# ---- axi_lite_master_flat ----
Figure 1. Congestion heat map (axi_lite_master_flat).
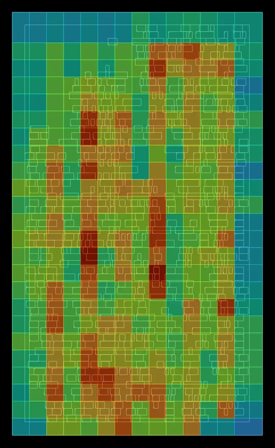

===== src/rtl/axi_lite_master_if.sv =====
// ============================================================================
//  Module   : axi_lite_master_if
//  Purpose  : AXI4-Lite bus bundle with initiator and responder views.
//  Revision : 1.0  initial release
// ============================================================================
`default_nettype none

interface axi_lite_master_if #(
    parameter int AXI_ADDR_BW_p = 12
);
    logic [AXI_ADDR_BW_p-1:0] awaddr;
    logic                     awvalid;
    logic                     awready;
    logic [31:0]              wdata;
    logic [3:0]               wstrb;
    logic                     wvalid;
    logic                     wready;
    logic [1:0]               bresp;
    logic                     bvalid;
    logic                     bready;
    logic [AXI_ADDR_BW_p-1:0] araddr;
    logic                     arvalid;
    logic                     arready;
    logic [31:0]              rdata;
    logic [1:0]               rresp;
    logic                     rvalid;
    logic                     rready;

    modport master (
        output awaddr, awvalid, wdata, wstrb, wvalid, bready, araddr, arvalid, rready,
        input  awready, wready, bresp, bvalid, arready, rdata, rresp, rvalid
    );

    modport slave (
        input  awaddr, awvalid, wdata, wstrb, wvalid, bready, araddr, arvalid, rready,
        output awready, wready, bresp, bvalid, arready, rdata, rresp, rvalid
    );
endinterface

`default_nettype wire


===== src/rtl/axi_lite_master.sv =====
// ============================================================================
//  Module   : axi_lite_master
//  Purpose  : Single-outstanding AXI4-Lite initiator with response watchdog.
//  Revision : 1.0  initial release
// ============================================================================
`default_nettype none

module axi_lite_master #(
    parameter int AXI_ADDR_BW_p    = 12,
    parameter int TIMEOUT_CYCLES_p = 1024
) (
    input  logic                     clk,
    input  logic                     rst_n,
    input  logic                     i_cmd_valid,
    output logic                     o_cmd_ready,
    input  logic                     i_cmd_write,
    input  logic [AXI_ADDR_BW_p-1:0] i_cmd_addr,
    input  logic [31:0]              i_cmd_wdata,
    input  logic [3:0]               i_cmd_wstrb,
    output logic                     o_rsp_valid,
    input  logic                     i_rsp_ready,
    output logic [31:0]              o_rsp_rdata,
    output logic [1:0]               o_rsp_resp,
    output logic                     o_rsp_write,
    output logic                     o_timeout,
    axi_lite_master_if.master        axi
);

    localparam int                 c_WD_BW    = (TIMEOUT_CYCLES_p > 0) ? $clog2(TIMEOUT_CYCLES_p + 1) : 1;
    localparam logic [c_WD_BW-1:0] c_WD_LIMIT = c_WD_BW'(TIMEOUT_CYCLES_p);
    localparam logic               c_WD_EN    = (TIMEOUT_CYCLES_p > 0);

    typedef enum logic [1:0] {
        S_IDLE  = 2'd0,
        S_WRITE = 2'd1,
        S_READ  = 2'd2,
        S_RSP   = 2'd3
    } state_t;

    state_t                   state_q;
    logic                     cmd_ready_q;
    logic                     awvalid_q;
    logic                     wvalid_q;
    logic                     bready_q;
    logic                     arvalid_q;
    logic                     rready_q;
    logic [AXI_ADDR_BW_p-1:0] addr_q;
    logic [31:0]              wdata_q;
    logic [3:0]               wstrb_q;
    logic                     rsp_valid_q;
    logic [31:0]              rsp_rdata_q;
    logic [1:0]               rsp_resp_q;
    logic                     rsp_write_q;
    logic [c_WD_BW-1:0]       wd_cnt_q;
    logic                     timeout_q;

    logic w_cmd_hs;
    logic w_aw_hs;
    logic w_w_hs;
    logic w_ar_hs;
    logic w_b_hs;
    logic w_r_hs;
    logic w_wd_tick;

    assign w_cmd_hs  = i_cmd_valid && cmd_ready_q;
    assign w_aw_hs   = awvalid_q && axi.awready;
    assign w_w_hs    = wvalid_q && axi.wready;
    assign w_ar_hs   = arvalid_q && axi.arready;
    // A B response is only taken once both AW and W completed in earlier cycles.
    assign w_b_hs    = (state_q == S_WRITE) && !awvalid_q && !wvalid_q && axi.bvalid;
    assign w_r_hs    = (state_q == S_READ) && (!arvalid_q || axi.arready) && axi.rvalid;
    assign w_wd_tick = c_WD_EN && ((state_q == S_WRITE) || (state_q == S_READ))
                       && (wd_cnt_q != c_WD_LIMIT);

    always_ff @(posedge clk) begin
        if (!rst_n) begin
            state_q     <= S_IDLE;
            cmd_ready_q <= 1'b1;
            awvalid_q   <= 1'b0;
            wvalid_q    <= 1'b0;
            bready_q    <= 1'b0;
            arvalid_q   <= 1'b0;
            rready_q    <= 1'b0;
            addr_q      <= '0;
            wdata_q     <= '0;
            wstrb_q     <= '0;
            rsp_valid_q <= 1'b0;
            rsp_rdata_q <= '0;
            rsp_resp_q  <= '0;
            rsp_write_q <= 1'b0;
            wd_cnt_q    <= '0;
            timeout_q   <= 1'b0;
        end else begin
            // The watchdog only flags; the transaction keeps waiting.
            if (w_wd_tick) begin
                wd_cnt_q <= wd_cnt_q + c_WD_BW'(1);
                if ((wd_cnt_q + c_WD_BW'(1)) == c_WD_LIMIT) begin
                    timeout_q <= 1'b1;
                end
            end
            case (state_q)
                S_IDLE: begin
                    if (w_cmd_hs) begin
                        cmd_ready_q <= 1'b0;
                        addr_q      <= i_cmd_addr;
                        wdata_q     <= i_cmd_wdata;
                        wstrb_q     <= i_cmd_wstrb;
                        wd_cnt_q    <= '0;
                        timeout_q   <= 1'b0;
                        if (i_cmd_write) begin
                            awvalid_q <= 1'b1;
                            wvalid_q  <= 1'b1;
                            bready_q  <= 1'b1;
                            state_q   <= S_WRITE;
                        end else begin
                            arvalid_q <= 1'b1;
                            rready_q  <= 1'b1;
                            state_q   <= S_READ;
                        end
                    end
                end
                S_WRITE: begin
                    if (w_aw_hs) awvalid_q <= 1'b0;
                    if (w_w_hs)  wvalid_q  <= 1'b0;
                    if (w_b_hs) begin
                        bready_q    <= 1'b0;
                        rsp_valid_q <= 1'b1;
                        rsp_rdata_q <= '0;
                        rsp_resp_q  <= axi.bresp;
                        rsp_write_q <= 1'b1;
                        state_q     <= S_RSP;
                    end
                end
                S_READ: begin
                    if (w_ar_hs) arvalid_q <= 1'b0;
                    if (w_r_hs) begin
                        rready_q    <= 1'b0;
                        rsp_valid_q <= 1'b1;
                        rsp_rdata_q <= axi.rdata;
                        rsp_resp_q  <= axi.rresp;
                        rsp_write_q <= 1'b0;
                        state_q     <= S_RSP;
                    end
                end
                S_RSP: begin
                    if (i_rsp_ready) begin
                        rsp_valid_q <= 1'b0;
                        cmd_ready_q <= 1'b1;
                        timeout_q   <= 1'b0;
                        state_q     <= S_IDLE;
                    end
                end
                default: state_q <= S_IDLE;
            endcase
        end
    end

    assign o_cmd_ready = cmd_ready_q;
    assign o_rsp_valid = rsp_valid_q;
    assign o_rsp_rdata = rsp_rdata_q;
    assign o_rsp_resp  = rsp_resp_q;
    assign o_rsp_write = rsp_write_q;
    assign o_timeout   = timeout_q;

    assign axi.awaddr  = addr_q;
    assign axi.awvalid = awvalid_q;
    assign axi.wdata   = wdata_q;
    assign axi.wstrb   = wstrb_q;
    assign axi.wvalid  = wvalid_q;
    assign axi.bready  = bready_q;
    assign axi.araddr  = addr_q;
    assign axi.arvalid = arvalid_q;
    assign axi.rready  = rready_q;

endmodule

`default_nettype wire


===== src/flat_wrapper.sv =====
// flat-port wrapper written by rule: the top's interface ports become plain ports
module axi_lite_master_flat 
#(
    parameter int AXI_ADDR_BW_p    = 12,
    parameter int TIMEOUT_CYCLES_p = 1024
)
  (clk, rst_n, i_cmd_valid, o_cmd_ready, i_cmd_write, i_cmd_addr, i_cmd_wdata, i_cmd_wstrb, o_rsp_valid, i_rsp_ready, o_rsp_rdata, o_rsp_resp, o_rsp_write, o_timeout, axi_awaddr, axi_awvalid, axi_wdata, axi_wstrb, axi_wvalid, axi_bready, axi_araddr, axi_arvalid, axi_rready, axi_awready, axi_wready, axi_bresp, axi_bvalid, axi_arready, axi_rdata, axi_rresp, axi_rvalid);
  axi_lite_master_if #(.AXI_ADDR_BW_p(AXI_ADDR_BW_p)) axi_i ();
  input  logic clk;
  input  logic rst_n;
  input  logic i_cmd_valid;
  output logic o_cmd_ready;
  input  logic i_cmd_write;
  input  logic [AXI_ADDR_BW_p-1:0] i_cmd_addr;
  input  logic [31:0] i_cmd_wdata;
  input  logic [3:0] i_cmd_wstrb;
  output logic o_rsp_valid;
  input  logic i_rsp_ready;
  output logic [31:0] o_rsp_rdata;
  output logic [1:0] o_rsp_resp;
  output logic o_rsp_write;
  output logic o_timeout;
  output wire logic [$bits(axi_i.awaddr)-1:0] axi_awaddr;
  output wire logic [$bits(axi_i.awvalid)-1:0] axi_awvalid;
  output wire logic [$bits(axi_i.wdata)-1:0] axi_wdata;
  output wire logic [$bits(axi_i.wstrb)-1:0] axi_wstrb;
  output wire logic [$bits(axi_i.wvalid)-1:0] axi_wvalid;
  output wire logic [$bits(axi_i.bready)-1:0] axi_bready;
  output wire logic [$bits(axi_i.araddr)-1:0] axi_araddr;
  output wire logic [$bits(axi_i.arvalid)-1:0] axi_arvalid;
  output wire logic [$bits(axi_i.rready)-1:0] axi_rready;
  input wire logic [$bits(axi_i.awready)-1:0] axi_awready;
  input wire logic [$bits(axi_i.wready)-1:0] axi_wready;
  input wire logic [$bits(axi_i.bresp)-1:0] axi_bresp;
  input wire logic [$bits(axi_i.bvalid)-1:0] axi_bvalid;
  input wire logic [$bits(axi_i.arready)-1:0] axi_arready;
  input wire logic [$bits(axi_i.rdata)-1:0] axi_rdata;
  input wire logic [$bits(axi_i.rresp)-1:0] axi_rresp;
  input wire logic [$bits(axi_i.rvalid)-1:0] axi_rvalid;
  assign axi_awaddr = axi_i.awaddr;
  assign axi_awvalid = axi_i.awvalid;
  assign axi_wdata = axi_i.wdata;
  assign axi_wstrb = axi_i.wstrb;
  assign axi_wvalid = axi_i.wvalid;
  assign axi_bready = axi_i.bready;
  assign axi_araddr = axi_i.araddr;
  assign axi_arvalid = axi_i.arvalid;
  assign axi_rready = axi_i.rready;
  assign axi_i.awready = axi_awready;
  assign axi_i.wready = axi_wready;
  assign axi_i.bresp = axi_bresp;
  assign axi_i.bvalid = axi_bvalid;
  assign axi_i.arready = axi_arready;
  assign axi_i.rdata = axi_rdata;
  assign axi_i.rresp = axi_rresp;
  assign axi_i.rvalid = axi_rvalid;
  axi_lite_master #(.AXI_ADDR_BW_p(AXI_ADDR_BW_p), .TIMEOUT_CYCLES_p(TIMEOUT_CYCLES_p)) u_core (.clk(clk), .rst_n(rst_n), .i_cmd_valid(i_cmd_valid), .o_cmd_ready(o_cmd_ready), .i_cmd_write(i_cmd_write), .i_cmd_addr(i_cmd_addr), .i_cmd_wdata(i_cmd_wdata), .i_cmd_wstrb(i_cmd_wstrb), .o_rsp_valid(o_rsp_valid), .i_rsp_ready(i_rsp_ready), .o_rsp_rdata(o_rsp_rdata), .o_rsp_resp(o_rsp_resp), .o_rsp_write(o_rsp_write), .o_timeout(o_timeout), .axi(axi_i));
endmodule

===== config.mk =====
export PLATFORM = sky130hd
export DESIGN_NAME = axi_lite_master_flat
export DESIGN_NICKNAME = d
export VERILOG_FILES = /design/src/rtl/axi_lite_master_if.sv /design/src/rtl/axi_lite_master.sv /design/src/flat_wrapper.sv
export SDC_FILE = /design/constraint.sdc
export NUM_CORES = 1
export LEC_CHECK = 0
export ABC_AREA = 0
export CAP_MARGIN = 40
export CELL_PAD_IN_SITES_DETAIL_PLACEMENT = 1
export CELL_PAD_IN_SITES_GLOBAL_PLACEMENT = 1
export CORE_AREA = 5 5 96 166
export CTS_CLUSTER_SIZE = 12
export DETAILED_ROUTE_END_ITERATION = 8
export DIE_AREA = 0 0 101 171
export PLACE_DENSITY_LB_ADDON = 0.25
export SYNTH_ARGS = -nofsm -noshare
export SYNTH_HDL_FRONTEND = slang
export SYNTH_SLANG_ARGS = --single-unit

===== constraint.sdc =====
create_clock -name clk -period 4.8 [get_ports clk]
set_input_delay 1.44 -clock clk [delete_from_list [all_inputs] [get_ports clk]]
set_output_delay 1.44 -clock clk [all_outputs]
set_load 0.02 [all_outputs]

# ---- dmem_arbiter ----
[config.mk]
export PLATFORM = sky130hd
export DESIGN_NAME = dmem_arbiter
export DESIGN_NICKNAME = d
export VERILOG_FILES = /design/src/rtl/dmem_arbiter.sv
export SDC_FILE = /design/constraint.sdc
export NUM_CORES = 1
export LEC_CHECK = 0
export CORE_AREA = 10 10 137 139
export CTS_CLUSTER_DIAMETER = 30
export DETAILED_ROUTE_END_ITERATION = 7
export DIE_AREA = 0 0 147 149
export PLACE_DENSITY = 0.81
export SLEW_MARGIN = 20
export SYNTH_ARGS = -nofsm -noshare
export SYNTH_HDL_FRONTEND = slang
export SYNTH_SLANG_ARGS = --single-unit
[constraint.sdc]
create_clock -name clk -period 2.8 [get_ports clk]
set_input_delay 0.56 -clock clk [delete_from_list [all_inputs] [get_ports clk]]
set_output_delay 0.56 -clock clk [all_outputs]
set_load 0.005 [all_outputs]
[src/rtl/dmem_arbiter.sv]
// Two-port arbiter and access sequencer in front of the single data memory: CPU port
// (byte/half/word) and DMA/debug port (word only), with MEM_LAT wait states per access.
module dmem_arbiter #(
    parameter int unsigned MEM_LAT = 1
) (
    input  logic        clk,
    input  logic        rst,
    input  logic        cpu_req,
    input  logic        cpu_we,
    input  logic [31:0] cpu_addr,
    input  logic [31:0] cpu_wdata,
    input  logic [1:0]  cpu_store_type,
    input  logic [2:0]  cpu_load_type,
    output logic [31:0] cpu_rdata,
    output logic        cpu_done,
    output logic        cpu_err,
    output logic        cpu_stall,
    input  logic        dma_req,
    input  logic        dma_we,
    input  logic [31:0] dma_addr,
    input  logic [31:0] dma_wdata,
    output logic [31:0] dma_rdata,
    output logic        dma_done,
    output logic        dma_err,
    output logic        mem_read,
    output logic        mem_write,
    output logic [31:0] mem_addr,
    output logic [31:0] mem_wdata,
    output logic [1:0]  mem_store_type,
    output logic [2:0]  mem_load_type,
    input  logic [31:0] mem_rdata
);

    typedef enum logic [1:0] {StIdle, StAccess, StResp} state_e;

    localparam logic [3:0] LatInit = 4'(MEM_LAT - 1);

    state_e      state_q, state_d;
    logic        gnt_q, gnt_d;
    logic        last_gnt_q, last_gnt_d;
    logic [3:0]  cnt_q, cnt_d;
    logic        err_q, err_d;
    logic        we_q, we_d;
    logic [31:0] addr_q, addr_d;
    logic [31:0] wdata_q, wdata_d;
    logic [1:0]  st_q, st_d;
    logic [2:0]  lt_q, lt_d;
    logic [31:0] cpu_rdata_q, cpu_rdata_d;
    logic [31:0] dma_rdata_q, dma_rdata_d;

    logic sel;
    logic misaligned;

    // On a conflict the port that did not win last time gets the grant.
    always_comb begin
        sel = dma_req;
        if (cpu_req && dma_req) begin
            sel = ~last_gnt_q;
        end
    end

    always_comb begin
        misaligned = 1'b0;
        if (sel) begin
            misaligned = |dma_addr[1:0];
        end else if (cpu_we) begin
            case (cpu_store_type)
                2'b01:   misaligned = cpu_addr[0];
                2'b10:   misaligned = |cpu_addr[1:0];
                default: misaligned = 1'b0;
            endcase
        end else begin
            case (cpu_load_type)
                3'b001, 3'b100: misaligned = cpu_addr[0];
                3'b010:         misaligned = |cpu_addr[1:0];
                default:        misaligned = 1'b0;
            endcase
        end
    end

    always_comb begin
        state_d        = state_q;
        gnt_d          = gnt_q;
        last_gnt_d     = last_gnt_q;
        cnt_d          = cnt_q;
        err_d          = err_q;
        we_d           = we_q;
        addr_d         = addr_q;
        wdata_d        = wdata_q;
        st_d           = st_q;
        lt_d           = lt_q;
        cpu_rdata_d    = cpu_rdata_q;
        dma_rdata_d    = dma_rdata_q;
        mem_read       = 1'b0;
        mem_write      = 1'b0;
        mem_addr       = '0;
        mem_wdata      = '0;
        mem_store_type = '0;
        mem_load_type  = '0;
        cpu_done       = 1'b0;
        cpu_err        = 1'b0;
        dma_done       = 1'b0;
        dma_err        = 1'b0;

        case (state_q)
            StIdle: begin
                if (cpu_req || dma_req) begin
                    gnt_d      = sel;
                    last_gnt_d = sel;
                    cnt_d      = LatInit;
                    err_d      = misaligned;
                    we_d       = sel ? dma_we    : cpu_we;
                    addr_d     = sel ? dma_addr  : cpu_addr;
                    wdata_d    = sel ? dma_wdata : cpu_wdata;
                    st_d       = sel ? 2'b10     : cpu_store_type;
                    lt_d       = sel ? 3'b010    : cpu_load_type;
                    state_d    = misaligned ? StResp : StAccess;
                end
            end
            StAccess: begin
                mem_addr       = addr_q;
                mem_wdata      = wdata_q;
                mem_store_type = st_q;
                mem_load_type  = lt_q;
                mem_read       = ~we_q;
                // Stores strobe only in the last wait state so memory sees one write edge.
                mem_write      = we_q && (cnt_q == 4'd0);
                if (cnt_q == 4'd0) begin
                    if (!we_q) begin
                        if (gnt_q) dma_rdata_d = mem_rdata;
                        else       cpu_rdata_d = mem_rdata;
                    end
                    state_d = StResp;
                end else begin
                    cnt_d = cnt_q - 4'd1;
                end
            end
            StResp: begin
                cpu_done = ~gnt_q;
                cpu_err  = ~gnt_q & err_q;
                dma_done = gnt_q;
                dma_err  = gnt_q & err_q;
                state_d  = StIdle;
            end
            default: state_d = StIdle;
        endcase
    end

    always_ff @(posedge clk or negedge rst) begin
        if (!rst) begin
            state_q     <= StIdle;
            gnt_q       <= 1'b0;
            last_gnt_q  <= 1'b1;
            cnt_q       <= 4'd0;
            err_q       <= 1'b0;
            we_q        <= 1'b0;
            addr_q      <= '0;
            wdata_q     <= '0;
            st_q        <= '0;
            lt_q        <= '0;
            cpu_rdata_q <= '0;
            dma_rdata_q <= '0;
        end else begin
            state_q     <= state_d;
            gnt_q       <= gnt_d;
            last_gnt_q  <= last_gnt_d;
            cnt_q       <= cnt_d;
            err_q       <= err_d;
            we_q        <= we_d;
            addr_q      <= addr_d;
            wdata_q     <= wdata_d;
            st_q        <= st_d;
            lt_q        <= lt_d;
            cpu_rdata_q <= cpu_rdata_d;
            dma_rdata_q <= dma_rdata_d;
        end
    end

    assign cpu_rdata = cpu_rdata_q;
    assign dma_rdata = dma_rdata_q;
    assign cpu_stall = cpu_req & ~cpu_done;

endmodule

Figure 2. Sequential cells colored by netlist name (axi_lite_master_flat).
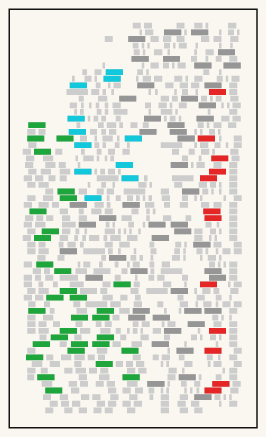
color	signal	flops
green	`u_core.o_rsp_rdata`	32
cyan	`u_core.wd_cnt_q`	11
red	`u_core.axi.araddr`	12

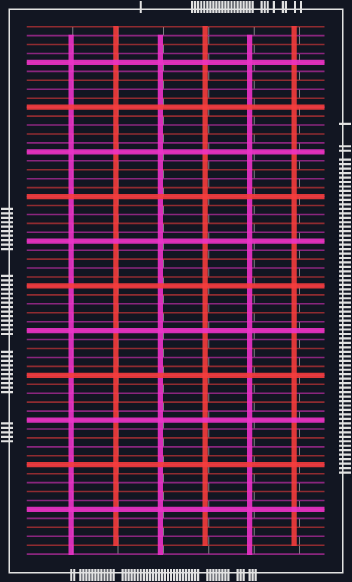
Figure 3: axi_lite_master_flat, PDN straps and rails.
Pins as bars on the die edge. Tap cells in gray.
color	net
magenta	VSS
red	VDD
met4 straps	6
met1 rails	60
signal pins	197
rows	59

About Figure 1:
M2 GR Usage: 31.4%
global routing usage on met3: 2.82%
most used routing layer in global routing: met2
fraction of the core area covered by cells at the end of the flow: 47.6%

==> impl_report.txt, axi_lite_master_flat <==
IMPLEMENTATION SUMMARY REPORT
----------------------------------------------------
[Run status]
  Outcome ........................ complete, no violations

[Setup path]
  Launching instance or port of the critical path ........................ i_cmd_valid
  Endpoint of the worst-slack reg-to-reg timing path ........................ u_core.axi.wdata[12]$_SDFFE_PN0P_
  Kind of capture point of the worst setup path ........................ register
  R2R setup slack ........................ around 2.6 ns
  Signal arrival time at the worst endpoint ........................ approximately 3.4 ns
  Worst r2r path cells ........................ 7
  Required time of the critical path ........................ 5.07 ns

[Final layout]
  Most frequent standard cell in the layout excluding fill and tap cells ........................ sky130_fd_sc_hd__clkdlybuf4s50_1
  Flops ........................ between 100 and 150
  Sequential standard cell area ........................ ~2100 µm²

[Final timing]
  Accumulated negative setup slack ........................ 0 ns

[Drt]
  Overall routed net length ........................ around 14 mm

[Power]
  P per Cell Area ........................ about 470 nW/µm²
  Maximum vdd ir drop ........................ ~0.22 mV
  Seq pwr ........................ 1.11 mW
  Sw Pwr ........................ roughly 1.2 mW
  Power dissipated in combinational cells ........................ approximately 1.4 mW

[Logic synthesis]
  Most instantiated flip-flop cell in the synthesis netlist ........................ sky130_fd_sc_hd__dfxtp_1
  Cell count in the Yosys report ........................ just under 500
  Syn nets ........................ between 500 and 600
  Post-synth EDFFs ........................ 0

[Clocking]
  Num CTS Buffers ........................ 9
  Later-pin clock latency in the skew report ........................ 0.35 ns
  Hold buffer count at CTS ........................ 0

[Die]
  Y dimension of the die ........................ ~170 µm
  # IOs ........................ a little under 200

[Flow run]
  Number of violations of the max-capacitance limit ........................ 0

----------------------------------------------------
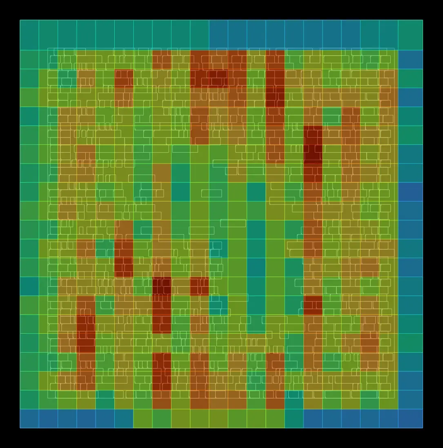
Figure 4: dmem_arbiter, congestion heat map.
fraction of the core area covered by cells at the end of the flow: 66.1%
most used routing layer in global routing: met2
GR met1 Demand/Resource: 21.4%
average wire per standard cell: 18.6 µm

==> impl_report.txt, dmem_arbiter <==
IMPLEMENTATION SUMMARY REPORT
----------------------------------------------------
[Run status]
  Outcome ........................ complete, no violations

[Setup path]
  Critical path class ........................ register to primary output

[Logic synthesis]
  Most instantiated flip-flop cell in the synthesis netlist ........................ sky130_fd_sc_hd__dfrtp_1
  Biggest area cells ........................ sky130_fd_sc_hd__dfrtp_1 (53%), sky130_fd_sc_hd__mux2i_1 (9.8%), sky130_fd_sc_hd__mux2_2 (9.7%)
  Syn nets ........................ between 700 and 800
  Cell count in the Yosys report ........................ around 580
  Main logic family after synthesis ........................ multiplexers
  XOR Share, Synth ........................ less than 1%
  Sequential fraction of the synthesis area ........................ about 54%

[Clocking]
  Clock transition at the registers of the reported paths ........................ roughly 0.06 ns
  CTS sink count ........................ between 100 and 150
  Count of buffers added by post-CTS timing repair for setup ........................ 2

[Power]
  Sw Pwr ........................ approximately 3.3 mW

[Final timing]
  Max-slew violation total from the final report ........................ 0

[Final layout]
  Area used by multi-input combinational logic ........................ roughly 2900 µm²
  Non-CTS buffers ........................ 325

----------------------------------------------------

# ---- sbox_out_map_pipe ----
Figure 5. Clock distribution (sbox_out_map_pipe).
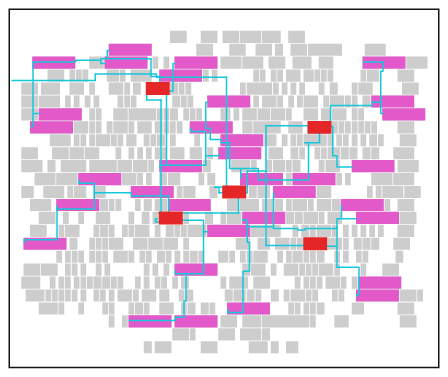

File: src/rtl/aes_sbox_pkg.sv
// Shared definitions for the composite-field AES S-box output mapping.
//   mode_e   : per-beat direction (MODE_ENC = 0, MODE_DEC = 1)
//   ENC_MAP  : inverse isomorphism fused with the forward affine matrix
//   DEC_MAP  : inverse isomorphism only
//   AFFINE_C : forward affine constant, applied in encrypt mode only
//   mat_mul  : GF(2) 8x8 matrix times byte
package aes_sbox_pkg;

   typedef enum logic {
      MODE_ENC = 1'b0,
      MODE_DEC = 1'b1
   } mode_e;

   localparam logic [7:0] AFFINE_C = 8'h63;

   // Entry [i] is the mask of input bits XORed together to form output bit i.
   localparam logic [7:0][7:0] ENC_MAP = {
      8'h28, 8'h88, 8'h41, 8'hA8, 8'hF8, 8'h6D, 8'h32, 8'h52
   };
   localparam logic [7:0][7:0] DEC_MAP = {
      8'h12, 8'hEB, 8'hED, 8'h42, 8'h7E, 8'hB2, 8'h22, 8'h04
   };

   function automatic logic [7:0] mat_mul(input logic [7:0][7:0] m, input logic [7:0] b);
      logic [7:0] g;
      for (int i = 0; i < 8; i++) begin
         g[i] = ^(m[i] & b);
      end
      return g;
   endfunction

endpackage

File: src/rtl/gf_out_map.sv
// Combinational single-byte mapper from GF((2^4)^2) back to GF(2^8).
//   b    : composite-field input byte
//   mode : MODE_ENC applies inverse-iso plus affine, MODE_DEC inverse-iso only
//   g    : GF(2^8) output byte
module gf_out_map
   import aes_sbox_pkg::*;
(
   input  logic [7:0] b,
   input  mode_e      mode,
   output logic [7:0] g
);

   always_comb begin
      if (mode == MODE_ENC) begin
         g = mat_mul(ENC_MAP, b) ^ AFFINE_C;
      end else begin
         g = mat_mul(DEC_MAP, b);
      end
   end

endmodule

File: src/rtl/sbox_out_map_pipe.sv
// Pipelined multi-lane S-box output mapper with valid/ready handshake.
// Each lane is mapped combinationally and captured into stage 0; further
// stages are plain delay registers. Empty stages accept data even when
// downstream is stalled, so bubbles collapse.
//   clk, rst           : clock, asynchronous active-high reset
//   in_valid/in_ready  : input handshake (in_ready is combinational from out_ready)
//   in_mode, in_data   : beat direction and composite-field bytes (lane i = [8i+7:8i])
//   out_valid/out_ready: output handshake
//   out_mode, out_data : carried direction and GF(2^8) bytes
// Optional build macro SBOX_MAP_ERRCHK_EN adds:
//   in_par : even parity per input lane
//   err    : sticky flag, set on any parity mismatch of an accepted beat
module sbox_out_map_pipe
   import aes_sbox_pkg::*;
#(
   parameter int unsigned LANES  = 4,
   parameter int unsigned STAGES = 1
) (
   input  logic                 clk,
   input  logic                 rst,
   input  logic                 in_valid,
   output logic                 in_ready,
   input  logic                 in_mode,
   input  logic [8*LANES-1:0]   in_data,
   output logic                 out_valid,
   input  logic                 out_ready,
   output logic                 out_mode,
   output logic [8*LANES-1:0]   out_data
`ifdef SBOX_MAP_ERRCHK_EN
   ,
   input  logic [LANES-1:0]     in_par,
   output logic                 err
`endif
);

   localparam int unsigned W = 8 * LANES;

   logic [W-1:0]              map_data;
   logic [STAGES-1:0]         v_q;
   logic [STAGES-1:0]         m_q;
   logic [STAGES-1:0][W-1:0]  d_q;
   logic [STAGES-1:0]         adv;

   for (genvar i = 0; i < LANES; i++) begin : g_lane
      gf_out_map u_map (
         .b    (in_data[8*i +: 8]),
         .mode (mode_e'(in_mode)),
         .g    (map_data[8*i +: 8])
      );
   end

   // Stage k can load if it or any stage after it is empty, or the consumer pops.
   // Written as an OR-reduction over v_q so adv has no self-dependency.
   always_comb begin
      adv = '0;
      for (int unsigned k = 0; k < STAGES; k++) begin
         adv[k] = out_ready;
         for (int unsigned j = k; j < STAGES; j++) begin
            if (!v_q[j]) begin
               adv[k] = 1'b1;
            end
         end
      end
   end

   always_ff @(posedge clk or posedge rst) begin
      if (rst) begin
         v_q <= '0;
         m_q <= '0;
         d_q <= '0;
      end else begin
         if (adv[0]) begin
            v_q[0] <= in_valid;
            m_q[0] <= in_mode;
            d_q[0] <= map_data;
         end
         for (int unsigned k = 1; k < STAGES; k++) begin
            if (adv[k]) begin
               v_q[k] <= v_q[k-1];
               m_q[k] <= m_q[k-1];
               d_q[k] <= d_q[k-1];
            end
         end
      end
   end

   assign in_ready  = adv[0];
   assign out_valid = v_q[STAGES-1];
   assign out_mode  = m_q[STAGES-1];
   assign out_data  = d_q[STAGES-1];

`ifdef SBOX_MAP_ERRCHK_EN
   logic             err_q;
   logic [LANES-1:0] par_bad;

   always_comb begin
      par_bad = '0;
      for (int unsigned i = 0; i < LANES; i++) begin
         par_bad[i] = in_par[i] ^ (^in_data[8*i +: 8]);
      end
   end

   always_ff @(posedge clk or posedge rst) begin
      if (rst) begin
         err_q <= 1'b0;
      end else if (in_valid && adv[0] && (|par_bad)) begin
         err_q <= 1'b1;
      end
   end

   assign err = err_q;
`endif

endmodule

File: config.mk
export PLATFORM = sky130hd
export DESIGN_NAME = sbox_out_map_pipe
export DESIGN_NICKNAME = d
export VERILOG_FILES = /design/src/rtl/aes_sbox_pkg.sv /design/src/rtl/gf_out_map.sv /design/src/rtl/sbox_out_map_pipe.sv
export SDC_FILE = /design/constraint.sdc
export NUM_CORES = 1
export LEC_CHECK = 0
export ABC_AREA = 1
export ABC_CLOCK_PERIOD_IN_PS = 1450
export CORE_AREA = 2 2 88 73
export CTS_CLUSTER_DIAMETER = 150
export DETAILED_ROUTE_END_ITERATION = 10
export DIE_AREA = 0 0 90 75
export GPL_ROUTABILITY_DRIVEN = 1
export GPL_TIMING_DRIVEN = 0
export PLACE_DENSITY = 0.8
export SLEW_MARGIN = 20
export SYNTH_ARGS = -nofsm -noshare
export SYNTH_HDL_FRONTEND = slang
export SYNTH_SLANG_ARGS = --single-unit
File: constraint.sdc
create_clock -name clk -period 1.45 [get_ports clk]
set_input_delay 0.2175 -clock clk [delete_from_list [all_inputs] [get_ports clk]]
set_output_delay 0.2175 -clock clk [all_outputs]
set_load 0.01 [all_outputs]
# ---- if_pc_fetch ----
===== config.mk =====
export PLATFORM = sky130hd
export DESIGN_NAME = if_pc_fetch
export DESIGN_NICKNAME = d
export VERILOG_FILES = /design/src/rtl/if_pc_fetch.sv
export SDC_FILE = /design/constraint.sdc
export NUM_CORES = 1
export LEC_CHECK = 0
export ABC_AREA = 1
export CAP_MARGIN = 30
export CORE_ASPECT_RATIO = 1.2
export CORE_MARGIN = 5
export CORE_UTILIZATION = 46
export CTS_CLUSTER_SIZE = 14
export DETAILED_ROUTE_END_ITERATION = 8
export PLACE_DENSITY = 0.91
export SYNTH_ARGS = -nofsm -noshare
export SYNTH_HDL_FRONTEND = slang
export SYNTH_SLANG_ARGS = --single-unit

===== constraint.sdc =====
create_clock -name Clk -period 4.7 [get_ports Clk]
set_input_delay 0.94 -clock Clk [delete_from_list [all_inputs] [get_ports Clk]]
set_output_delay 0.94 -clock Clk [all_outputs]
set_load 0.02 [all_outputs]

===== src/rtl/if_pc_fetch.sv =====
// Instruction-fetch control stage: program counter, next-PC selection and the IF/ID latch.
// Optional single-step gating is enabled by defining IF_STEP_MODE_EN (adds the Step input).
module if_pc_fetch #(
  parameter logic [31:0] RESET_PC   = 32'h0000_0000,
  parameter logic [31:0] HALT_INSTR = 32'hFFFF_FFFF,
  parameter logic [31:0] PC_STEP    = 32'd4
) (
  input  logic        Clk,
  input  logic        Reset,
  input  logic        Start,
`ifdef IF_STEP_MODE_EN
  input  logic        Step,
`endif
  input  logic        Stall,
  input  logic        BranchTaken,
  input  logic [31:0] BranchTarget,
  input  logic        JumpTaken,
  input  logic [31:0] JumpTarget,
  input  logic [31:0] PCPlus4In,
  input  logic [31:0] InstrIn,
  output logic [31:0] PCOut,
  output logic [31:0] AdderB,
  output logic [31:0] IFID_Instr,
  output logic [31:0] IFID_PCPlus4,
  output logic        IFID_Valid,
  output logic        Halted,
  output logic [31:0] FetchCount
);

  typedef enum logic [1:0] {
    S_IDLE   = 2'd0,
    S_RUN    = 2'd1,
    S_HALTED = 2'd2
  } state_e;

  state_e      state_q, state_d;
  logic [31:0] pc_q, pc_d;
  logic [31:0] instr_q, instr_d;
  logic [31:0] pc4_q, pc4_d;
  logic [31:0] count_q, count_d;
  logic        valid_q, valid_d;
  logic        halted_q, halted_d;
  logic        advance_s;
  logic        is_halt_s;

`ifdef IF_STEP_MODE_EN
  assign advance_s = Step;
`else
  assign advance_s = 1'b1;
`endif

  assign is_halt_s = (InstrIn == HALT_INSTR);

  // Next-state selection: redirect beats stall, and a halt word only counts on a clean fetch.
  always_comb begin
    state_d  = state_q;
    pc_d     = pc_q;
    instr_d  = instr_q;
    pc4_d    = pc4_q;
    count_d  = count_q;
    valid_d  = valid_q;
    halted_d = halted_q;
    case (state_q)
      S_IDLE: begin
        valid_d  = 1'b0;
        halted_d = 1'b0;
        if (Start) begin
          state_d = S_RUN;
          pc_d    = RESET_PC;
        end else begin
          state_d = S_IDLE;
        end
      end
      S_RUN: begin
        if (!advance_s) begin
          state_d = S_RUN;
        end else if (JumpTaken || BranchTaken) begin
          pc_d    = JumpTaken ? JumpTarget : BranchTarget;
          instr_d = 32'd0;
          pc4_d   = 32'd0;
          valid_d = 1'b0;
        end else if (Stall) begin
          state_d = S_RUN;
        end else begin
          instr_d = InstrIn;
          pc4_d   = PCPlus4In;
          valid_d = 1'b1;
          count_d = count_q + 32'd1;
          if (is_halt_s) begin
            state_d  = S_HALTED;
            halted_d = 1'b1;
          end else begin
            pc_d = PCPlus4In;
          end
        end
      end
      S_HALTED: begin
        valid_d  = 1'b0;
        halted_d = 1'b1;
      end
      default: begin
        state_d  = S_IDLE;
        valid_d  = 1'b0;
        halted_d = 1'b0;
      end
    endcase
  end

  // State and output registers with synchronous reset.
  always_ff @(posedge Clk) begin
    if (Reset) begin
      state_q  <= S_IDLE;
      pc_q     <= RESET_PC;
      instr_q  <= 32'd0;
      pc4_q    <= 32'd0;
      count_q  <= 32'd0;
      valid_q  <= 1'b0;
      halted_q <= 1'b0;
    end else begin
      state_q  <= state_d;
      pc_q     <= pc_d;
      instr_q  <= instr_d;
      pc4_q    <= pc4_d;
      count_q  <= count_d;
      valid_q  <= valid_d;
      halted_q <= halted_d;
    end
  end

  assign PCOut        = pc_q;
  assign AdderB       = PC_STEP;
  assign IFID_Instr   = instr_q;
  assign IFID_PCPlus4 = pc4_q;
  assign IFID_Valid   = valid_q;
  assign Halted       = halted_q;
  assign FetchCount   = count_q;

endmodule


# ---- serial_adder_ctrl ----
`src/rtl/serial_adder_ctrl.sv`:
```
// rtl/serial_adder_ctrl.sv - bit-serial WIDTH-bit adder with valid/ready operand and result handshakes
// Optional signed-overflow flag output enabled by defining SERIAL_ADDER_OVF_EN.
`timescale 1ns/1ps

module serial_adder_ctrl #(
  parameter int WIDTH = 8
) (
  input  logic             clk,
  input  logic             rst_n,
  input  logic             in_valid,
  output logic             in_ready,
  input  logic [WIDTH-1:0] a,
  input  logic [WIDTH-1:0] b,
  input  logic             cin,
  output logic             out_valid,
  input  logic             out_ready,
  output logic [WIDTH-1:0] sum,
  output logic             cout,
`ifdef SERIAL_ADDER_OVF_EN
  output logic             ovf,
`endif
  output logic             busy
);

  localparam int CNT_W = $clog2(WIDTH) + 1;

  typedef enum logic [1:0] {
    S_IDLE  = 2'd0,
    S_SHIFT = 2'd1,
    S_DONE  = 2'd2
  } state_t;

  state_t             state;
  state_t             state_nxt;
  logic [WIDTH-1:0]   a_sh;
  logic [WIDTH-1:0]   b_sh;
  logic [WIDTH-1:0]   sum_sh;
  logic [WIDTH-1:0]   sum_sh_nxt;
  logic [WIDTH:0]     sum_cat;
  logic               carry;
  logic [CNT_W-1:0]   cnt;
  logic               cell_s;
  logic               cell_c;
  logic               last_bit;
  logic               unused_sum_lsb;

  // Single full-adder cell fed from the operand shift register LSBs
  assign cell_s = a_sh[0] ^ b_sh[0] ^ carry;
  assign cell_c = (a_sh[0] & b_sh[0]) | (a_sh[0] & carry) | (b_sh[0] & carry);

  // New sum bit enters at the MSB; the concatenation keeps WIDTH=1 legal
  assign sum_cat        = {cell_s, sum_sh};
  assign sum_sh_nxt     = sum_cat[WIDTH:1];
  assign unused_sum_lsb = sum_cat[0];

  assign last_bit = (cnt == CNT_W'(WIDTH - 1));

  always_ff @(posedge clk or negedge rst_n) begin
    if (!rst_n) begin
      state <= S_IDLE;
    end else begin
      state <= state_nxt;
    end
  end

  // Handshake outputs decode from state only, so no input-to-output paths
  always_comb begin
    state_nxt = state;
    in_ready  = 1'b0;
    out_valid = 1'b0;
    busy      = 1'b0;
    case (state)
      S_IDLE: begin
        in_ready = 1'b1;
        if (in_valid) begin
          state_nxt = S_SHIFT;
        end
      end
      S_SHIFT: begin
        busy = 1'b1;
        if (last_bit) begin
          state_nxt = S_DONE;
        end
      end
      S_DONE: begin
        busy      = 1'b1;
        out_valid = 1'b1;
        if (out_ready) begin
          state_nxt = S_IDLE;
        end
      end
      default: begin
        state_nxt = S_IDLE;
      end
    endcase
  end

  always_ff @(posedge clk or negedge rst_n) begin
    if (!rst_n) begin
      a_sh   <= '0;
      b_sh   <= '0;
      sum_sh <= '0;
      carry  <= 1'b0;
      cnt    <= '0;
      sum    <= '0;
      cout   <= 1'b0;
`ifdef SERIAL_ADDER_OVF_EN
      ovf    <= 1'b0;
`endif
    end else begin
      case (state)
        S_IDLE: begin
          if (in_valid) begin
            a_sh   <= a;
            b_sh   <= b;
            carry  <= cin;
            cnt    <= '0;
            sum_sh <= '0;
`ifdef SERIAL_ADDER_OVF_EN
            ovf    <= 1'b0;
`endif
          end
        end
        S_SHIFT: begin
          a_sh   <= a_sh >> 1;
          b_sh   <= b_sh >> 1;
          sum_sh <= sum_sh_nxt;
          carry  <= cell_c;
          cnt    <= cnt + CNT_W'(1);
          if (last_bit) begin
            sum  <= sum_sh_nxt;
            cout <= cell_c;
`ifdef SERIAL_ADDER_OVF_EN
            // carry still holds the carry into the MSB on the final bit
            ovf  <= carry ^ cell_c;
`endif
          end
        end
        default: begin
        end
      endcase
    end
  end

endmodule
```
`config.mk`:
```
export PLATFORM = sky130hd
export DESIGN_NAME = serial_adder_ctrl
export DESIGN_NICKNAME = d
export VERILOG_FILES = /design/src/rtl/serial_adder_ctrl.sv
export SDC_FILE = /design/constraint.sdc
export NUM_CORES = 1
export LEC_CHECK = 0
export CELL_PAD_IN_SITES_DETAIL_PLACEMENT = 0
export CELL_PAD_IN_SITES_GLOBAL_PLACEMENT = 2
export CORE_ASPECT_RATIO = 0.6
export CORE_MARGIN = 2
export CORE_UTILIZATION = 35
export CTS_BUF_LIST = sky130_fd_sc_hd__clkbuf_4
export DETAILED_ROUTE_END_ITERATION = 10
export GPL_TIMING_DRIVEN = 0
export PLACE_DENSITY_LB_ADDON = 0.12
export SLEW_MARGIN = 20
export SYNTH_ARGS = -nofsm -noshare
export SYNTH_HDL_FRONTEND = slang
export SYNTH_SLANG_ARGS = --single-unit
```
`constraint.sdc`:
```
create_clock -name clk -period 1.8 [get_ports clk]
set_input_delay 0.27 -clock clk [delete_from_list [all_inputs] [get_ports clk]]
set_output_delay 0.27 -clock clk [all_outputs]
set_load 0.1 [all_outputs]
```
# ---- serial_subtractor ----
## src/rtl/serial_subtractor.sv

```systemverilog
// Bit-serial subtractor: recovers b = sum - a, LSB first, one bit per clock,
// with valid/ready handshakes on both the operand and result sides.
module serial_subtractor #(
  parameter int WIDTH = 4
) (
  input  logic             clk,
  input  logic             rst_n,
  input  logic             in_valid,
  output logic             in_ready,
  input  logic [WIDTH:0]   sum,
  input  logic [WIDTH-1:0] a,
  output logic             out_valid,
  input  logic             out_ready,
  output logic [WIDTH-1:0] b,
  output logic             borrow,
  output logic             range_err,
  output logic             busy
);

  localparam int CW = $clog2(WIDTH + 1);

  typedef enum logic [1:0] {IDLE, CALC, HOLD} state_t;

  state_t         state, state_nxt;
  logic [WIDTH:0] sreg, areg, res;
  logic           bw;
  logic [CW-1:0]  cnt;
  logic           accept, consume, last;
  logic           s_bit, a_bit, d, bw_nxt;

  // in_ready is a flop that tracks IDLE, so it only ever rises in IDLE
  assign accept  = in_valid && in_ready;
  assign consume = (state == HOLD) && out_ready;
  assign last    = (cnt == CW'(WIDTH));

  assign s_bit  = sreg[0];
  assign a_bit  = areg[0];
  assign d      = s_bit ^ a_bit ^ bw;
  assign bw_nxt = (~s_bit & a_bit) | (~(s_bit ^ a_bit) & bw);

  always_ff @(posedge clk or negedge rst_n) begin
    if (!rst_n) begin
      state    <= IDLE;
      in_ready <= 1'b0;
    end else begin
      state    <= state_nxt;
      in_ready <= (state_nxt == IDLE);
    end
  end

  always_comb begin
    state_nxt = state;
    case (state)
      IDLE:    if (accept)  state_nxt = CALC;
      CALC:    if (last)    state_nxt = HOLD;
      HOLD:    if (consume) state_nxt = IDLE;
      default:              state_nxt = IDLE;
    endcase
  end

  // Result fills from the MSB side so bit 0 lands in res[0] after WIDTH+1 shifts
  always_ff @(posedge clk or negedge rst_n) begin
    if (!rst_n) begin
      sreg <= '0;
      areg <= '0;
      res  <= '0;
      bw   <= 1'b0;
      cnt  <= '0;
    end else if (accept) begin
      sreg <= sum;
      areg <= {1'b0, a};
      res  <= '0;
      bw   <= 1'b0;
      cnt  <= '0;
    end else if (state == CALC) begin
      sreg <= sreg >> 1;
      areg <= areg >> 1;
      res  <= {d, res[WIDTH:1]};
      bw   <= bw_nxt;
      cnt  <= cnt + 1'b1;
    end
  end

  always_comb begin
    busy      = (state != IDLE);
    out_valid = (state == HOLD);
    b         = '0;
    borrow    = 1'b0;
    range_err = 1'b0;
    if (state == HOLD) begin
      b         = res[WIDTH-1:0];
      borrow    = bw;
      range_err = res[WIDTH] & ~bw;
    end
  end

endmodule

```

## config.mk

```make
export PLATFORM = sky130hd
export DESIGN_NAME = serial_subtractor
export DESIGN_NICKNAME = d
export VERILOG_FILES = /design/src/rtl/serial_subtractor.sv
export SDC_FILE = /design/constraint.sdc
export NUM_CORES = 1
export LEC_CHECK = 0
export CORE_MARGIN = 2
export CORE_UTILIZATION = 35
export CTS_CLUSTER_SIZE = 14
export DETAILED_ROUTE_END_ITERATION = 7
export PLACE_DENSITY = 0.6
export SKIP_CTS_REPAIR_TIMING = 1
export SLEW_MARGIN = 20
export SYNTH_ARGS = -nofsm -noshare
export SYNTH_HDL_FRONTEND = slang
export SYNTH_SLANG_ARGS = --single-unit
```

## constraint.sdc

```tcl
create_clock -name clk -period 1.5 [get_ports clk]
set_input_delay 0.3 -clock clk [delete_from_list [all_inputs] [get_ports clk]]
set_output_delay 0.3 -clock clk [all_outputs]
set_load 0.1 [all_outputs]
```

# ---- uart_wb_master_flat ----
<file path="src/rtl/uart_wb_master_if.sv">
// Wishbone classic initiator/target signal bundle used by the UART debug bridge.
// Signal names keep the initiator-side _o/_i suffixes so both ends read the same.
interface uart_wb_master_if;
  logic [31:0] wb_adr_o;
  logic [31:0] wb_dat_o;
  logic [31:0] wb_dat_i;
  logic        wb_we_o;
  logic [3:0]  wb_sel_o;
  logic        wb_stb_o;
  logic        wb_cyc_o;
  logic        wb_ack_i;

  modport master (
    output wb_adr_o, wb_dat_o, wb_we_o, wb_sel_o, wb_stb_o, wb_cyc_o,
    input  wb_dat_i, wb_ack_i
  );

  modport slave (
    input  wb_adr_o, wb_dat_o, wb_we_o, wb_sel_o, wb_stb_o, wb_cyc_o,
    output wb_dat_i, wb_ack_i
  );
endinterface

</file>
<file path="src/rtl/uart_wb_master.sv">
// UART byte stream to Wishbone bridge: decodes cmd/addr/data frames, runs one
// bus cycle with ack timeout, and returns status or read data as UART bytes.
module uart_wb_master #(
  parameter int unsigned TIMEOUT = 1024,
  parameter logic [7:0]  CMD_WR  = 8'h57,
  parameter logic [7:0]  CMD_RD  = 8'h52
) (
  input  logic             clk,
  input  logic             rst,
  input  logic [7:0]       rx_data,
  input  logic             rx_done,
  output logic [7:0]       tx_data,
  output logic             tx_start,
  input  logic             tx_busy,
  output logic             busy,
  uart_wb_master_if.master wb
);

  localparam int unsigned     WAIT_W    = $clog2(TIMEOUT);
  localparam logic [WAIT_W-1:0] WAIT_LAST = WAIT_W'(TIMEOUT - 1);
  localparam logic [7:0]      RSP_OK    = 8'h4B;
  localparam logic [7:0]      RSP_ERR   = 8'hEE;

  typedef enum logic [2:0] {
    S_IDLE,
    S_ADDR,
    S_DATA,
    S_BUS,
    S_RESP
  } state_e;

  state_e              state_q, state_d;
  logic [1:0]          cnt_q, cnt_d;
  logic                we_q, we_d;
  logic                err_q, err_d;
  logic [31:0]         adr_q, adr_d;
  logic [31:0]         dat_q, dat_d;
  logic [31:0]         rdat_q, rdat_d;
  logic [WAIT_W-1:0]   wait_q, wait_d;
  logic [2:0]          sent_q, sent_d;
  logic [7:0]          tx_data_q, tx_data_d;
  logic                tx_start_q, tx_start_d;
  logic                hold_q, hold_d;

  logic                can_tx;
  logic [2:0]          resp_last;

  // hold_q covers the idle cycle after a pulse so tx_busy has time to rise
  // before it is trusted again.
  assign can_tx    = !tx_start_q && !hold_q && !tx_busy;
  assign resp_last = (err_q || we_q) ? 3'd1 : 3'd4;

  always_ff @(posedge clk or posedge rst) begin
    if (rst) begin
      state_q    <= S_IDLE;
      cnt_q      <= '0;
      we_q       <= 1'b0;
      err_q      <= 1'b0;
      adr_q      <= '0;
      dat_q      <= '0;
      rdat_q     <= '0;
      wait_q     <= '0;
      sent_q     <= '0;
      tx_data_q  <= '0;
      tx_start_q <= 1'b0;
      hold_q     <= 1'b0;
    end else begin
      state_q    <= state_d;
      cnt_q      <= cnt_d;
      we_q       <= we_d;
      err_q      <= err_d;
      adr_q      <= adr_d;
      dat_q      <= dat_d;
      rdat_q     <= rdat_d;
      wait_q     <= wait_d;
      sent_q     <= sent_d;
      tx_data_q  <= tx_data_d;
      tx_start_q <= tx_start_d;
      hold_q     <= hold_d;
    end
  end

  always_comb begin
    state_d    = state_q;
    cnt_d      = cnt_q;
    we_d       = we_q;
    err_d      = err_q;
    adr_d      = adr_q;
    dat_d      = dat_q;
    rdat_d     = rdat_q;
    wait_d     = wait_q;
    sent_d     = sent_q;
    tx_data_d  = tx_data_q;
    tx_start_d = 1'b0;
    hold_d     = tx_start_q;

    unique case (state_q)
      S_IDLE: begin
        if (rx_done && (rx_data == CMD_WR || rx_data == CMD_RD)) begin
          we_d    = (rx_data == CMD_WR);
          err_d   = 1'b0;
          cnt_d   = 2'd0;
          state_d = S_ADDR;
        end
      end

      S_ADDR: begin
        if (rx_done) begin
          adr_d = {adr_q[23:0], rx_data};
          cnt_d = cnt_q + 2'd1;
          if (cnt_q == 2'd3) begin
            wait_d  = '0;
            state_d = we_q ? S_DATA : S_BUS;
          end
        end
      end

      S_DATA: begin
        if (rx_done) begin
          dat_d = {dat_q[23:0], rx_data};
          cnt_d = cnt_q + 2'd1;
          if (cnt_q == 2'd3) begin
            wait_d  = '0;
            state_d = S_BUS;
          end
        end
      end

      S_BUS: begin
        // Ack wins over expiry on the same edge; the first response byte is
        // launched straight from here so it leaves the cycle after the ack.
        if (wb.wb_ack_i) begin
          err_d   = 1'b0;
          sent_d  = 3'd0;
          rdat_d  = wb.wb_dat_i;
          state_d = S_RESP;
          if (can_tx) begin
            tx_start_d = 1'b1;
            sent_d     = 3'd1;
            if (we_q) begin
              tx_data_d = RSP_OK;
            end else begin
              tx_data_d = wb.wb_dat_i[31:24];
              rdat_d    = {wb.wb_dat_i[23:0], 8'h00};
            end
          end
        end else if (wait_q == WAIT_LAST) begin
          err_d   = 1'b1;
          sent_d  = 3'd0;
          state_d = S_RESP;
          if (can_tx) begin
            tx_start_d = 1'b1;
            tx_data_d  = RSP_ERR;
            sent_d     = 3'd1;
          end
        end else begin
          wait_d = wait_q + WAIT_W'(1);
        end
      end

      S_RESP: begin
        // sent_q reaches resp_last in the cycle of the final pulse.
        if (sent_q == resp_last) begin
          state_d = S_IDLE;
        end else if (can_tx) begin
          tx_start_d = 1'b1;
          sent_d     = sent_q + 3'd1;
          if (err_q) begin
            tx_data_d = RSP_ERR;
          end else if (we_q) begin
            tx_data_d = RSP_OK;
          end else begin
            tx_data_d = rdat_q[31:24];
            rdat_d    = {rdat_q[23:0], 8'h00};
          end
        end
      end

      default: state_d = S_IDLE;
    endcase
  end

  assign wb.wb_cyc_o = (state_q == S_BUS);
  assign wb.wb_stb_o = (state_q == S_BUS);
  assign wb.wb_we_o  = (state_q == S_BUS) && we_q;
  assign wb.wb_sel_o = (state_q == S_BUS) ? 4'hF : 4'h0;
  assign wb.wb_adr_o = adr_q;
  assign wb.wb_dat_o = dat_q;

  assign tx_data  = tx_data_q;
  assign tx_start = tx_start_q;
  assign busy     = (state_q != S_IDLE);

endmodule

</file>
<file path="src/flat_wrapper.sv">
// flat-port wrapper written by rule: the top's interface ports become plain ports
module uart_wb_master_flat 
#(
  parameter int unsigned TIMEOUT = 1024,
  parameter logic [7:0]  CMD_WR  = 8'h57,
  parameter logic [7:0]  CMD_RD  = 8'h52
)
  (clk, rst, rx_data, rx_done, tx_data, tx_start, tx_busy, busy, wb_wb_adr_o, wb_wb_dat_o, wb_wb_we_o, wb_wb_sel_o, wb_wb_stb_o, wb_wb_cyc_o, wb_wb_dat_i, wb_wb_ack_i);
  uart_wb_master_if wb_i ();
  input  logic clk;
  input  logic rst;
  input  logic [7:0] rx_data;
  input  logic rx_done;
  output logic [7:0] tx_data;
  output logic tx_start;
  input  logic tx_busy;
  output logic busy;
  output wire logic [$bits(wb_i.wb_adr_o)-1:0] wb_wb_adr_o;
  output wire logic [$bits(wb_i.wb_dat_o)-1:0] wb_wb_dat_o;
  output wire logic [$bits(wb_i.wb_we_o)-1:0] wb_wb_we_o;
  output wire logic [$bits(wb_i.wb_sel_o)-1:0] wb_wb_sel_o;
  output wire logic [$bits(wb_i.wb_stb_o)-1:0] wb_wb_stb_o;
  output wire logic [$bits(wb_i.wb_cyc_o)-1:0] wb_wb_cyc_o;
  input wire logic [$bits(wb_i.wb_dat_i)-1:0] wb_wb_dat_i;
  input wire logic [$bits(wb_i.wb_ack_i)-1:0] wb_wb_ack_i;
  assign wb_wb_adr_o = wb_i.wb_adr_o;
  assign wb_wb_dat_o = wb_i.wb_dat_o;
  assign wb_wb_we_o = wb_i.wb_we_o;
  assign wb_wb_sel_o = wb_i.wb_sel_o;
  assign wb_wb_stb_o = wb_i.wb_stb_o;
  assign wb_wb_cyc_o = wb_i.wb_cyc_o;
  assign wb_i.wb_dat_i = wb_wb_dat_i;
  assign wb_i.wb_ack_i = wb_wb_ack_i;
  uart_wb_master #(.TIMEOUT(TIMEOUT), .CMD_WR(CMD_WR), .CMD_RD(CMD_RD)) u_core (.clk(clk), .rst(rst), .rx_data(rx_data), .rx_done(rx_done), .tx_data(tx_data), .tx_start(tx_start), .tx_busy(tx_busy), .busy(busy), .wb(wb_i));
endmodule
</file>
<file path="config.mk">
export PLATFORM = sky130hd
export DESIGN_NAME = uart_wb_master_flat
export DESIGN_NICKNAME = d
export VERILOG_FILES = /design/src/rtl/uart_wb_master_if.sv /design/src/rtl/uart_wb_master.sv /design/src/flat_wrapper.sv
export SDC_FILE = /design/constraint.sdc
export NUM_CORES = 1
export LEC_CHECK = 0
export ABC_AREA = 1
export CAP_MARGIN = 15
export CORE_MARGIN = 4
export CORE_UTILIZATION = 45
export DETAILED_ROUTE_END_ITERATION = 8
export GPL_TIMING_DRIVEN = 0
export PLACE_DENSITY = 0.71
export SKIP_CTS_REPAIR_TIMING = 1
export SYNTH_ARGS = -nofsm -noshare
export SYNTH_HDL_FRONTEND = slang
export SYNTH_SLANG_ARGS = --single-unit
</file>
<file path="constraint.sdc">
create_clock -name clk -period 13.5 [get_ports clk]
set_input_delay 3.375 -clock clk [delete_from_list [all_inputs] [get_ports clk]]
set_output_delay 3.375 -clock clk [all_outputs]
set_load 0.02 [all_outputs]
</file>
Figure 6. Placement by cell class (serial_adder_ctrl).
Bar = 20 µm.
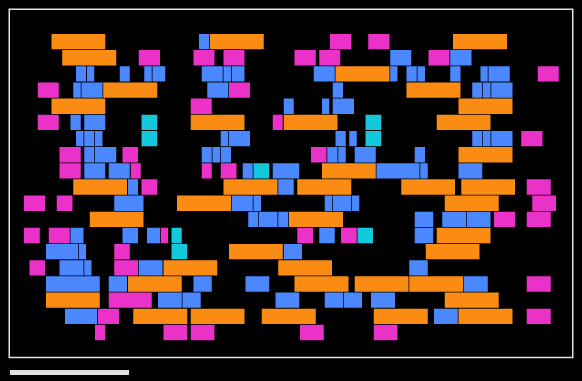
color	class	cells	share of their area
orange	flops	39	45%
blue	combinational and other logic	95	33%
magenta	other buffers and delay cells	46	20%
cyan	clock drivers and dummy loads	8	2.6%

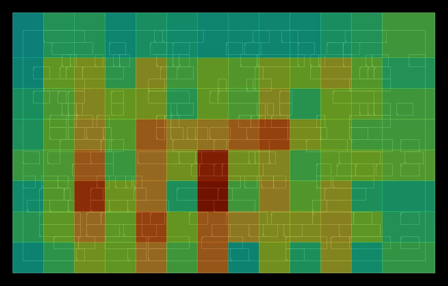
Figure 7: serial_adder_ctrl, congestion heat map.
GR met1 Demand/Resource: 21.5%
overall track demand over capacity in global routing: 15.2%
average wire per standard cell: 14.6 µm
global routing usage on met3: 3.84%

==> impl_report.txt, serial_adder_ctrl <==
IMPLEMENTATION SUMMARY REPORT
----------------------------------------------------
[Setup path]
  CP max stage delay ........................ approximately 0.4 ns
  Count of buffer and inverter cells on the critical path ........................ 3
  Launch point of the worst reg-to-reg path ........................ state[1]$_DFFE_PN0P_
  Kind of cell adding the most delay to the critical path ........................ buffers and inverters
  Signal arrival time at the worst endpoint ........................ about 1.5 ns

[Global routing]
  Most used routing layer in global routing ........................ met2
  Pin count of the biggest net entering global routing ........................ 33

[Logic synthesis]
  Adder-cell share of the synthesized area ........................ just over 4%
  Main logic family after synthesis ........................ multiplexers
  Post-synthesis cell count ........................ approximately 140
  Post-synth EDFFs ........................ 0
  Syn nets ........................ about 170

[Power]
  P per Cell Area ........................ 1810 nW/µm²
  Switch share ........................ a little under half

[Final layout]
  Ant diodes ........................ 0
  Nets@finish ........................ about 210

[Drt]
  Wl on met1 ........................ around 1.8 mm
  Violation count after the first detailed-routing iteration ........................ between 60 and 70

[Die]
  Y dimension of the die ........................ just under 60 µm

[Place]
  Post-detail-place hpwl ........................ 2.58 mm

[Final timing]
  Cycle use final ........................ between 90% and 100%

[Run status]
  Outcome ........................ complete, no violations

----------------------------------------------------
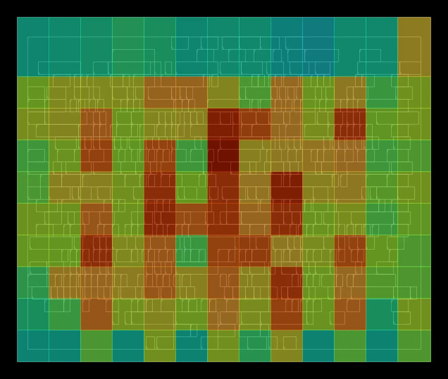
Figure 8: sbox_out_map_pipe, congestion heat map.
overall track demand over capacity in global routing: 23.0%
average wire per standard cell: 13.2 µm
fraction of the core area covered by cells at the end of the flow: 65.2%
M2 GR Usage: 40.9%

Notes on Figure 5 above:
[cyan] clock wires | length: 577 µm
[red] clock drivers | count: 5
[magenta] flip-flops | count: 34
routed clock nets	6
flops lie	widely spread

==> impl_report.txt, sbox_out_map_pipe <==
IMPLEMENTATION SUMMARY REPORT
----------------------------------------------------
[Drt]
  Wl on met1 ........................ ~3.4 mm
  Post-route antenna net violation count ........................ 0
  Overall routed net length ........................ between 7 and 8 mm
  DRC violations left ........................ 0
  Vias post-DR ........................ 2892
  Detailed-router iteration count before antenna repair ........................ 4

[Run status]
  Outcome ........................ complete, no violations

[Clocking]
  Count of buffers added by post-CTS timing repair for setup ........................ 1

[Logic synthesis]
  Post-synth EDFFs ........................ 0
  Most instantiated flip-flop cell in the synthesis netlist ........................ sky130_fd_sc_hd__dfrtp_1
  Post-synth top area cell ........................ sky130_fd_sc_hd__dfrtp_1
  Main logic family after synthesis ........................ simple AND/OR/NAND/NOR gates
  Synth mux share ........................ 0%

[Die]
  Horizontal extent of the die ........................ roughly 90 µm
  Row count ........................ 25
  Y dimension of the die ........................ 75 µm

[Final layout]
  Largest cell class ........................ multi-input combinational cells
  Ant diodes ........................ 0
  Sequential standard cell area ........................ around 850 µm²

[Final timing]
  RSZ-0062 raised after global routing ........................ no
  Worst hold-check slack ........................ around 0.27 ns

[Power]
  Switch share ........................ between 30% and 40%

[Global routing]
  GR met1 Demand/Resource ........................ between 20% and 30%

----------------------------------------------------
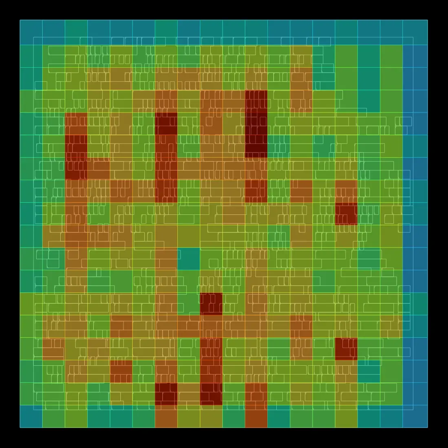
Figure 9: uart_wb_master_flat, congestion heat map.
GR met1 Demand/Resource: 26.5%
most used routing layer in global routing: met2
average wire per standard cell: 13.8 µm

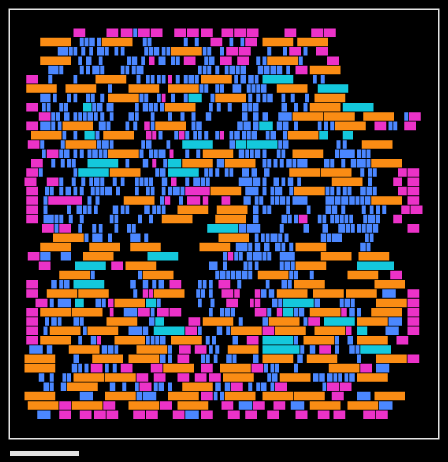
Figure 10: uart_wb_master_flat, placement by cell class.
Bar = 20 µm.
color	class	cells	share of their area
blue	combinational and other logic	620	35%
magenta	other buffers and delay cells	161	18%
orange	flops	126	39%
cyan	clock drivers and dummy loads	32	7.5%

==> impl_report.txt, uart_wb_master_flat <==
IMPLEMENTATION SUMMARY REPORT
----------------------------------------------------
[Power]
  Seq pwr ........................ roughly 0.65 mW
  Pint ........................ 1.20 mW

[Clocking]
  TritonCTS clock tree ........................ done
  CTS root buf ........................ sky130_fd_sc_hd__clkbuf_16
  Number of H-tree levels ........................ 4

[Logic synthesis]
  Distinct lib cells used ........................ 32
  Area fraction of the dominant cell type after synthesis ........................ 51.2%
  Number of flip-flops and latches in the synthesized netlist ........................ 126
  Most instantiated flip-flop cell in the synthesis netlist ........................ sky130_fd_sc_hd__dfrtp_1

[Final layout]
  Nets@finish ........................ between 900 and 1000
  Sequential standard cell area ........................ 3150 µm²
  Largest cell class ........................ registers
  Multi-input logic portion of the cell area ........................ around 30%
  Area delta synth->final ........................ 34.2%
  Fraction of the core area covered by cells at the end of the flow ........................ 62.1%

[Global routing]
  Pin count of the biggest net entering global routing ........................ 66
  Remaining global-route overflow ........................ 0
  Via count of the first global-routing pass ........................ 5136

[Drt]
  Wl on met1 ........................ roughly 7.1 mm
  Wire length on met3 ........................ just over 700 µm
  Violation count after the first detailed-routing iteration ........................ between 300 and 400

[Setup path]
  CP max stage delay ........................ between 0.6 and 0.7 ns
  Worst r2r path cells ........................ 10
  Kind of cell adding the most delay to the critical path ........................ buffers and inverters

[Final timing]
  Hold Violations, Final ........................ 0
  Accumulated negative setup slack ........................ 0 ns

[Run status]
  Outcome ........................ complete, no violations

[Place]
  Post-detail-place hpwl ........................ ~11 mm
  Pre-CTS WS ........................ about 8.3 ns

[Worst hold path]
  Class of the tightest hold or removal check ........................ register to register

----------------------------------------------------
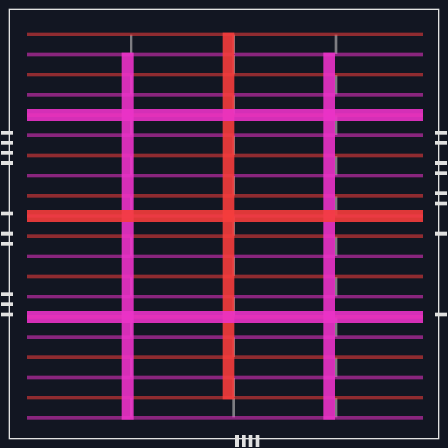
Figure 11: serial_subtractor, PDN straps and rails.
Pins as bars on the die edge. Tap cells in gray.
color	net
magenta	VSS
red	VDD
met5 straps	3
tap cells	31

==> impl_report.txt, serial_subtractor <==
IMPLEMENTATION SUMMARY REPORT
----------------------------------------------------
[Final timing]
  Accumulated negative setup slack ........................ -1.25 ns
  RSZ-0062 raised after global routing ........................ yes
  Final setup slack of the worst path ........................ -0.205 ns
  Final setup violation count ........................ 8

[Power]
  Final Total Pwr ........................ roughly 2.8 mW

[Global routing]
  Pin count of the biggest net entering global routing ........................ 22

[Setup path]
  Sort of element at the start of the critical path ........................ register
  Critical-path top delay cell ........................ sky130_fd_sc_hd__dfrtp_1
  Launching instance or port of the critical path ........................ state[0]$_DFF_PN0_

[Final layout]
  Layout cells sized above 1 ........................ between 20% and 30%
  Biggest registers after layout ........................ res (5), sreg (5), areg (4)

[Flow run]
  Number of violations of the max-capacitance limit ........................ 0

[Run status]
  Outcome ........................ finished, violations left
  Failing checks ........................ setup timing

[Die]
  Y dimension of the die ........................ approximately 58 µm

[Logic synthesis]
  Synthesis Warnings ........................ 0
  Post-synth top area cell ........................ sky130_fd_sc_hd__dfrtp_1

----------------------------------------------------
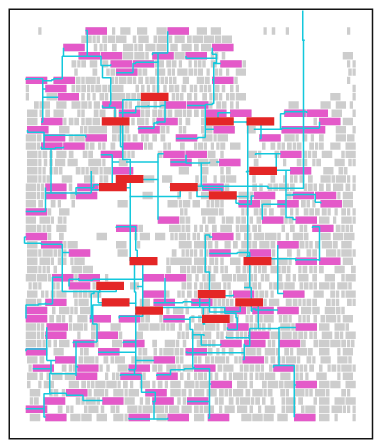
Figure 12: if_pc_fetch, clock distribution.
[red] clock drivers | count: 17
[magenta] flip-flops | count: 132
[cyan] clock wires | length: 1760 µm
flops lie	widely spread
routed clock nets	18

==> impl_report.txt, if_pc_fetch <==
IMPLEMENTATION SUMMARY REPORT
----------------------------------------------------
[Setup path]
  Critical-path cell list ........................ clkdlybuf4s50_1 -> buf_4 -> inv_1 -> nand2_4 -> inv_2 -> nand3_1 -> nand2_1 -> nand2_2 -> nand2_1 -> nand2_1 -> nand2_1 -> nor2_1
  Launching instance or port of the critical path ........................ BranchTaken
  Max Fanout on Critical Path ........................ ~53
  Kind of capture point of the worst setup path ........................ register

[Worst hold path]
  HP Start ........................ IFID_Instr[2]$_SDFFE_PP0P_

[Final layout]
  Area used by multi-input combinational logic ........................ around 3300 µm²
  CLK BUF ........................ 18

[Global routing]
  Global routing usage on met3 ........................ 9.09%
  M2 GR Usage ........................ between 40% and 50%

[Final timing]
  Worst hold-check slack ........................ roughly 0.46 ns
  RSZ-0062 raised after global routing ........................ no

[Logic synthesis]
  Sequential fraction of the synthesis area ........................ about two fifths
  Leading cell types by count after synthesis ........................ sky130_fd_sc_hd__nand2_1 (312), sky130_fd_sc_hd__dfxtp_1 (132), sky130_fd_sc_hd__nor2_1 (115)
  Adder-cell share of the synthesized area ........................ less than 1%
  Area fraction of the dominant cell type after synthesis ........................ about two fifths

[Drt]
  Post-route antenna net violation count ........................ 0

[Clocking]
  CTS root buf ........................ sky130_fd_sc_hd__clkbuf_16

[Place]
  Pre-CTS WS ........................ 0.680 ns
  Gpl congestion ........................ between 0.8 and 0.9

[Run status]
  Outcome ........................ complete, no violations

----------------------------------------------------

==> layout pictures side by side <==
Sequential cells colored by netlist name.
image #1
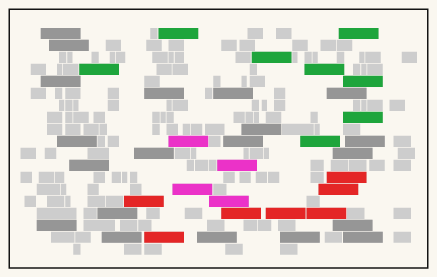
image #2
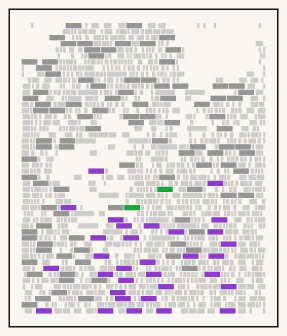
image #3
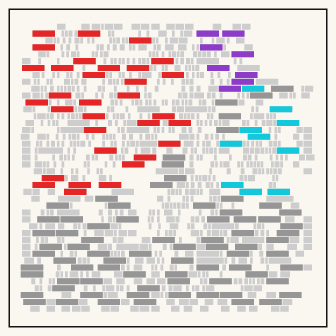
image #4
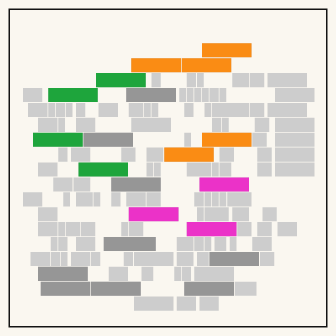
| from | picture |
|---|---|
| uart_wb_master_flat | image #3 |
| serial_subtractor | image #4 |
| serial_adder_ctrl | image #1 |
| if_pc_fetch | image #2 |
- most cells: image #2
- fewest sequential cells: image #4

Key to image #3:
color	signal	flops
cyan	`u_core.wait_q`	10
purple	`u_core.tx_data`	8
red	`u_core.rdat_q`	32


# ---- line_fill_engine_flat ----
Figure 13. PDN straps and rails (line_fill_engine_flat).
Pins as bars on the die edge. Tap cells in gray.
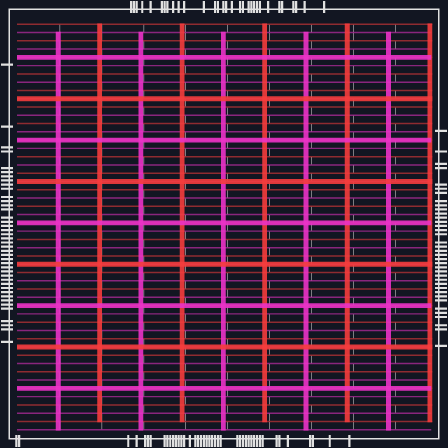

===== config.mk =====
export PLATFORM = sky130hd
export DESIGN_NAME = line_fill_engine_flat
export DESIGN_NICKNAME = d
export VERILOG_FILES = /design/src/rtl/line_fill_pkg.sv /design/src/rtl/line_fill_engine_if.sv /design/src/rtl/line_fill_beat_ctr.sv /design/src/rtl/line_fill_engine.sv /design/src/flat_wrapper.sv
export SDC_FILE = /design/constraint.sdc
export NUM_CORES = 1
export LEC_CHECK = 0
export ABC_AREA = 1
export CAP_MARGIN = 30
export CORE_MARGIN = 2
export CORE_UTILIZATION = 30
export DETAILED_ROUTE_END_ITERATION = 10
export GPL_TIMING_DRIVEN = 1
export PLACE_DENSITY = 0.65
export SYNTH_ARGS = -nofsm -noshare
export SYNTH_HDL_FRONTEND = slang
export SYNTH_SLANG_ARGS = --single-unit

===== constraint.sdc =====
create_clock -name clk -period 3.5 [get_ports clk]
set_clock_uncertainty 0.05 [all_clocks]
set_input_delay 0.525 -clock clk [delete_from_list [all_inputs] [get_ports clk]]
set_output_delay 0.525 -clock clk [all_outputs]
set_load 0.02 [all_outputs]

===== src/rtl/line_fill_pkg.sv =====
// Shared types and helpers for the line fill engine.
// Optional build macro used by the engine: LINE_FILL_WRAP_FIRST_EN.
package line_fill_pkg;

  localparam int unsigned DEF_ADDR_W     = 32;
  localparam int unsigned DEF_LINE_BYTES = 4;
  localparam int unsigned DEF_MEM_LAT    = 1;

  typedef enum logic [1:0] {
    IDLE = 2'd0,
    BEAT = 2'd1,
    DONE = 2'd2
  } lf_state_e;

  // Width of a byte offset inside a line.
  function automatic int unsigned off_width(input int unsigned line_bytes);
    return (line_bytes > 1) ? $clog2(line_bytes) : 1;
  endfunction

  // Lowest bit of byte lane `off` within a packed line.
  function automatic int unsigned lane_lsb(input int unsigned off);
    return off * 8;
  endfunction

endpackage


===== src/rtl/line_fill_engine_if.sv =====
// Request/response and byte-wide memory port bundle of the line fill engine.
interface line_fill_engine_if
  import line_fill_pkg::*;
#(
  parameter int unsigned ADDR_W     = DEF_ADDR_W,
  parameter int unsigned LINE_BYTES = DEF_LINE_BYTES
);
  localparam int unsigned LINE_W = LINE_BYTES * 8;

  logic              req_valid;
  logic              req_ready;
  logic              req_write;
  logic [ADDR_W-1:0] req_addr;
  logic [LINE_W-1:0] wr_line;
  logic              rsp_valid;
  logic              rsp_write;
  logic [LINE_W-1:0] rd_line;
  logic [ADDR_W-1:0] mem_address;
  logic [7:0]        mem_data;
  logic              mem_is_write;
  logic [7:0]        mem_outputdata;

  // Engine side.
  modport slave (
    input  req_valid, req_write, req_addr, wr_line, mem_outputdata,
    output req_ready, rsp_valid, rsp_write, rd_line,
           mem_address, mem_data, mem_is_write
  );

  // Cache controller / memory side.
  modport master (
    output req_valid, req_write, req_addr, wr_line, mem_outputdata,
    input  req_ready, rsp_valid, rsp_write, rd_line,
           mem_address, mem_data, mem_is_write
  );

endinterface


===== src/rtl/line_fill_beat_ctr.sv =====
// Latency and beat counters for one line transfer; supplies current and
// next-cycle byte offset so the top can register its memory outputs.
module line_fill_beat_ctr
  import line_fill_pkg::*;
#(
  parameter  int unsigned LINE_BYTES = DEF_LINE_BYTES,
  parameter  int unsigned MEM_LAT    = DEF_MEM_LAT,
  localparam int unsigned OFF_W      = off_width(LINE_BYTES)
) (
  input  logic             clk,
  input  logic             rst,
  input  logic             load_i,
  input  logic             en_i,
  input  logic [OFF_W-1:0] start_i,
  output logic [OFF_W-1:0] off_o,
  output logic             lat_last_o,
  output logic             beat_last_o,
  output logic [OFF_W-1:0] off_nxt_c,
  output logic             lat_last_nxt_c
);

  localparam int unsigned      LAT_W    = (MEM_LAT > 1) ? $clog2(MEM_LAT) : 1;
  localparam logic [LAT_W-1:0] LAT_MAX  = LAT_W'(MEM_LAT - 1);
  localparam logic [OFF_W-1:0] BEAT_MAX = OFF_W'(LINE_BYTES - 1);

  logic [LAT_W-1:0] lat_q, lat_d;
  logic [OFF_W-1:0] beat_q, beat_d;
  logic [OFF_W-1:0] start_q, start_d;
  logic [OFF_W-1:0] off_q;
  logic             lat_last_q, beat_last_q;
  logic             beat_last_d;

  // Offset arithmetic wraps naturally because LINE_BYTES is a power of two.
  always_comb begin
    lat_d   = lat_q;
    beat_d  = beat_q;
    start_d = start_q;
    if (load_i) begin
      lat_d   = '0;
      beat_d  = '0;
      start_d = start_i;
    end else if (en_i) begin
      if (lat_q == LAT_MAX) begin
        lat_d  = '0;
        beat_d = beat_q + OFF_W'(1);
      end else begin
        lat_d = lat_q + LAT_W'(1);
      end
    end
    off_nxt_c      = start_d + beat_d;
    lat_last_nxt_c = (lat_d == LAT_MAX);
    beat_last_d    = (beat_d == BEAT_MAX);
  end

  always_ff @(posedge clk) begin
    if (rst) begin
      lat_q       <= '0;
      beat_q      <= '0;
      start_q     <= '0;
      off_q       <= '0;
      lat_last_q  <= 1'b0;
      beat_last_q <= 1'b0;
    end else begin
      lat_q       <= lat_d;
      beat_q      <= beat_d;
      start_q     <= start_d;
      off_q       <= off_nxt_c;
      lat_last_q  <= lat_last_nxt_c;
      beat_last_q <= beat_last_d;
    end
  end

  assign off_o       = off_q;
  assign lat_last_o  = lat_last_q;
  assign beat_last_o = beat_last_q;

endmodule


===== src/rtl/line_fill_engine.sv =====
// Turns one cache-line request into LINE_BYTES byte beats on the memory port.
// Define LINE_FILL_WRAP_FIRST_EN to start at the requested byte (critical first).
module line_fill_engine
  import line_fill_pkg::*;
#(
  parameter int unsigned ADDR_W     = DEF_ADDR_W,
  parameter int unsigned LINE_BYTES = DEF_LINE_BYTES,
  parameter int unsigned MEM_LAT    = DEF_MEM_LAT
) (
  input logic               clk,
  input logic               rst,
  line_fill_engine_if.slave bus
);

  localparam int unsigned LINE_W = LINE_BYTES * 8;
  localparam int unsigned OFF_W  = off_width(LINE_BYTES);

  lf_state_e         state_q, state_d;
  logic [ADDR_W-1:0] base_q, base_d;
  logic              write_q, write_d;
  logic [LINE_W-1:0] wr_line_q, wr_line_d;
  logic [LINE_W-1:0] rd_line_q, rd_line_d;
  logic              req_ready_q, req_ready_d;
  logic              rsp_valid_q, rsp_valid_d;
  logic              rsp_write_q, rsp_write_d;
  logic [ADDR_W-1:0] mem_address_q, mem_address_d;
  logic [7:0]        mem_data_q, mem_data_d;
  logic              mem_is_write_q, mem_is_write_d;

  logic             ctr_load, ctr_en;
  logic [OFF_W-1:0] start_c;
  logic [OFF_W-1:0] off, off_nxt_c;
  logic             lat_last, beat_last, lat_last_nxt_c;

`ifdef LINE_FILL_WRAP_FIRST_EN
  assign start_c = bus.req_addr[OFF_W-1:0];
`else
  assign start_c = '0;
`endif

  line_fill_beat_ctr #(
    .LINE_BYTES (LINE_BYTES),
    .MEM_LAT    (MEM_LAT)
  ) u_beat_ctr (
    .clk            (clk),
    .rst            (rst),
    .load_i         (ctr_load),
    .en_i           (ctr_en),
    .start_i        (start_c),
    .off_o          (off),
    .lat_last_o     (lat_last),
    .beat_last_o    (beat_last),
    .off_nxt_c      (off_nxt_c),
    .lat_last_nxt_c (lat_last_nxt_c)
  );

  // Next-state and request latching.
  always_comb begin
    state_d   = state_q;
    base_d    = base_q;
    write_d   = write_q;
    wr_line_d = wr_line_q;
    ctr_load  = 1'b0;
    ctr_en    = 1'b0;
    unique case (state_q)
      IDLE: begin
        if (bus.req_valid) begin
          state_d   = BEAT;
          base_d    = bus.req_addr & ~ADDR_W'(LINE_BYTES - 1);
          write_d   = bus.req_write;
          wr_line_d = bus.wr_line;
          ctr_load  = 1'b1;
        end
      end
      BEAT: begin
        ctr_en = 1'b1;
        if (lat_last && beat_last) begin
          state_d = DONE;
        end
      end
      DONE:    state_d = IDLE;
      default: state_d = IDLE;
    endcase
  end

  // Outputs are computed for the upcoming cycle so every port is a flop.
  always_comb begin
    req_ready_d    = (state_d == IDLE);
    rsp_valid_d    = (state_d == DONE);
    rsp_write_d    = (state_d == DONE) && write_d;
    mem_address_d  = '0;
    mem_data_d     = '0;
    mem_is_write_d = 1'b0;
    if (state_d == BEAT) begin
      mem_address_d = base_d | ADDR_W'(off_nxt_c);
      if (write_d) begin
        mem_data_d     = wr_line_d[lane_lsb(32'(off_nxt_c)) +: 8];
        mem_is_write_d = lat_last_nxt_c;
      end
    end
    rd_line_d = rd_line_q;
    if ((state_q == BEAT) && !write_q && lat_last) begin
      rd_line_d[lane_lsb(32'(off)) +: 8] = bus.mem_outputdata;
    end
  end

  always_ff @(posedge clk) begin
    if (rst) begin
      state_q        <= IDLE;
      base_q         <= '0;
      write_q        <= 1'b0;
      wr_line_q      <= '0;
      rd_line_q      <= '0;
      req_ready_q    <= 1'b1;
      rsp_valid_q    <= 1'b0;
      rsp_write_q    <= 1'b0;
      mem_address_q  <= '0;
      mem_data_q     <= '0;
      mem_is_write_q <= 1'b0;
    end else begin
      state_q        <= state_d;
      base_q         <= base_d;
      write_q        <= write_d;
      wr_line_q      <= wr_line_d;
      rd_line_q      <= rd_line_d;
      req_ready_q    <= req_ready_d;
      rsp_valid_q    <= rsp_valid_d;
      rsp_write_q    <= rsp_write_d;
      mem_address_q  <= mem_address_d;
      mem_data_q     <= mem_data_d;
      mem_is_write_q <= mem_is_write_d;
    end
  end

  assign bus.req_ready    = req_ready_q;
  assign bus.rsp_valid    = rsp_valid_q;
  assign bus.rsp_write    = rsp_write_q;
  assign bus.rd_line      = rd_line_q;
  assign bus.mem_address  = mem_address_q;
  assign bus.mem_data     = mem_data_q;
  assign bus.mem_is_write = mem_is_write_q;

endmodule


===== src/flat_wrapper.sv =====
// flat-port wrapper written by rule: the top's interface ports become plain ports
module line_fill_engine_flat import line_fill_pkg::*;
#(
  parameter int unsigned ADDR_W     = DEF_ADDR_W,
  parameter int unsigned LINE_BYTES = DEF_LINE_BYTES,
  parameter int unsigned MEM_LAT    = DEF_MEM_LAT
)
  (clk, rst, bus_req_valid, bus_req_write, bus_req_addr, bus_wr_line, bus_mem_outputdata, bus_req_ready, bus_rsp_valid, bus_rsp_write, bus_rd_line, bus_mem_address, bus_mem_data, bus_mem_is_write);
  line_fill_engine_if #(.ADDR_W(ADDR_W), .LINE_BYTES(LINE_BYTES)) bus_i ();
  input logic clk;
  input logic rst;
  input wire logic [$bits(bus_i.req_valid)-1:0] bus_req_valid;
  input wire logic [$bits(bus_i.req_write)-1:0] bus_req_write;
  input wire logic [$bits(bus_i.req_addr)-1:0] bus_req_addr;
  input wire logic [$bits(bus_i.wr_line)-1:0] bus_wr_line;
  input wire logic [$bits(bus_i.mem_outputdata)-1:0] bus_mem_outputdata;
  output wire logic [$bits(bus_i.req_ready)-1:0] bus_req_ready;
  output wire logic [$bits(bus_i.rsp_valid)-1:0] bus_rsp_valid;
  output wire logic [$bits(bus_i.rsp_write)-1:0] bus_rsp_write;
  output wire logic [$bits(bus_i.rd_line)-1:0] bus_rd_line;
  output wire logic [$bits(bus_i.mem_address)-1:0] bus_mem_address;
  output wire logic [$bits(bus_i.mem_data)-1:0] bus_mem_data;
  output wire logic [$bits(bus_i.mem_is_write)-1:0] bus_mem_is_write;
  assign bus_i.req_valid = bus_req_valid;
  assign bus_i.req_write = bus_req_write;
  assign bus_i.req_addr = bus_req_addr;
  assign bus_i.wr_line = bus_wr_line;
  assign bus_i.mem_outputdata = bus_mem_outputdata;
  assign bus_req_ready = bus_i.req_ready;
  assign bus_rsp_valid = bus_i.rsp_valid;
  assign bus_rsp_write = bus_i.rsp_write;
  assign bus_rd_line = bus_i.rd_line;
  assign bus_mem_address = bus_i.mem_address;
  assign bus_mem_data = bus_i.mem_data;
  assign bus_mem_is_write = bus_i.mem_is_write;
  line_fill_engine #(.ADDR_W(ADDR_W), .LINE_BYTES(LINE_BYTES), .MEM_LAT(MEM_LAT)) u_core (.clk(clk), .rst(rst), .bus(bus_i));
endmodule

# ---- dandy_dance_flat ----
<file path="src/rtl/dandy_pkg.sv">
// Shared definitions for the dandy_dance display animator: segment bit
// constants, the 2-bit pattern codes and the frame ROM.
package dandy_pkg;

    localparam logic [6:0] SEG_A = 7'h01;
    localparam logic [6:0] SEG_B = 7'h02;
    localparam logic [6:0] SEG_C = 7'h04;
    localparam logic [6:0] SEG_D = 7'h08;
    localparam logic [6:0] SEG_E = 7'h10;
    localparam logic [6:0] SEG_F = 7'h20;
    localparam logic [6:0] SEG_G = 7'h40;

    typedef enum logic [1:0] {
        PAT_SPIN   = 2'd0,
        PAT_BOUNCE = 2'd1,
        PAT_WIGGLE = 2'd2,
        PAT_PULSE  = 2'd3
    } pat_e;

    // Ascending ranges so the leftmost group is pattern 0 and, inside each
    // group, the leftmost entry is frame 0.
    localparam logic [0:3][0:7][6:0] SEG_ROM = {
        {SEG_A, SEG_B, SEG_C, SEG_D, SEG_E, SEG_F, SEG_A, SEG_B},             // spin
        {SEG_A, SEG_G, SEG_D, SEG_G, SEG_A, SEG_G, SEG_D, SEG_G},             // bounce
        {7'h30, 7'h06, 7'h30, 7'h06, 7'h36, 7'h00, 7'h36, 7'h00},             // wiggle
        {7'h00, 7'h08, 7'h5C, 7'h63, 7'h7F, 7'h63, 7'h5C, 7'h08}              // pulse
    };

    function automatic logic [6:0] seg_lookup(input pat_e pat, input logic [2:0] frame);
        return SEG_ROM[pat][frame];
    endfunction

endpackage

</file>
<file path="src/rtl/dandy_dance_if.sv">
// Pin bundle of the Tiny Tapeout user tile: selection, dedicated inputs and
// outputs, and the bidirectional uio group.
interface dandy_dance_if;

    logic       ena;
    logic [7:0] ui_in;
    logic [7:0] uo_out;
    logic [7:0] uio_in;
    logic [7:0] uio_out;
    logic [7:0] uio_oe;

    // Driver side (harness or chip pads).
    modport master (
        output ena, ui_in, uio_in,
        input  uo_out, uio_out, uio_oe
    );

    // Design side.
    modport slave (
        input  ena, ui_in, uio_in,
        output uo_out, uio_out, uio_oe
    );

endinterface

</file>
<file path="src/rtl/dandy_tempo.sv">
// Step prescaler: counts enabled clocks and emits a one-cycle tick every
// max(1, BASE_DIV >> speed) enabled clocks.
module dandy_tempo #(
    parameter int BASE_DIV = 1 << 20
) (
    input  logic       clk,
    input  logic       rst_n,
    input  logic       enable,
    input  logic [2:0] speed,
    output logic       tick
);

    localparam int DIV   = (BASE_DIV < 1) ? 1 : BASE_DIV;
    localparam int CNT_W = $clog2(DIV + 1);

    logic [CNT_W-1:0] cnt_q;
    logic [CNT_W-1:0] cnt_d;
    logic [CNT_W-1:0] limit_m1;
    logic [31:0]      shifted;

    // Terminal count for the selected speed; the >= compare lets a count left
    // over-range by a speed change tick immediately instead of wrapping.
    always_comb begin
        // NOTE: every combinational output gets a default first so no path leaves it unassigned and infers a latch.
        shifted  = 32'(DIV) >> speed;
        limit_m1 = (shifted > 32'd1) ? CNT_W'(shifted - 32'd1) : '0;
        tick     = enable && (cnt_q >= limit_m1);
        cnt_d    = cnt_q;
        if (tick) begin
            cnt_d = '0;
        end else if (enable) begin
            cnt_d = cnt_q + CNT_W'(1);
        end
    end

    // Prescaler register; holds while disabled.
    always_ff @(posedge clk or negedge rst_n) begin
        // NOTE: sequential state uses non-blocking assignments so every register samples pre-edge values.
        if (!rst_n) begin
            cnt_q <= '0;
        end else begin
            cnt_q <= cnt_d;
        end
    end

endmodule

</file>
<file path="src/rtl/dandy_dance.sv">
// Tiny Tapeout top: steps one of four 8-frame dance routines on a 7-segment
// display and exports frame index and beat count on uio.
module dandy_dance
    import dandy_pkg::*;
#(
    parameter int BASE_DIV = 1 << 20
) (
    input logic         clk,
    input logic         rst_n,
    dandy_dance_if.slave bus
);

    logic       run;
    logic       dir;
    logic [2:0] speed;
    pat_e       pattern;
    logic       invert;
    logic       tick;

    logic [2:0] frame_q, frame_d;
    logic       beat_q, beat_d;
    logic [4:0] beat_cnt_q, beat_cnt_d;
    logic [6:0] seg_q, seg_d;

    logic       unused_uio_in;

    assign run     = bus.ui_in[0];
    assign dir     = bus.ui_in[1];
    assign speed   = bus.ui_in[4:2];
    assign pattern = pat_e'(bus.ui_in[6:5]);
    assign invert  = bus.ui_in[7];

    assign unused_uio_in = ^bus.uio_in;

    // ena low freezes the animation exactly like run low.
    dandy_tempo #(
        .BASE_DIV(BASE_DIV)
    ) u_tempo (
        .clk   (clk),
        .rst_n (rst_n),
        .enable(run & bus.ena),
        .speed (speed),
        .tick  (tick)
    );

    // Step frame and beat on tick; segments always follow the current frame.
    always_comb begin
        frame_d    = frame_q;
        beat_d     = beat_q;
        beat_cnt_d = beat_cnt_q;
        if (tick) begin
            frame_d    = dir ? frame_q - 3'd1 : frame_q + 3'd1;
            beat_d     = ~beat_q;
            beat_cnt_d = beat_cnt_q + 5'd1;
        end
        seg_d = seg_lookup(pattern, frame_q) ^ {7{invert}};
    end

    // Animation state and registered segment drive.
    always_ff @(posedge clk or negedge rst_n) begin
        if (!rst_n) begin
            frame_q    <= '0;
            beat_q     <= 1'b0;
            beat_cnt_q <= '0;
            seg_q      <= '0;
        end else begin
            frame_q    <= frame_d;
            beat_q     <= beat_d;
            beat_cnt_q <= beat_cnt_d;
            seg_q      <= seg_d;
        end
    end

    assign bus.uo_out  = {beat_q, seg_q};
    assign bus.uio_out = {beat_cnt_q, frame_q};
    assign bus.uio_oe  = 8'hFF;

endmodule

</file>
<file path="src/flat_wrapper.sv">
// flat-port wrapper written by rule: the top's interface ports become plain ports
module dandy_dance_flat import dandy_pkg::*;
#(
    parameter int BASE_DIV = 1 << 20
)
  (clk, rst_n, bus_ena, bus_ui_in, bus_uio_in, bus_uo_out, bus_uio_out, bus_uio_oe);
  dandy_dance_if bus_i ();
  input logic clk;
  input logic rst_n;
  input wire logic [$bits(bus_i.ena)-1:0] bus_ena;
  input wire logic [$bits(bus_i.ui_in)-1:0] bus_ui_in;
  input wire logic [$bits(bus_i.uio_in)-1:0] bus_uio_in;
  output wire logic [$bits(bus_i.uo_out)-1:0] bus_uo_out;
  output wire logic [$bits(bus_i.uio_out)-1:0] bus_uio_out;
  output wire logic [$bits(bus_i.uio_oe)-1:0] bus_uio_oe;
  assign bus_i.ena = bus_ena;
  assign bus_i.ui_in = bus_ui_in;
  assign bus_i.uio_in = bus_uio_in;
  assign bus_uo_out = bus_i.uo_out;
  assign bus_uio_out = bus_i.uio_out;
  assign bus_uio_oe = bus_i.uio_oe;
  dandy_dance #(.BASE_DIV(BASE_DIV)) u_core (.clk(clk), .rst_n(rst_n), .bus(bus_i));
endmodule
</file>
<file path="config.mk">
export PLATFORM = sky130hd
export DESIGN_NAME = dandy_dance_flat
export DESIGN_NICKNAME = d
export VERILOG_FILES = /design/src/rtl/dandy_pkg.sv /design/src/rtl/dandy_dance_if.sv /design/src/rtl/dandy_tempo.sv /design/src/rtl/dandy_dance.sv /design/src/flat_wrapper.sv
export SDC_FILE = /design/constraint.sdc
export NUM_CORES = 1
export LEC_CHECK = 0
export CAP_MARGIN = 20
export CORE_MARGIN = 1
export CORE_UTILIZATION = 48
export DETAILED_ROUTE_END_ITERATION = 6
export PLACE_DENSITY = 0.77
export REMOVE_ABC_BUFFERS = 1
export SYNTH_ARGS = -nofsm -noshare
export SYNTH_HDL_FRONTEND = slang
export SYNTH_SLANG_ARGS = --single-unit
</file>
<file path="constraint.sdc">
create_clock -name clk -period 2 [get_ports clk]
set_input_delay 0.4 -clock clk [delete_from_list [all_inputs] [get_ports clk]]
set_output_delay 0.4 -clock clk [all_outputs]
set_load 0.02 [all_outputs]
</file>

## Gallery

Congestion heat map.
(a)
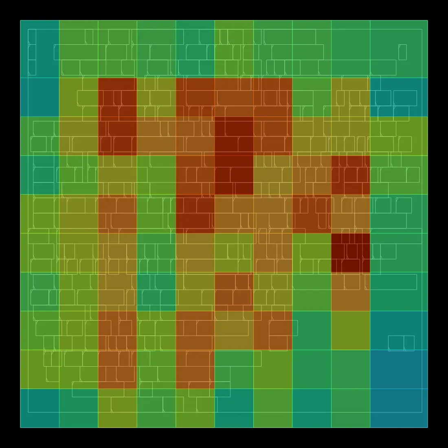
(b)
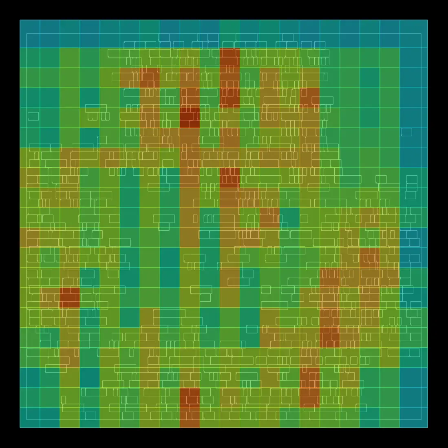
(b) is line_fill_engine_flat.
(a) is dandy_dance_flat.

Figure 14. Sequential cells colored by netlist name (dandy_dance_flat).
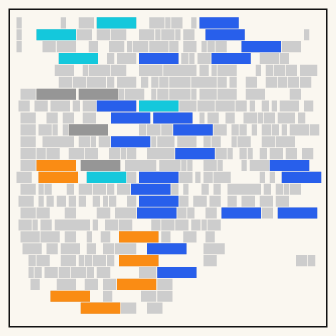
color	signal	flops
blue	`u_core.u_tempo.cnt_q`	21
cyan	`u_core.beat_cnt_q`	5
orange	`u_core.seg_q`	7

==> impl_report.txt, dandy_dance_flat <==
IMPLEMENTATION SUMMARY REPORT
----------------------------------------------------
[Final timing]
  Final setup slack of the worst path ........................ -0.137 ns
  Max-slew violation total from the final report ........................ 0
  Final setup violation count ........................ 23
  Worst hold-check slack ........................ roughly 0.14 ns
  Cycle use final ........................ 107%

[Die]
  Die Size ........................ ~5200 µm²

[Power]
  Combinational power share ........................ between 10% and 20%
  Part of the power in the clock network ........................ 32.1%
  Biggest power consumer among the groups ........................ registers

[Run status]
  Failing checks ........................ setup timing
  Outcome ........................ finished, violations left

[Setup path]
  Kind of capture point of the worst setup path ........................ register
  Critical Path Sink ........................ u_core.u_tempo.cnt_q[11]$_DFFE_PN0P_

[Logic synthesis]
  Proportion of synthesized flip-flops having asynchronous set or reset ........................ 100%
  Synth mux share ........................ under 10%
  Distinct lib cells used ........................ between 50 and 60

[Flow run]
  Number of warnings the tools reported ........................ ~40
  Number of violations of the max-capacitance limit ........................ 0

[Worst hold path]
  Class of the tightest hold or removal check ........................ input pin to asynchronous set/reset pin

[Final layout]
  Largest cell class ........................ multi-input combinational cells

[Clocking]
  Max clock buf depth ........................ 2

----------------------------------------------------
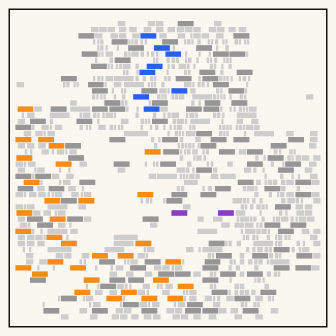
Figure 15: line_fill_engine_flat, sequential cells colored by netlist name.
color	signal	flops
purple	`u_core.u_beat_ctr.off_o`	2
orange	`u_core.base_q`	32
blue	`u_core.bus.mem_data`	8
not colored	110

Notes on Figure 13 above:
color	net
red	VDD
magenta	VSS
tap cells	229
met1 rails	50
signal pins	152
met5 straps	9

==> impl_report.txt, line_fill_engine_flat <==
IMPLEMENTATION SUMMARY REPORT
----------------------------------------------------
[Run status]
  Outcome ........................ complete, no violations

[Final layout]
  Nets@finish ........................ around 900
  Largest cell class ........................ registers
  Flops ........................ 152
  Commonest cells after routing, fill and taps aside ........................ sky130_fd_sc_hd__dfxtp_1 (152), sky130_fd_sc_hd__clkdlybuf4s50_1 (148), sky130_fd_sc_hd__nand2_1 (112)

[Logic synthesis]
  Leading cell types by count after synthesis ........................ sky130_fd_sc_hd__dfxtp_1 (152), sky130_fd_sc_hd__nand2_1 (112), sky130_fd_sc_hd__nor2_1 (104)
  Post-synth EDFFs ........................ 0
  Most instantiated flip-flop cell in the synthesis netlist ........................ sky130_fd_sc_hd__dfxtp_1

[Setup path]
  Critical Path Sink ........................ u_core.bus.mem_data[5]$_SDFF_PP0_
  Kind of cell adding the most delay to the critical path ........................ buffers and inverters
  Sort of element at the start of the critical path ........................ input pin
  Critical-path top delay cell ........................ sky130_fd_sc_hd__buf_4

[Drt]
  Top layer reached by signal wires ........................ met5

[Power]
  Sequential share of power ........................ around 44%
  P per Cell Area ........................ roughly 530 nW/µm²

----------------------------------------------------

# ---- subword_mem_unit_flat ----
Figure 16. Sequential cells colored by netlist name (subword_mem_unit_flat).
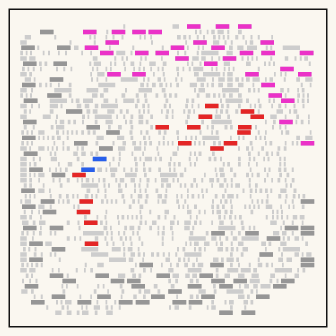

`src/rtl/subword_mem_unit_if.sv`:
```
// Bus bundle between the datapath memory stage, the subword_mem_unit and the
// word-only data memory port. The slave view belongs to the unit itself; the
// master view is the opposite side (datapath requests plus memory responses).
interface subword_mem_unit_if #(
    parameter int ADDR_W = 32,
    parameter int DATA_W = 32
);
    logic              req_ren;
    logic              req_wen;
    logic [ADDR_W-1:0] req_addr;
    logic [DATA_W-1:0] req_wdata;
    logic [1:0]        req_size;
    logic              req_signed;
    logic              ready;
    logic              err;
    logic [DATA_W-1:0] rdata;
    logic              dREN;
    logic              dWEN;
    logic [ADDR_W-1:0] daddr;
    logic [DATA_W-1:0] dstore;
    logic [DATA_W-1:0] dload;
    logic              dhit;

    modport slave (
        input  req_ren, req_wen, req_addr, req_wdata, req_size, req_signed,
        input  dload, dhit,
        output ready, err, rdata, dREN, dWEN, daddr, dstore
    );

    modport master (
        output req_ren, req_wen, req_addr, req_wdata, req_size, req_signed,
        output dload, dhit,
        input  ready, err, rdata, dREN, dWEN, daddr, dstore
    );
endinterface

```
`src/rtl/subword_mem_unit.sv`:
```
// Sub-word load/store adapter for a big-endian, word-only data memory.
// Loads pull a byte or halfword lane out of the addressed word and extend it
// to 32 bits; sub-word stores do a read-modify-write of the containing word.
// Illegal or misaligned requests are answered with err and never touch memory.
module subword_mem_unit #(
    parameter int ADDR_W = 32,
    parameter int DATA_W = 32
) (
    input  logic              CLK,
    input  logic              nRST,
    subword_mem_unit_if.slave bus
);

    localparam logic [1:0] SIZE_BYTE = 2'b00;
    localparam logic [1:0] SIZE_HALF = 2'b01;
    localparam logic [1:0] SIZE_WORD = 2'b10;

    typedef enum logic [1:0] {
        IDLE = 2'b00,
        RD   = 2'b01,
        WR   = 2'b10,
        DONE = 2'b11
    } state_t;

    state_t state;
    state_t next_state;

    // Request captured in IDLE; the datapath is free to change its inputs
    // afterwards, so everything downstream works from these copies.
    logic [ADDR_W-1:0] addr_q;
    logic [15:0]       wdata_q;
    logic [1:0]        size_q;
    logic              signed_q;
    logic              store_q;
    logic              err_q;

    // Registered results presented to the datapath and the memory.
    logic [DATA_W-1:0] rdata_q;
    logic [DATA_W-1:0] dstore_q;

    logic req_any;
    logic req_bad;
    logic req_word_store;

    // Pull the addressed lane out of a big-endian word and extend it.
    // Byte offset 0 is the most significant byte of the word.
    function automatic logic [31:0] extract_lane(
        input logic [31:0] word,
        input logic [1:0]  lo,
        input logic [1:0]  size,
        input logic        sgn
    );
        logic [7:0]  b;
        logic [15:0] h;
        logic [31:0] r;
        b = 8'h00;
        r = word;
        case (lo)
            2'b00:   b = word[31:24];
            2'b01:   b = word[23:16];
            2'b10:   b = word[15:8];
            default: b = word[7:0];
        endcase
        h = lo[1] ? word[15:0] : word[31:16];
        case (size)
            SIZE_BYTE: r = {{24{sgn & b[7]}}, b};
            SIZE_HALF: r = {{16{sgn & h[15]}}, h};
            default:   r = word;
        endcase
        return r;
    endfunction

    // Replace the addressed lane of a big-endian word with new store data,
    // leaving the remaining lanes exactly as read from memory.
    function automatic logic [31:0] merge_lane(
        input logic [31:0] word,
        input logic [15:0] wd,
        input logic [1:0]  lo,
        input logic [1:0]  size
    );
        logic [31:0] r;
        r = word;
        case (size)
            SIZE_BYTE: begin
                case (lo)
                    2'b00:   r[31:24] = wd[7:0];
                    2'b01:   r[23:16] = wd[7:0];
                    2'b10:   r[15:8]  = wd[7:0];
                    default: r[7:0]   = wd[7:0];
                endcase
            end
            SIZE_HALF: begin
                if (lo[1]) begin
                    r[15:0] = wd;
                end else begin
                    r[31:16] = wd;
                end
            end
            default: r = word;
        endcase
        return r;
    endfunction

    // Classify the incoming request: present at all, illegal, or a full-word store.
    always_comb begin
        req_any        = bus.req_ren | bus.req_wen;
        req_bad        = 1'b0;
        req_word_store = 1'b0;
        if (bus.req_ren && bus.req_wen) begin
            req_bad = 1'b1;
        end
        if (bus.req_size == 2'b11) begin
            req_bad = 1'b1;
        end
        if ((bus.req_size == SIZE_HALF) && bus.req_addr[0]) begin
            req_bad = 1'b1;
        end
        if ((bus.req_size == SIZE_WORD) && (bus.req_addr[1:0] != 2'b00)) begin
            req_bad = 1'b1;
        end
        if (bus.req_wen && !bus.req_ren && (bus.req_size == SIZE_WORD)) begin
            req_word_store = 1'b1;
        end
    end

    // State register; reset drops any access in flight straight back to IDLE.
    always_ff @(posedge CLK) begin
        if (!nRST) begin
            state <= IDLE;
        end else begin
            state <= next_state;
        end
    end

    // Next-state decode and the handshake/enable outputs, all from the current state.
    always_comb begin
        next_state = state;
        bus.ready  = 1'b0;
        bus.err    = 1'b0;
        bus.dREN   = 1'b0;
        bus.dWEN   = 1'b0;
        case (state)
            IDLE: begin
                if (req_any) begin
                    if (req_bad) begin
                        next_state = DONE;
                    end else if (req_word_store) begin
                        next_state = WR;
                    end else begin
                        next_state = RD;
                    end
                end
            end
            RD: begin
                bus.dREN = 1'b1;
                if (bus.dhit) begin
                    next_state = store_q ? WR : DONE;
                end
            end
            WR: begin
                bus.dWEN = 1'b1;
                if (bus.dhit) begin
                    next_state = DONE;
                end
            end
            DONE: begin
                bus.ready  = 1'b1;
                bus.err    = err_q;
                next_state = IDLE;
            end
            default: next_state = IDLE;
        endcase
    end

    // Capture the request in IDLE and register load results / merged store words.
    always_ff @(posedge CLK) begin
        if (!nRST) begin
            addr_q   <= '0;
            wdata_q  <= '0;
            size_q   <= '0;
            signed_q <= 1'b0;
            store_q  <= 1'b0;
            err_q    <= 1'b0;
            rdata_q  <= '0;
            dstore_q <= '0;
        end else begin
            case (state)
                IDLE: begin
                    if (req_any) begin
                        addr_q   <= bus.req_addr;
                        wdata_q  <= bus.req_wdata[15:0];
                        size_q   <= bus.req_size;
                        signed_q <= bus.req_signed;
                        store_q  <= bus.req_wen;
                        err_q    <= req_bad;
                        if (req_word_store && !req_bad) begin
                            dstore_q <= bus.req_wdata;
                        end
                    end
                end
                RD: begin
                    if (bus.dhit) begin
                        if (store_q) begin
                            dstore_q <= merge_lane(bus.dload, wdata_q, addr_q[1:0], size_q);
                        end else begin
                            rdata_q <= extract_lane(bus.dload, addr_q[1:0], size_q, signed_q);
                        end
                    end
                end
                default: begin
                end
            endcase
        end
    end

    assign bus.daddr  = {addr_q[ADDR_W-1:2], 2'b00};
    assign bus.dstore = dstore_q;
    assign bus.rdata  = rdata_q;

endmodule

```
`src/flat_wrapper.sv`:
```
// flat-port wrapper written by rule: the top's interface ports become plain ports
module subword_mem_unit_flat 
#(
    parameter int ADDR_W = 32,
    parameter int DATA_W = 32
)
  (CLK, nRST, bus_req_ren, bus_req_wen, bus_req_addr, bus_req_wdata, bus_req_size, bus_req_signed, bus_dload, bus_dhit, bus_ready, bus_err, bus_rdata, bus_dREN, bus_dWEN, bus_daddr, bus_dstore);
  subword_mem_unit_if #(.ADDR_W(ADDR_W), .DATA_W(DATA_W)) bus_i ();
  input  logic CLK;
  input  logic nRST;
  input wire logic [$bits(bus_i.req_ren)-1:0] bus_req_ren;
  input wire logic [$bits(bus_i.req_wen)-1:0] bus_req_wen;
  input wire logic [$bits(bus_i.req_addr)-1:0] bus_req_addr;
  input wire logic [$bits(bus_i.req_wdata)-1:0] bus_req_wdata;
  input wire logic [$bits(bus_i.req_size)-1:0] bus_req_size;
  input wire logic [$bits(bus_i.req_signed)-1:0] bus_req_signed;
  input wire logic [$bits(bus_i.dload)-1:0] bus_dload;
  input wire logic [$bits(bus_i.dhit)-1:0] bus_dhit;
  output wire logic [$bits(bus_i.ready)-1:0] bus_ready;
  output wire logic [$bits(bus_i.err)-1:0] bus_err;
  output wire logic [$bits(bus_i.rdata)-1:0] bus_rdata;
  output wire logic [$bits(bus_i.dREN)-1:0] bus_dREN;
  output wire logic [$bits(bus_i.dWEN)-1:0] bus_dWEN;
  output wire logic [$bits(bus_i.daddr)-1:0] bus_daddr;
  output wire logic [$bits(bus_i.dstore)-1:0] bus_dstore;
  assign bus_i.req_ren = bus_req_ren;
  assign bus_i.req_wen = bus_req_wen;
  assign bus_i.req_addr = bus_req_addr;
  assign bus_i.req_wdata = bus_req_wdata;
  assign bus_i.req_size = bus_req_size;
  assign bus_i.req_signed = bus_req_signed;
  assign bus_i.dload = bus_dload;
  assign bus_i.dhit = bus_dhit;
  assign bus_ready = bus_i.ready;
  assign bus_err = bus_i.err;
  assign bus_rdata = bus_i.rdata;
  assign bus_dREN = bus_i.dREN;
  assign bus_dWEN = bus_i.dWEN;
  assign bus_daddr = bus_i.daddr;
  assign bus_dstore = bus_i.dstore;
  subword_mem_unit #(.ADDR_W(ADDR_W), .DATA_W(DATA_W)) u_core (.CLK(CLK), .nRST(nRST), .bus(bus_i));
endmodule
```
`config.mk`:
```
export PLATFORM = sky130hd
export DESIGN_NAME = subword_mem_unit_flat
export DESIGN_NICKNAME = d
export VERILOG_FILES = /design/src/rtl/subword_mem_unit_if.sv /design/src/rtl/subword_mem_unit.sv /design/src/flat_wrapper.sv
export SDC_FILE = /design/constraint.sdc
export NUM_CORES = 1
export LEC_CHECK = 0
export ABC_AREA = 1
export CELL_PAD_IN_SITES_DETAIL_PLACEMENT = 1
export CELL_PAD_IN_SITES_GLOBAL_PLACEMENT = 1
export CORE_MARGIN = 5
export CORE_UTILIZATION = 30
export DETAILED_ROUTE_END_ITERATION = 12
export DONT_BUFFER_PORTS = 1
export GPL_TIMING_DRIVEN = 0
export PLACE_DENSITY_LB_ADDON = 0.1
export RECOVER_POWER = 100
export SYNTH_ARGS = -nofsm -noshare
export SYNTH_HDL_FRONTEND = slang
export SYNTH_SLANG_ARGS = --single-unit
export TNS_END_PERCENT = 30
```
`constraint.sdc`:
```
create_clock -name CLK -period 1.8 [get_ports CLK]
set_input_delay 0.18 -clock CLK [delete_from_list [all_inputs] [get_ports CLK]]
set_output_delay 0.18 -clock CLK [all_outputs]
set_load 0.02 [all_outputs]
```
# ---- uart_tx_fifo_flat ----
### src/rtl/uart_pkg.sv
// Shared UART constants: bit timing, payload width and transmit FSM encoding.
// The receive path imports the same package so both directions agree on timing.
package uart_pkg;
  localparam int CLKS_PER_BIT = 434;
  localparam int DATA_W       = 8;

  localparam logic [1:0] ST_IDLE  = 2'd0;
  localparam logic [1:0] ST_START = 2'd1;
  localparam logic [1:0] ST_DATA  = 2'd2;
  localparam logic [1:0] ST_STOP  = 2'd3;
endpackage

### src/rtl/uart_tx_fifo_if.sv
// Host-side enqueue port of the UART transmitter: byte, strobe and FIFO flags.
interface uart_tx_fifo_if #(parameter int DATA_W = uart_pkg::DATA_W);
  logic [DATA_W-1:0] data_i;
  logic              wr_en_i;
  logic              full_o;
  logic              empty_o;
  logic              overflow_o;

  modport master (output data_i, wr_en_i, input full_o, empty_o, overflow_o);
  modport slave  (input data_i, wr_en_i, output full_o, empty_o, overflow_o);
endinterface

### src/rtl/sync_fifo.sv
// Count-based synchronous FIFO with registered full/empty and a drop-on-full
// overflow pulse; head entry is readable combinationally on rd_data.
module sync_fifo #(
  parameter int DATA_W = 8,
  parameter int ADDR_W = 4
) (
  input  logic              clk,
  input  logic              rst,
  input  logic              wr_en,
  input  logic [DATA_W-1:0] wr_data,
  input  logic              rd_en,
  output logic [DATA_W-1:0] rd_data,
  output logic              full,
  output logic              empty,
  output logic              overflow
);
  localparam int DEPTH = 1 << ADDR_W;

  logic [DATA_W-1:0] mem_q [DEPTH];
  logic [ADDR_W-1:0] wr_ptr_q, rd_ptr_q;
  logic [ADDR_W:0]   count_q, count_d;
  logic              full_q, empty_q, ovf_q;
  logic              wr_ok, rd_ok;

  assign wr_ok = wr_en & ~full_q;
  assign rd_ok = rd_en & ~empty_q;

  always_comb begin
    count_d = count_q;
    case ({wr_ok, rd_ok})
      2'b10:   count_d = count_q + 1'b1;
      2'b01:   count_d = count_q - 1'b1;
      default: count_d = count_q;
    endcase
  end

  always_ff @(posedge clk) begin
    if (rst) begin
      wr_ptr_q <= '0;
      rd_ptr_q <= '0;
      count_q  <= '0;
      full_q   <= 1'b0;
      empty_q  <= 1'b1;
      ovf_q    <= 1'b0;
    end else begin
      if (wr_ok) wr_ptr_q <= wr_ptr_q + 1'b1;
      if (rd_ok) rd_ptr_q <= rd_ptr_q + 1'b1;
      count_q <= count_d;
      full_q  <= (count_d == (ADDR_W+1)'(DEPTH));
      empty_q <= (count_d == '0);
      ovf_q   <= wr_en & full_q;
    end
  end

  // Storage carries no reset; validity is tracked entirely by the count.
  always_ff @(posedge clk) begin
    if (wr_ok) mem_q[wr_ptr_q] <= wr_data;
  end

  assign rd_data  = mem_q[rd_ptr_q];
  assign full     = full_q;
  assign empty    = empty_q;
  assign overflow = ovf_q;
endmodule

### src/rtl/uart_tx_fifo.sv
// UART transmitter: host bytes queue in a sync_fifo and are serialized 8N1,
// LSB first, with a registered line output and one idle cycle between frames.
module uart_tx_fifo #(
  parameter int CLKS_PER_BIT = uart_pkg::CLKS_PER_BIT,
  parameter int DATA_W       = uart_pkg::DATA_W,
  parameter int FIFO_DEPTH   = 16,
  parameter int ADDR_W       = 4
) (
  input  logic            clk,
  input  logic            rst,
  uart_tx_fifo_if.slave   host,
  output logic            tx_serial,
  output logic            tx_busy_o,
  output logic            tx_done_o
);
  import uart_pkg::*;

  localparam int BAUD_W = (CLKS_PER_BIT > 1) ? $clog2(CLKS_PER_BIT) : 1;
  localparam int IDX_W  = (DATA_W > 1) ? $clog2(DATA_W) : 1;

  logic [1:0]        state_q, state_d;
  logic [BAUD_W-1:0] baud_q, baud_d;
  logic [IDX_W-1:0]  bit_q, bit_d;
  logic [DATA_W-1:0] shift_q, shift_d;
  logic              tx_q, tx_d;
  logic              rd_en, baud_last;
  logic [DATA_W-1:0] head;

  sync_fifo #(.DATA_W(DATA_W), .ADDR_W(ADDR_W)) u_fifo (
    .clk      (clk),
    .rst      (rst),
    .wr_en    (host.wr_en_i),
    .wr_data  (host.data_i),
    .rd_en    (rd_en),
    .rd_data  (head),
    .full     (host.full_o),
    .empty    (host.empty_o),
    .overflow (host.overflow_o)
  );

  assign baud_last = (baud_q == BAUD_W'(CLKS_PER_BIT-1));

  // tx_d is the level for the cycle after this edge, so the line is a flop.
  always_comb begin
    state_d = state_q;
    baud_d  = baud_q + 1'b1;
    bit_d   = bit_q;
    shift_d = shift_q;
    tx_d    = tx_q;
    rd_en   = 1'b0;
    case (state_q)
      ST_IDLE: begin
        baud_d = '0;
        tx_d   = 1'b1;
        if (!host.empty_o) begin
          rd_en   = 1'b1;
          shift_d = head;
          bit_d   = '0;
          state_d = ST_START;
          tx_d    = 1'b0;
        end
      end
      ST_START: if (baud_last) begin
        state_d = ST_DATA;
        baud_d  = '0;
        tx_d    = shift_q[0];
      end
      ST_DATA: if (baud_last) begin
        baud_d = '0;
        if (bit_q == IDX_W'(DATA_W-1)) begin
          state_d = ST_STOP;
          tx_d    = 1'b1;
        end else begin
          shift_d = shift_q >> 1;
          bit_d   = bit_q + 1'b1;
          tx_d    = shift_q[1];
        end
      end
      default: if (baud_last) begin
        state_d = ST_IDLE;
        baud_d  = '0;
        tx_d    = 1'b1;
      end
    endcase
  end

  always_ff @(posedge clk) begin
    if (rst) begin
      state_q <= ST_IDLE;
      baud_q  <= '0;
      bit_q   <= '0;
      shift_q <= '0;
      tx_q    <= 1'b1;
    end else begin
      state_q <= state_d;
      baud_q  <= baud_d;
      bit_q   <= bit_d;
      shift_q <= shift_d;
      tx_q    <= tx_d;
    end
  end

  assign tx_serial = tx_q;
  assign tx_busy_o = (state_q != ST_IDLE);
  assign tx_done_o = (state_q == ST_STOP) && baud_last;
endmodule

### src/flat_wrapper.sv
// flat-port wrapper written by rule: the top's interface ports become plain ports
module uart_tx_fifo_flat import uart_pkg::*;
#(
  parameter int CLKS_PER_BIT = uart_pkg::CLKS_PER_BIT,
  parameter int DATA_W       = uart_pkg::DATA_W,
  parameter int FIFO_DEPTH   = 16,
  parameter int ADDR_W       = 4
)
  (clk, rst, tx_serial, tx_busy_o, tx_done_o, host_data_i, host_wr_en_i, host_full_o, host_empty_o, host_overflow_o);
  uart_tx_fifo_if #(.DATA_W(DATA_W)) host_i ();
  input  logic clk;
  input  logic rst;
  output logic tx_serial;
  output logic tx_busy_o;
  output logic tx_done_o;
  input wire logic [$bits(host_i.data_i)-1:0] host_data_i;
  input wire logic [$bits(host_i.wr_en_i)-1:0] host_wr_en_i;
  output wire logic [$bits(host_i.full_o)-1:0] host_full_o;
  output wire logic [$bits(host_i.empty_o)-1:0] host_empty_o;
  output wire logic [$bits(host_i.overflow_o)-1:0] host_overflow_o;
  assign host_i.data_i = host_data_i;
  assign host_i.wr_en_i = host_wr_en_i;
  assign host_full_o = host_i.full_o;
  assign host_empty_o = host_i.empty_o;
  assign host_overflow_o = host_i.overflow_o;
  uart_tx_fifo #(.CLKS_PER_BIT(CLKS_PER_BIT), .DATA_W(DATA_W), .FIFO_DEPTH(FIFO_DEPTH), .ADDR_W(ADDR_W)) u_core (.clk(clk), .rst(rst), .host(host_i), .tx_serial(tx_serial), .tx_busy_o(tx_busy_o), .tx_done_o(tx_done_o));
endmodule
### config.mk
export PLATFORM = sky130hd
export DESIGN_NAME = uart_tx_fifo_flat
export DESIGN_NICKNAME = d
export VERILOG_FILES = /design/src/rtl/uart_pkg.sv /design/src/rtl/uart_tx_fifo_if.sv /design/src/rtl/sync_fifo.sv /design/src/rtl/uart_tx_fifo.sv /design/src/flat_wrapper.sv
export SDC_FILE = /design/constraint.sdc
export NUM_CORES = 1
export LEC_CHECK = 0
export CAP_MARGIN = 15
export CORE_ASPECT_RATIO = 2
export CORE_MARGIN = 5
export CORE_UTILIZATION = 25
export DETAILED_ROUTE_END_ITERATION = 7
export DONT_BUFFER_PORTS = 1
export PLACE_DENSITY = 0.35
export SLEW_MARGIN = 30
export SYNTH_ARGS = -nofsm -noshare
export SYNTH_HDL_FRONTEND = slang
export SYNTH_SLANG_ARGS = --single-unit
### constraint.sdc
create_clock -name clk -period 6.2 [get_ports clk]
set_input_delay 0.62 -clock clk [delete_from_list [all_inputs] [get_ports clk]]
set_output_delay 0.62 -clock clk [all_outputs]
set_load 0.02 [all_outputs]

==> gallery <==
Placement by cell class.
Bar = 50 µm.
panel A
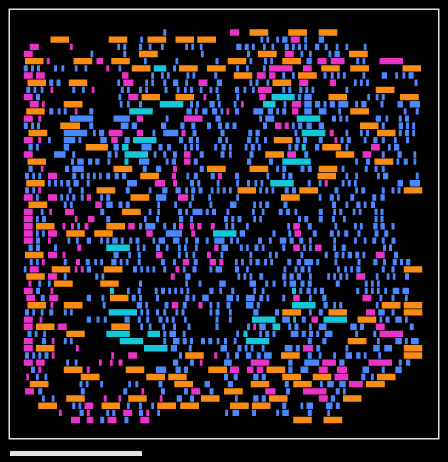
panel B
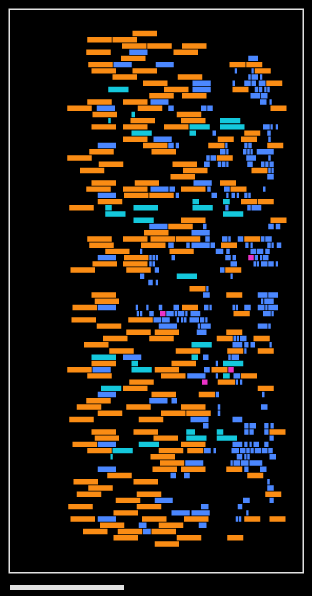
- subword_mem_unit_flat = panel A
- uart_tx_fifo_flat = panel B
- largest die: panel B

Figure 17. Clock distribution (subword_mem_unit_flat).
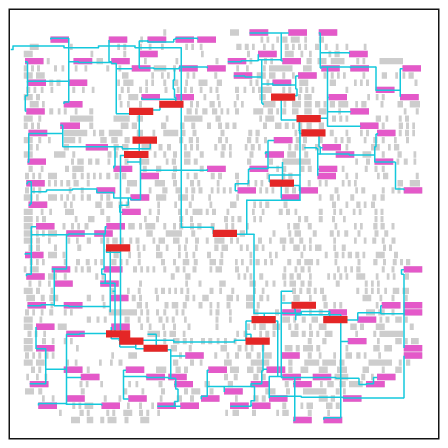
[red] clock drivers | count: 17
[cyan] clock wires | length: 2150 µm
[magenta] flip-flops | count: 119
flops lie	widely spread

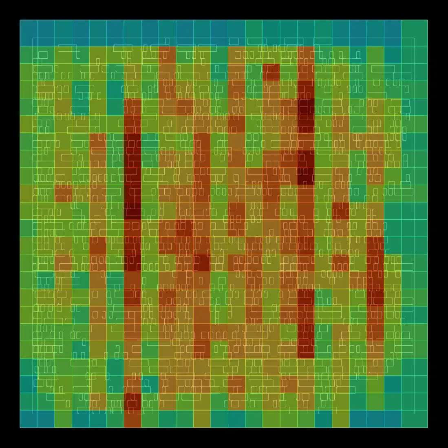
Figure 18: subword_mem_unit_flat, congestion heat map.
fraction of the core area covered by cells at the end of the flow: 39.7%
most used routing layer in global routing: met2
average wire per standard cell: 20.9 µm

About Figure 16:
color	signal	flops
red	`u_core.wdata_q`	16
magenta	`u_core.bus.dstore`	32
blue	`u_core.size_q`	2

==> impl_report.txt, subword_mem_unit_flat <==
IMPLEMENTATION SUMMARY REPORT
----------------------------------------------------
[Logic synthesis]
  Adder-cell share of the synthesized area ........................ less than 1%
  Number of flip-flops and latches in the synthesized netlist ........................ 119

[Final layout]
  CLK BUF ........................ 21
  Area used by multi-input combinational logic ........................ just under 4000 µm²
  Final non-filler cell total ........................ ~1500

[Setup path]
  CP max stage delay ........................ ~0.36 ns
  Sort of element at the start of the critical path ........................ register
  Critical-path cell list ........................ inv_4 -> ha_4 -> clkinv_8 -> nor2_4 -> nand2_4 -> inv_4 -> buf_12 -> buf_8 -> o21ai_1 -> o21bai_1 -> inv_1
  Critical-path top delay cell ........................ sky130_fd_sc_hd__dfxtp_4

[Final timing]
  Final setup slack of the worst path ........................ -0.0235 ns
  Final setup violation count ........................ 9

[Clocking]
  Max clock buf depth ........................ 2

[Flow run]
  Number of warnings the tools reported ........................ 32
  Number of violations of the max-capacitance limit ........................ 0

[Global routing]
  Antenna violations before repair ........................ 1
  Overall track demand over capacity in global routing ........................ 23.7%
  GR met1 Demand/Resource ........................ between 20% and 30%

[Run status]
  Outcome ........................ finished, violations left
  Failing checks ........................ setup timing

[Power]
  Leakage power summed over all cells ........................ between 4 and 5 nW

[Worst hold path]
  Number of cells traversed by the worst hold path ........................ 2

[Die]
  Floorplan Utilization ........................ between 30% and 40%

----------------------------------------------------
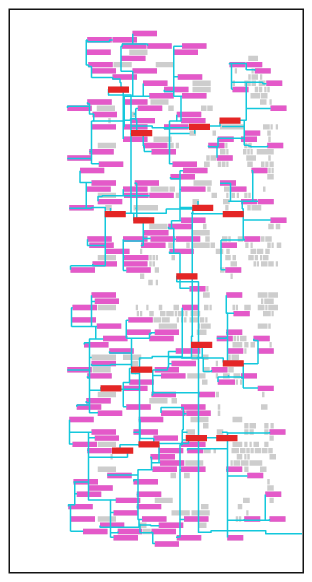
Figure 19: uart_tx_fifo_flat, clock distribution.
[red] clock drivers | count: 17
[magenta] flip-flops | count: 171
[cyan] clock wires | length: 2290 µm
routed clock nets	18

==> impl_report.txt, uart_tx_fifo_flat <==
IMPLEMENTATION SUMMARY REPORT
----------------------------------------------------
[Logic synthesis]
  Most numerous cell in the Yosys netlist ........................ sky130_fd_sc_hd__edfxtp_1
  XOR Share, Synth ........................ 2.15%
  Post-synth EDFFs ........................ between 100 and 150
  Post-synthesis cell area ........................ around 7000 µm²
  Post-Synth Simple-Gate Area ........................ between 8 and 9%
  Most instantiated flip-flop cell in the synthesis netlist ........................ sky130_fd_sc_hd__edfxtp_1
  Adder-cell share of the synthesized area ........................ between 2 and 3%
  Leading cell types by count after synthesis ........................ sky130_fd_sc_hd__edfxtp_1 (128), sky130_fd_sc_hd__nor2_1 (54), sky130_fd_sc_hd__dfxtp_1 (43)
  Synthesis Warnings ........................ 0

[Final timing]
  Max-slew violation total from the final report ........................ 0

[Power]
  Part of the power in the clock network ........................ 33.5%
  Switch share ........................ a little under a third
  Combinational power share ........................ between 20% and 30%
  Clock network power ........................ between 1 and 1.5 mW

[Final layout]
  Register containing the most flip-flops in the final layout ........................ u_core.u_fifo.mem_q
  Total number of multi-input combinational cells ........................ about 250

[Setup path]
  Critical-path cell list ........................ nor2b_1 -> nor3_4 -> xor2_1 -> ha_1 -> nor3b_1 -> o21ai_0 -> a211oi_1 -> xnor2_1 -> nor2_1 -> and3_1
  Critical-path top delay cell ........................ sky130_fd_sc_hd__nor2b_1
  Endpoint of the worst-slack reg-to-reg timing path ........................ u_core.u_fifo.full$_SDFF_PP0_
  Launching instance or port of the critical path ........................ u_core.u_fifo.full$_SDFF_PP0_

[Worst hold path]
  Class of the tightest hold or removal check ........................ input pin to register

[Drt]
  Violation count after the first detailed-routing iteration ........................ around 170

[Run status]
  Outcome ........................ complete, no violations

[Die]
  Floorplan Utilization ........................ 25.3%
  Row count ........................ 86

[Place]
  Cell area after placement ........................ between 7000 and 8000 µm²

[Global routing]
  GR met1 Demand/Resource ........................ between 10% and 20%

----------------------------------------------------


==> gallery <==
PDN straps and rails.
Pins as bars on the die edge. Tap cells in gray.
Plate I
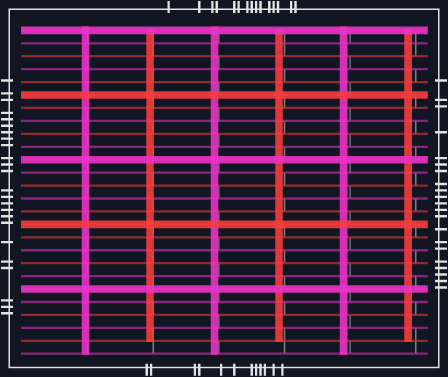
Plate II
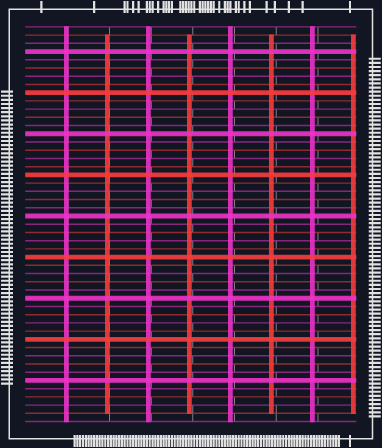
Plate III
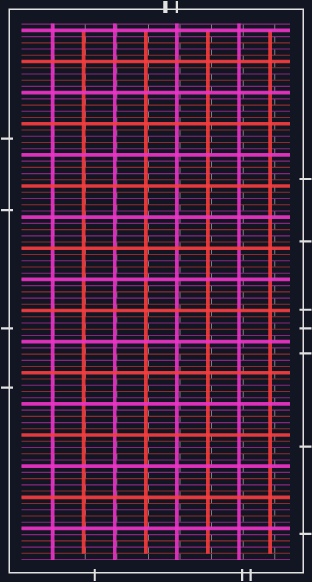
Plate IV
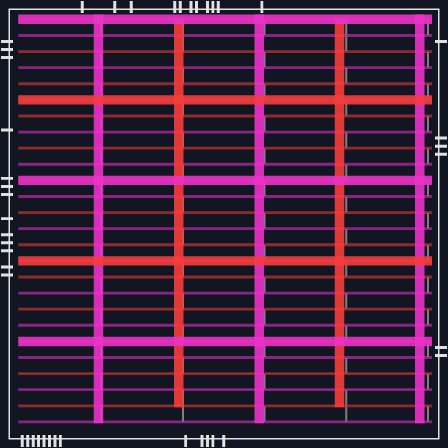
Plate V
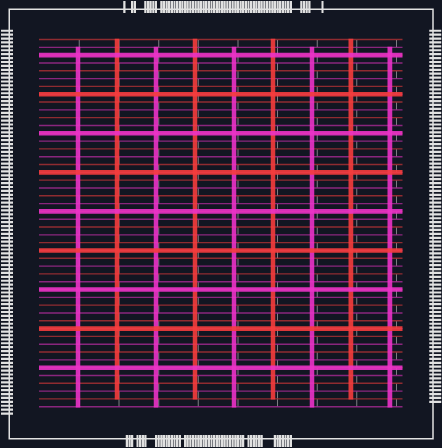
Plate VI
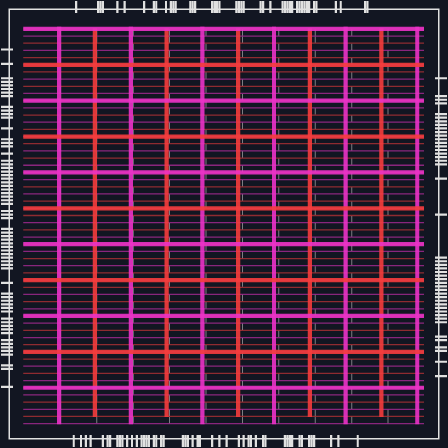
Plate VI: subword_mem_unit_flat
Plate V: dmem_arbiter
Plate III: uart_tx_fifo_flat
Plate II: if_pc_fetch
Plate I: sbox_out_map_pipe
Plate IV: dandy_dance_flat
Of these, smallest die: Plate IV
Of these, fewest pins: Plate III


==> notes/layouts.md <==
Pictures saved along the way, in no particular order.

Placement by cell class.
picture 1
Bar = 20 µm.
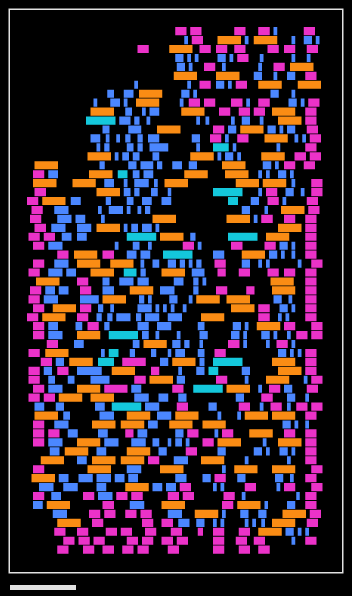
picture 2
Bar = 20 µm.
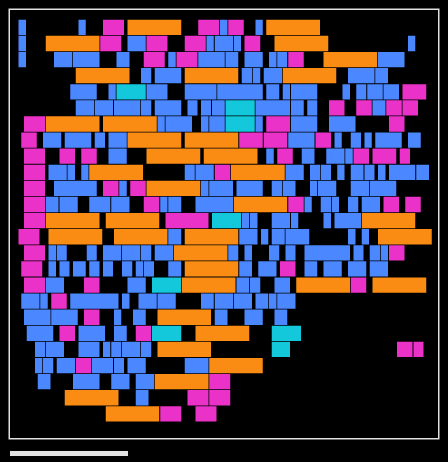
picture 3
Bar = 20 µm.
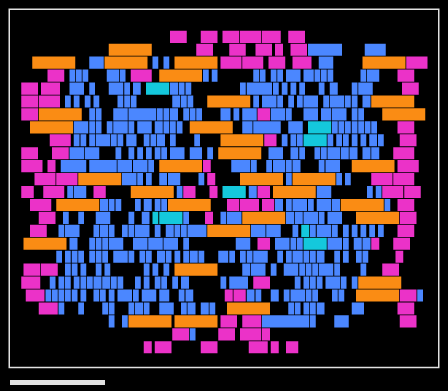
picture 4
Bar = 50 µm.
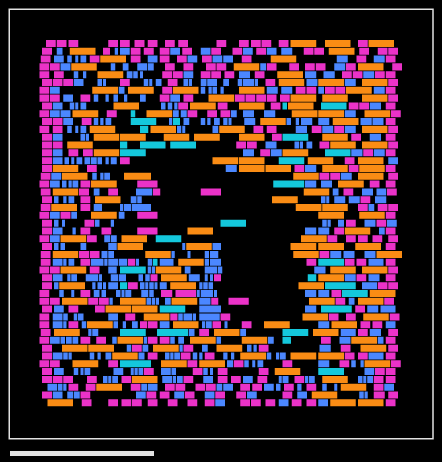
picture 5
Bar = 50 µm.
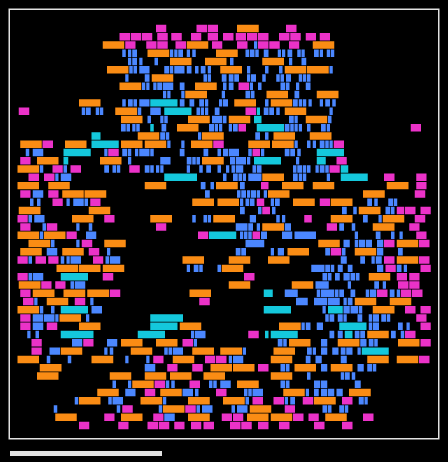
picture 6
Bar = 20 µm.
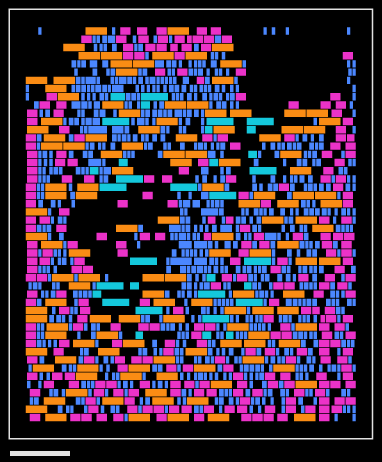
picture 5 -> line_fill_engine_flat
picture 2 -> dandy_dance_flat
picture 4 -> dmem_arbiter
picture 3 -> sbox_out_map_pipe
picture 6 -> if_pc_fetch
picture 1 -> axi_lite_master_flat
Of these, smallest die: picture 2

Power is estimated from default activity; no workload was simulated.
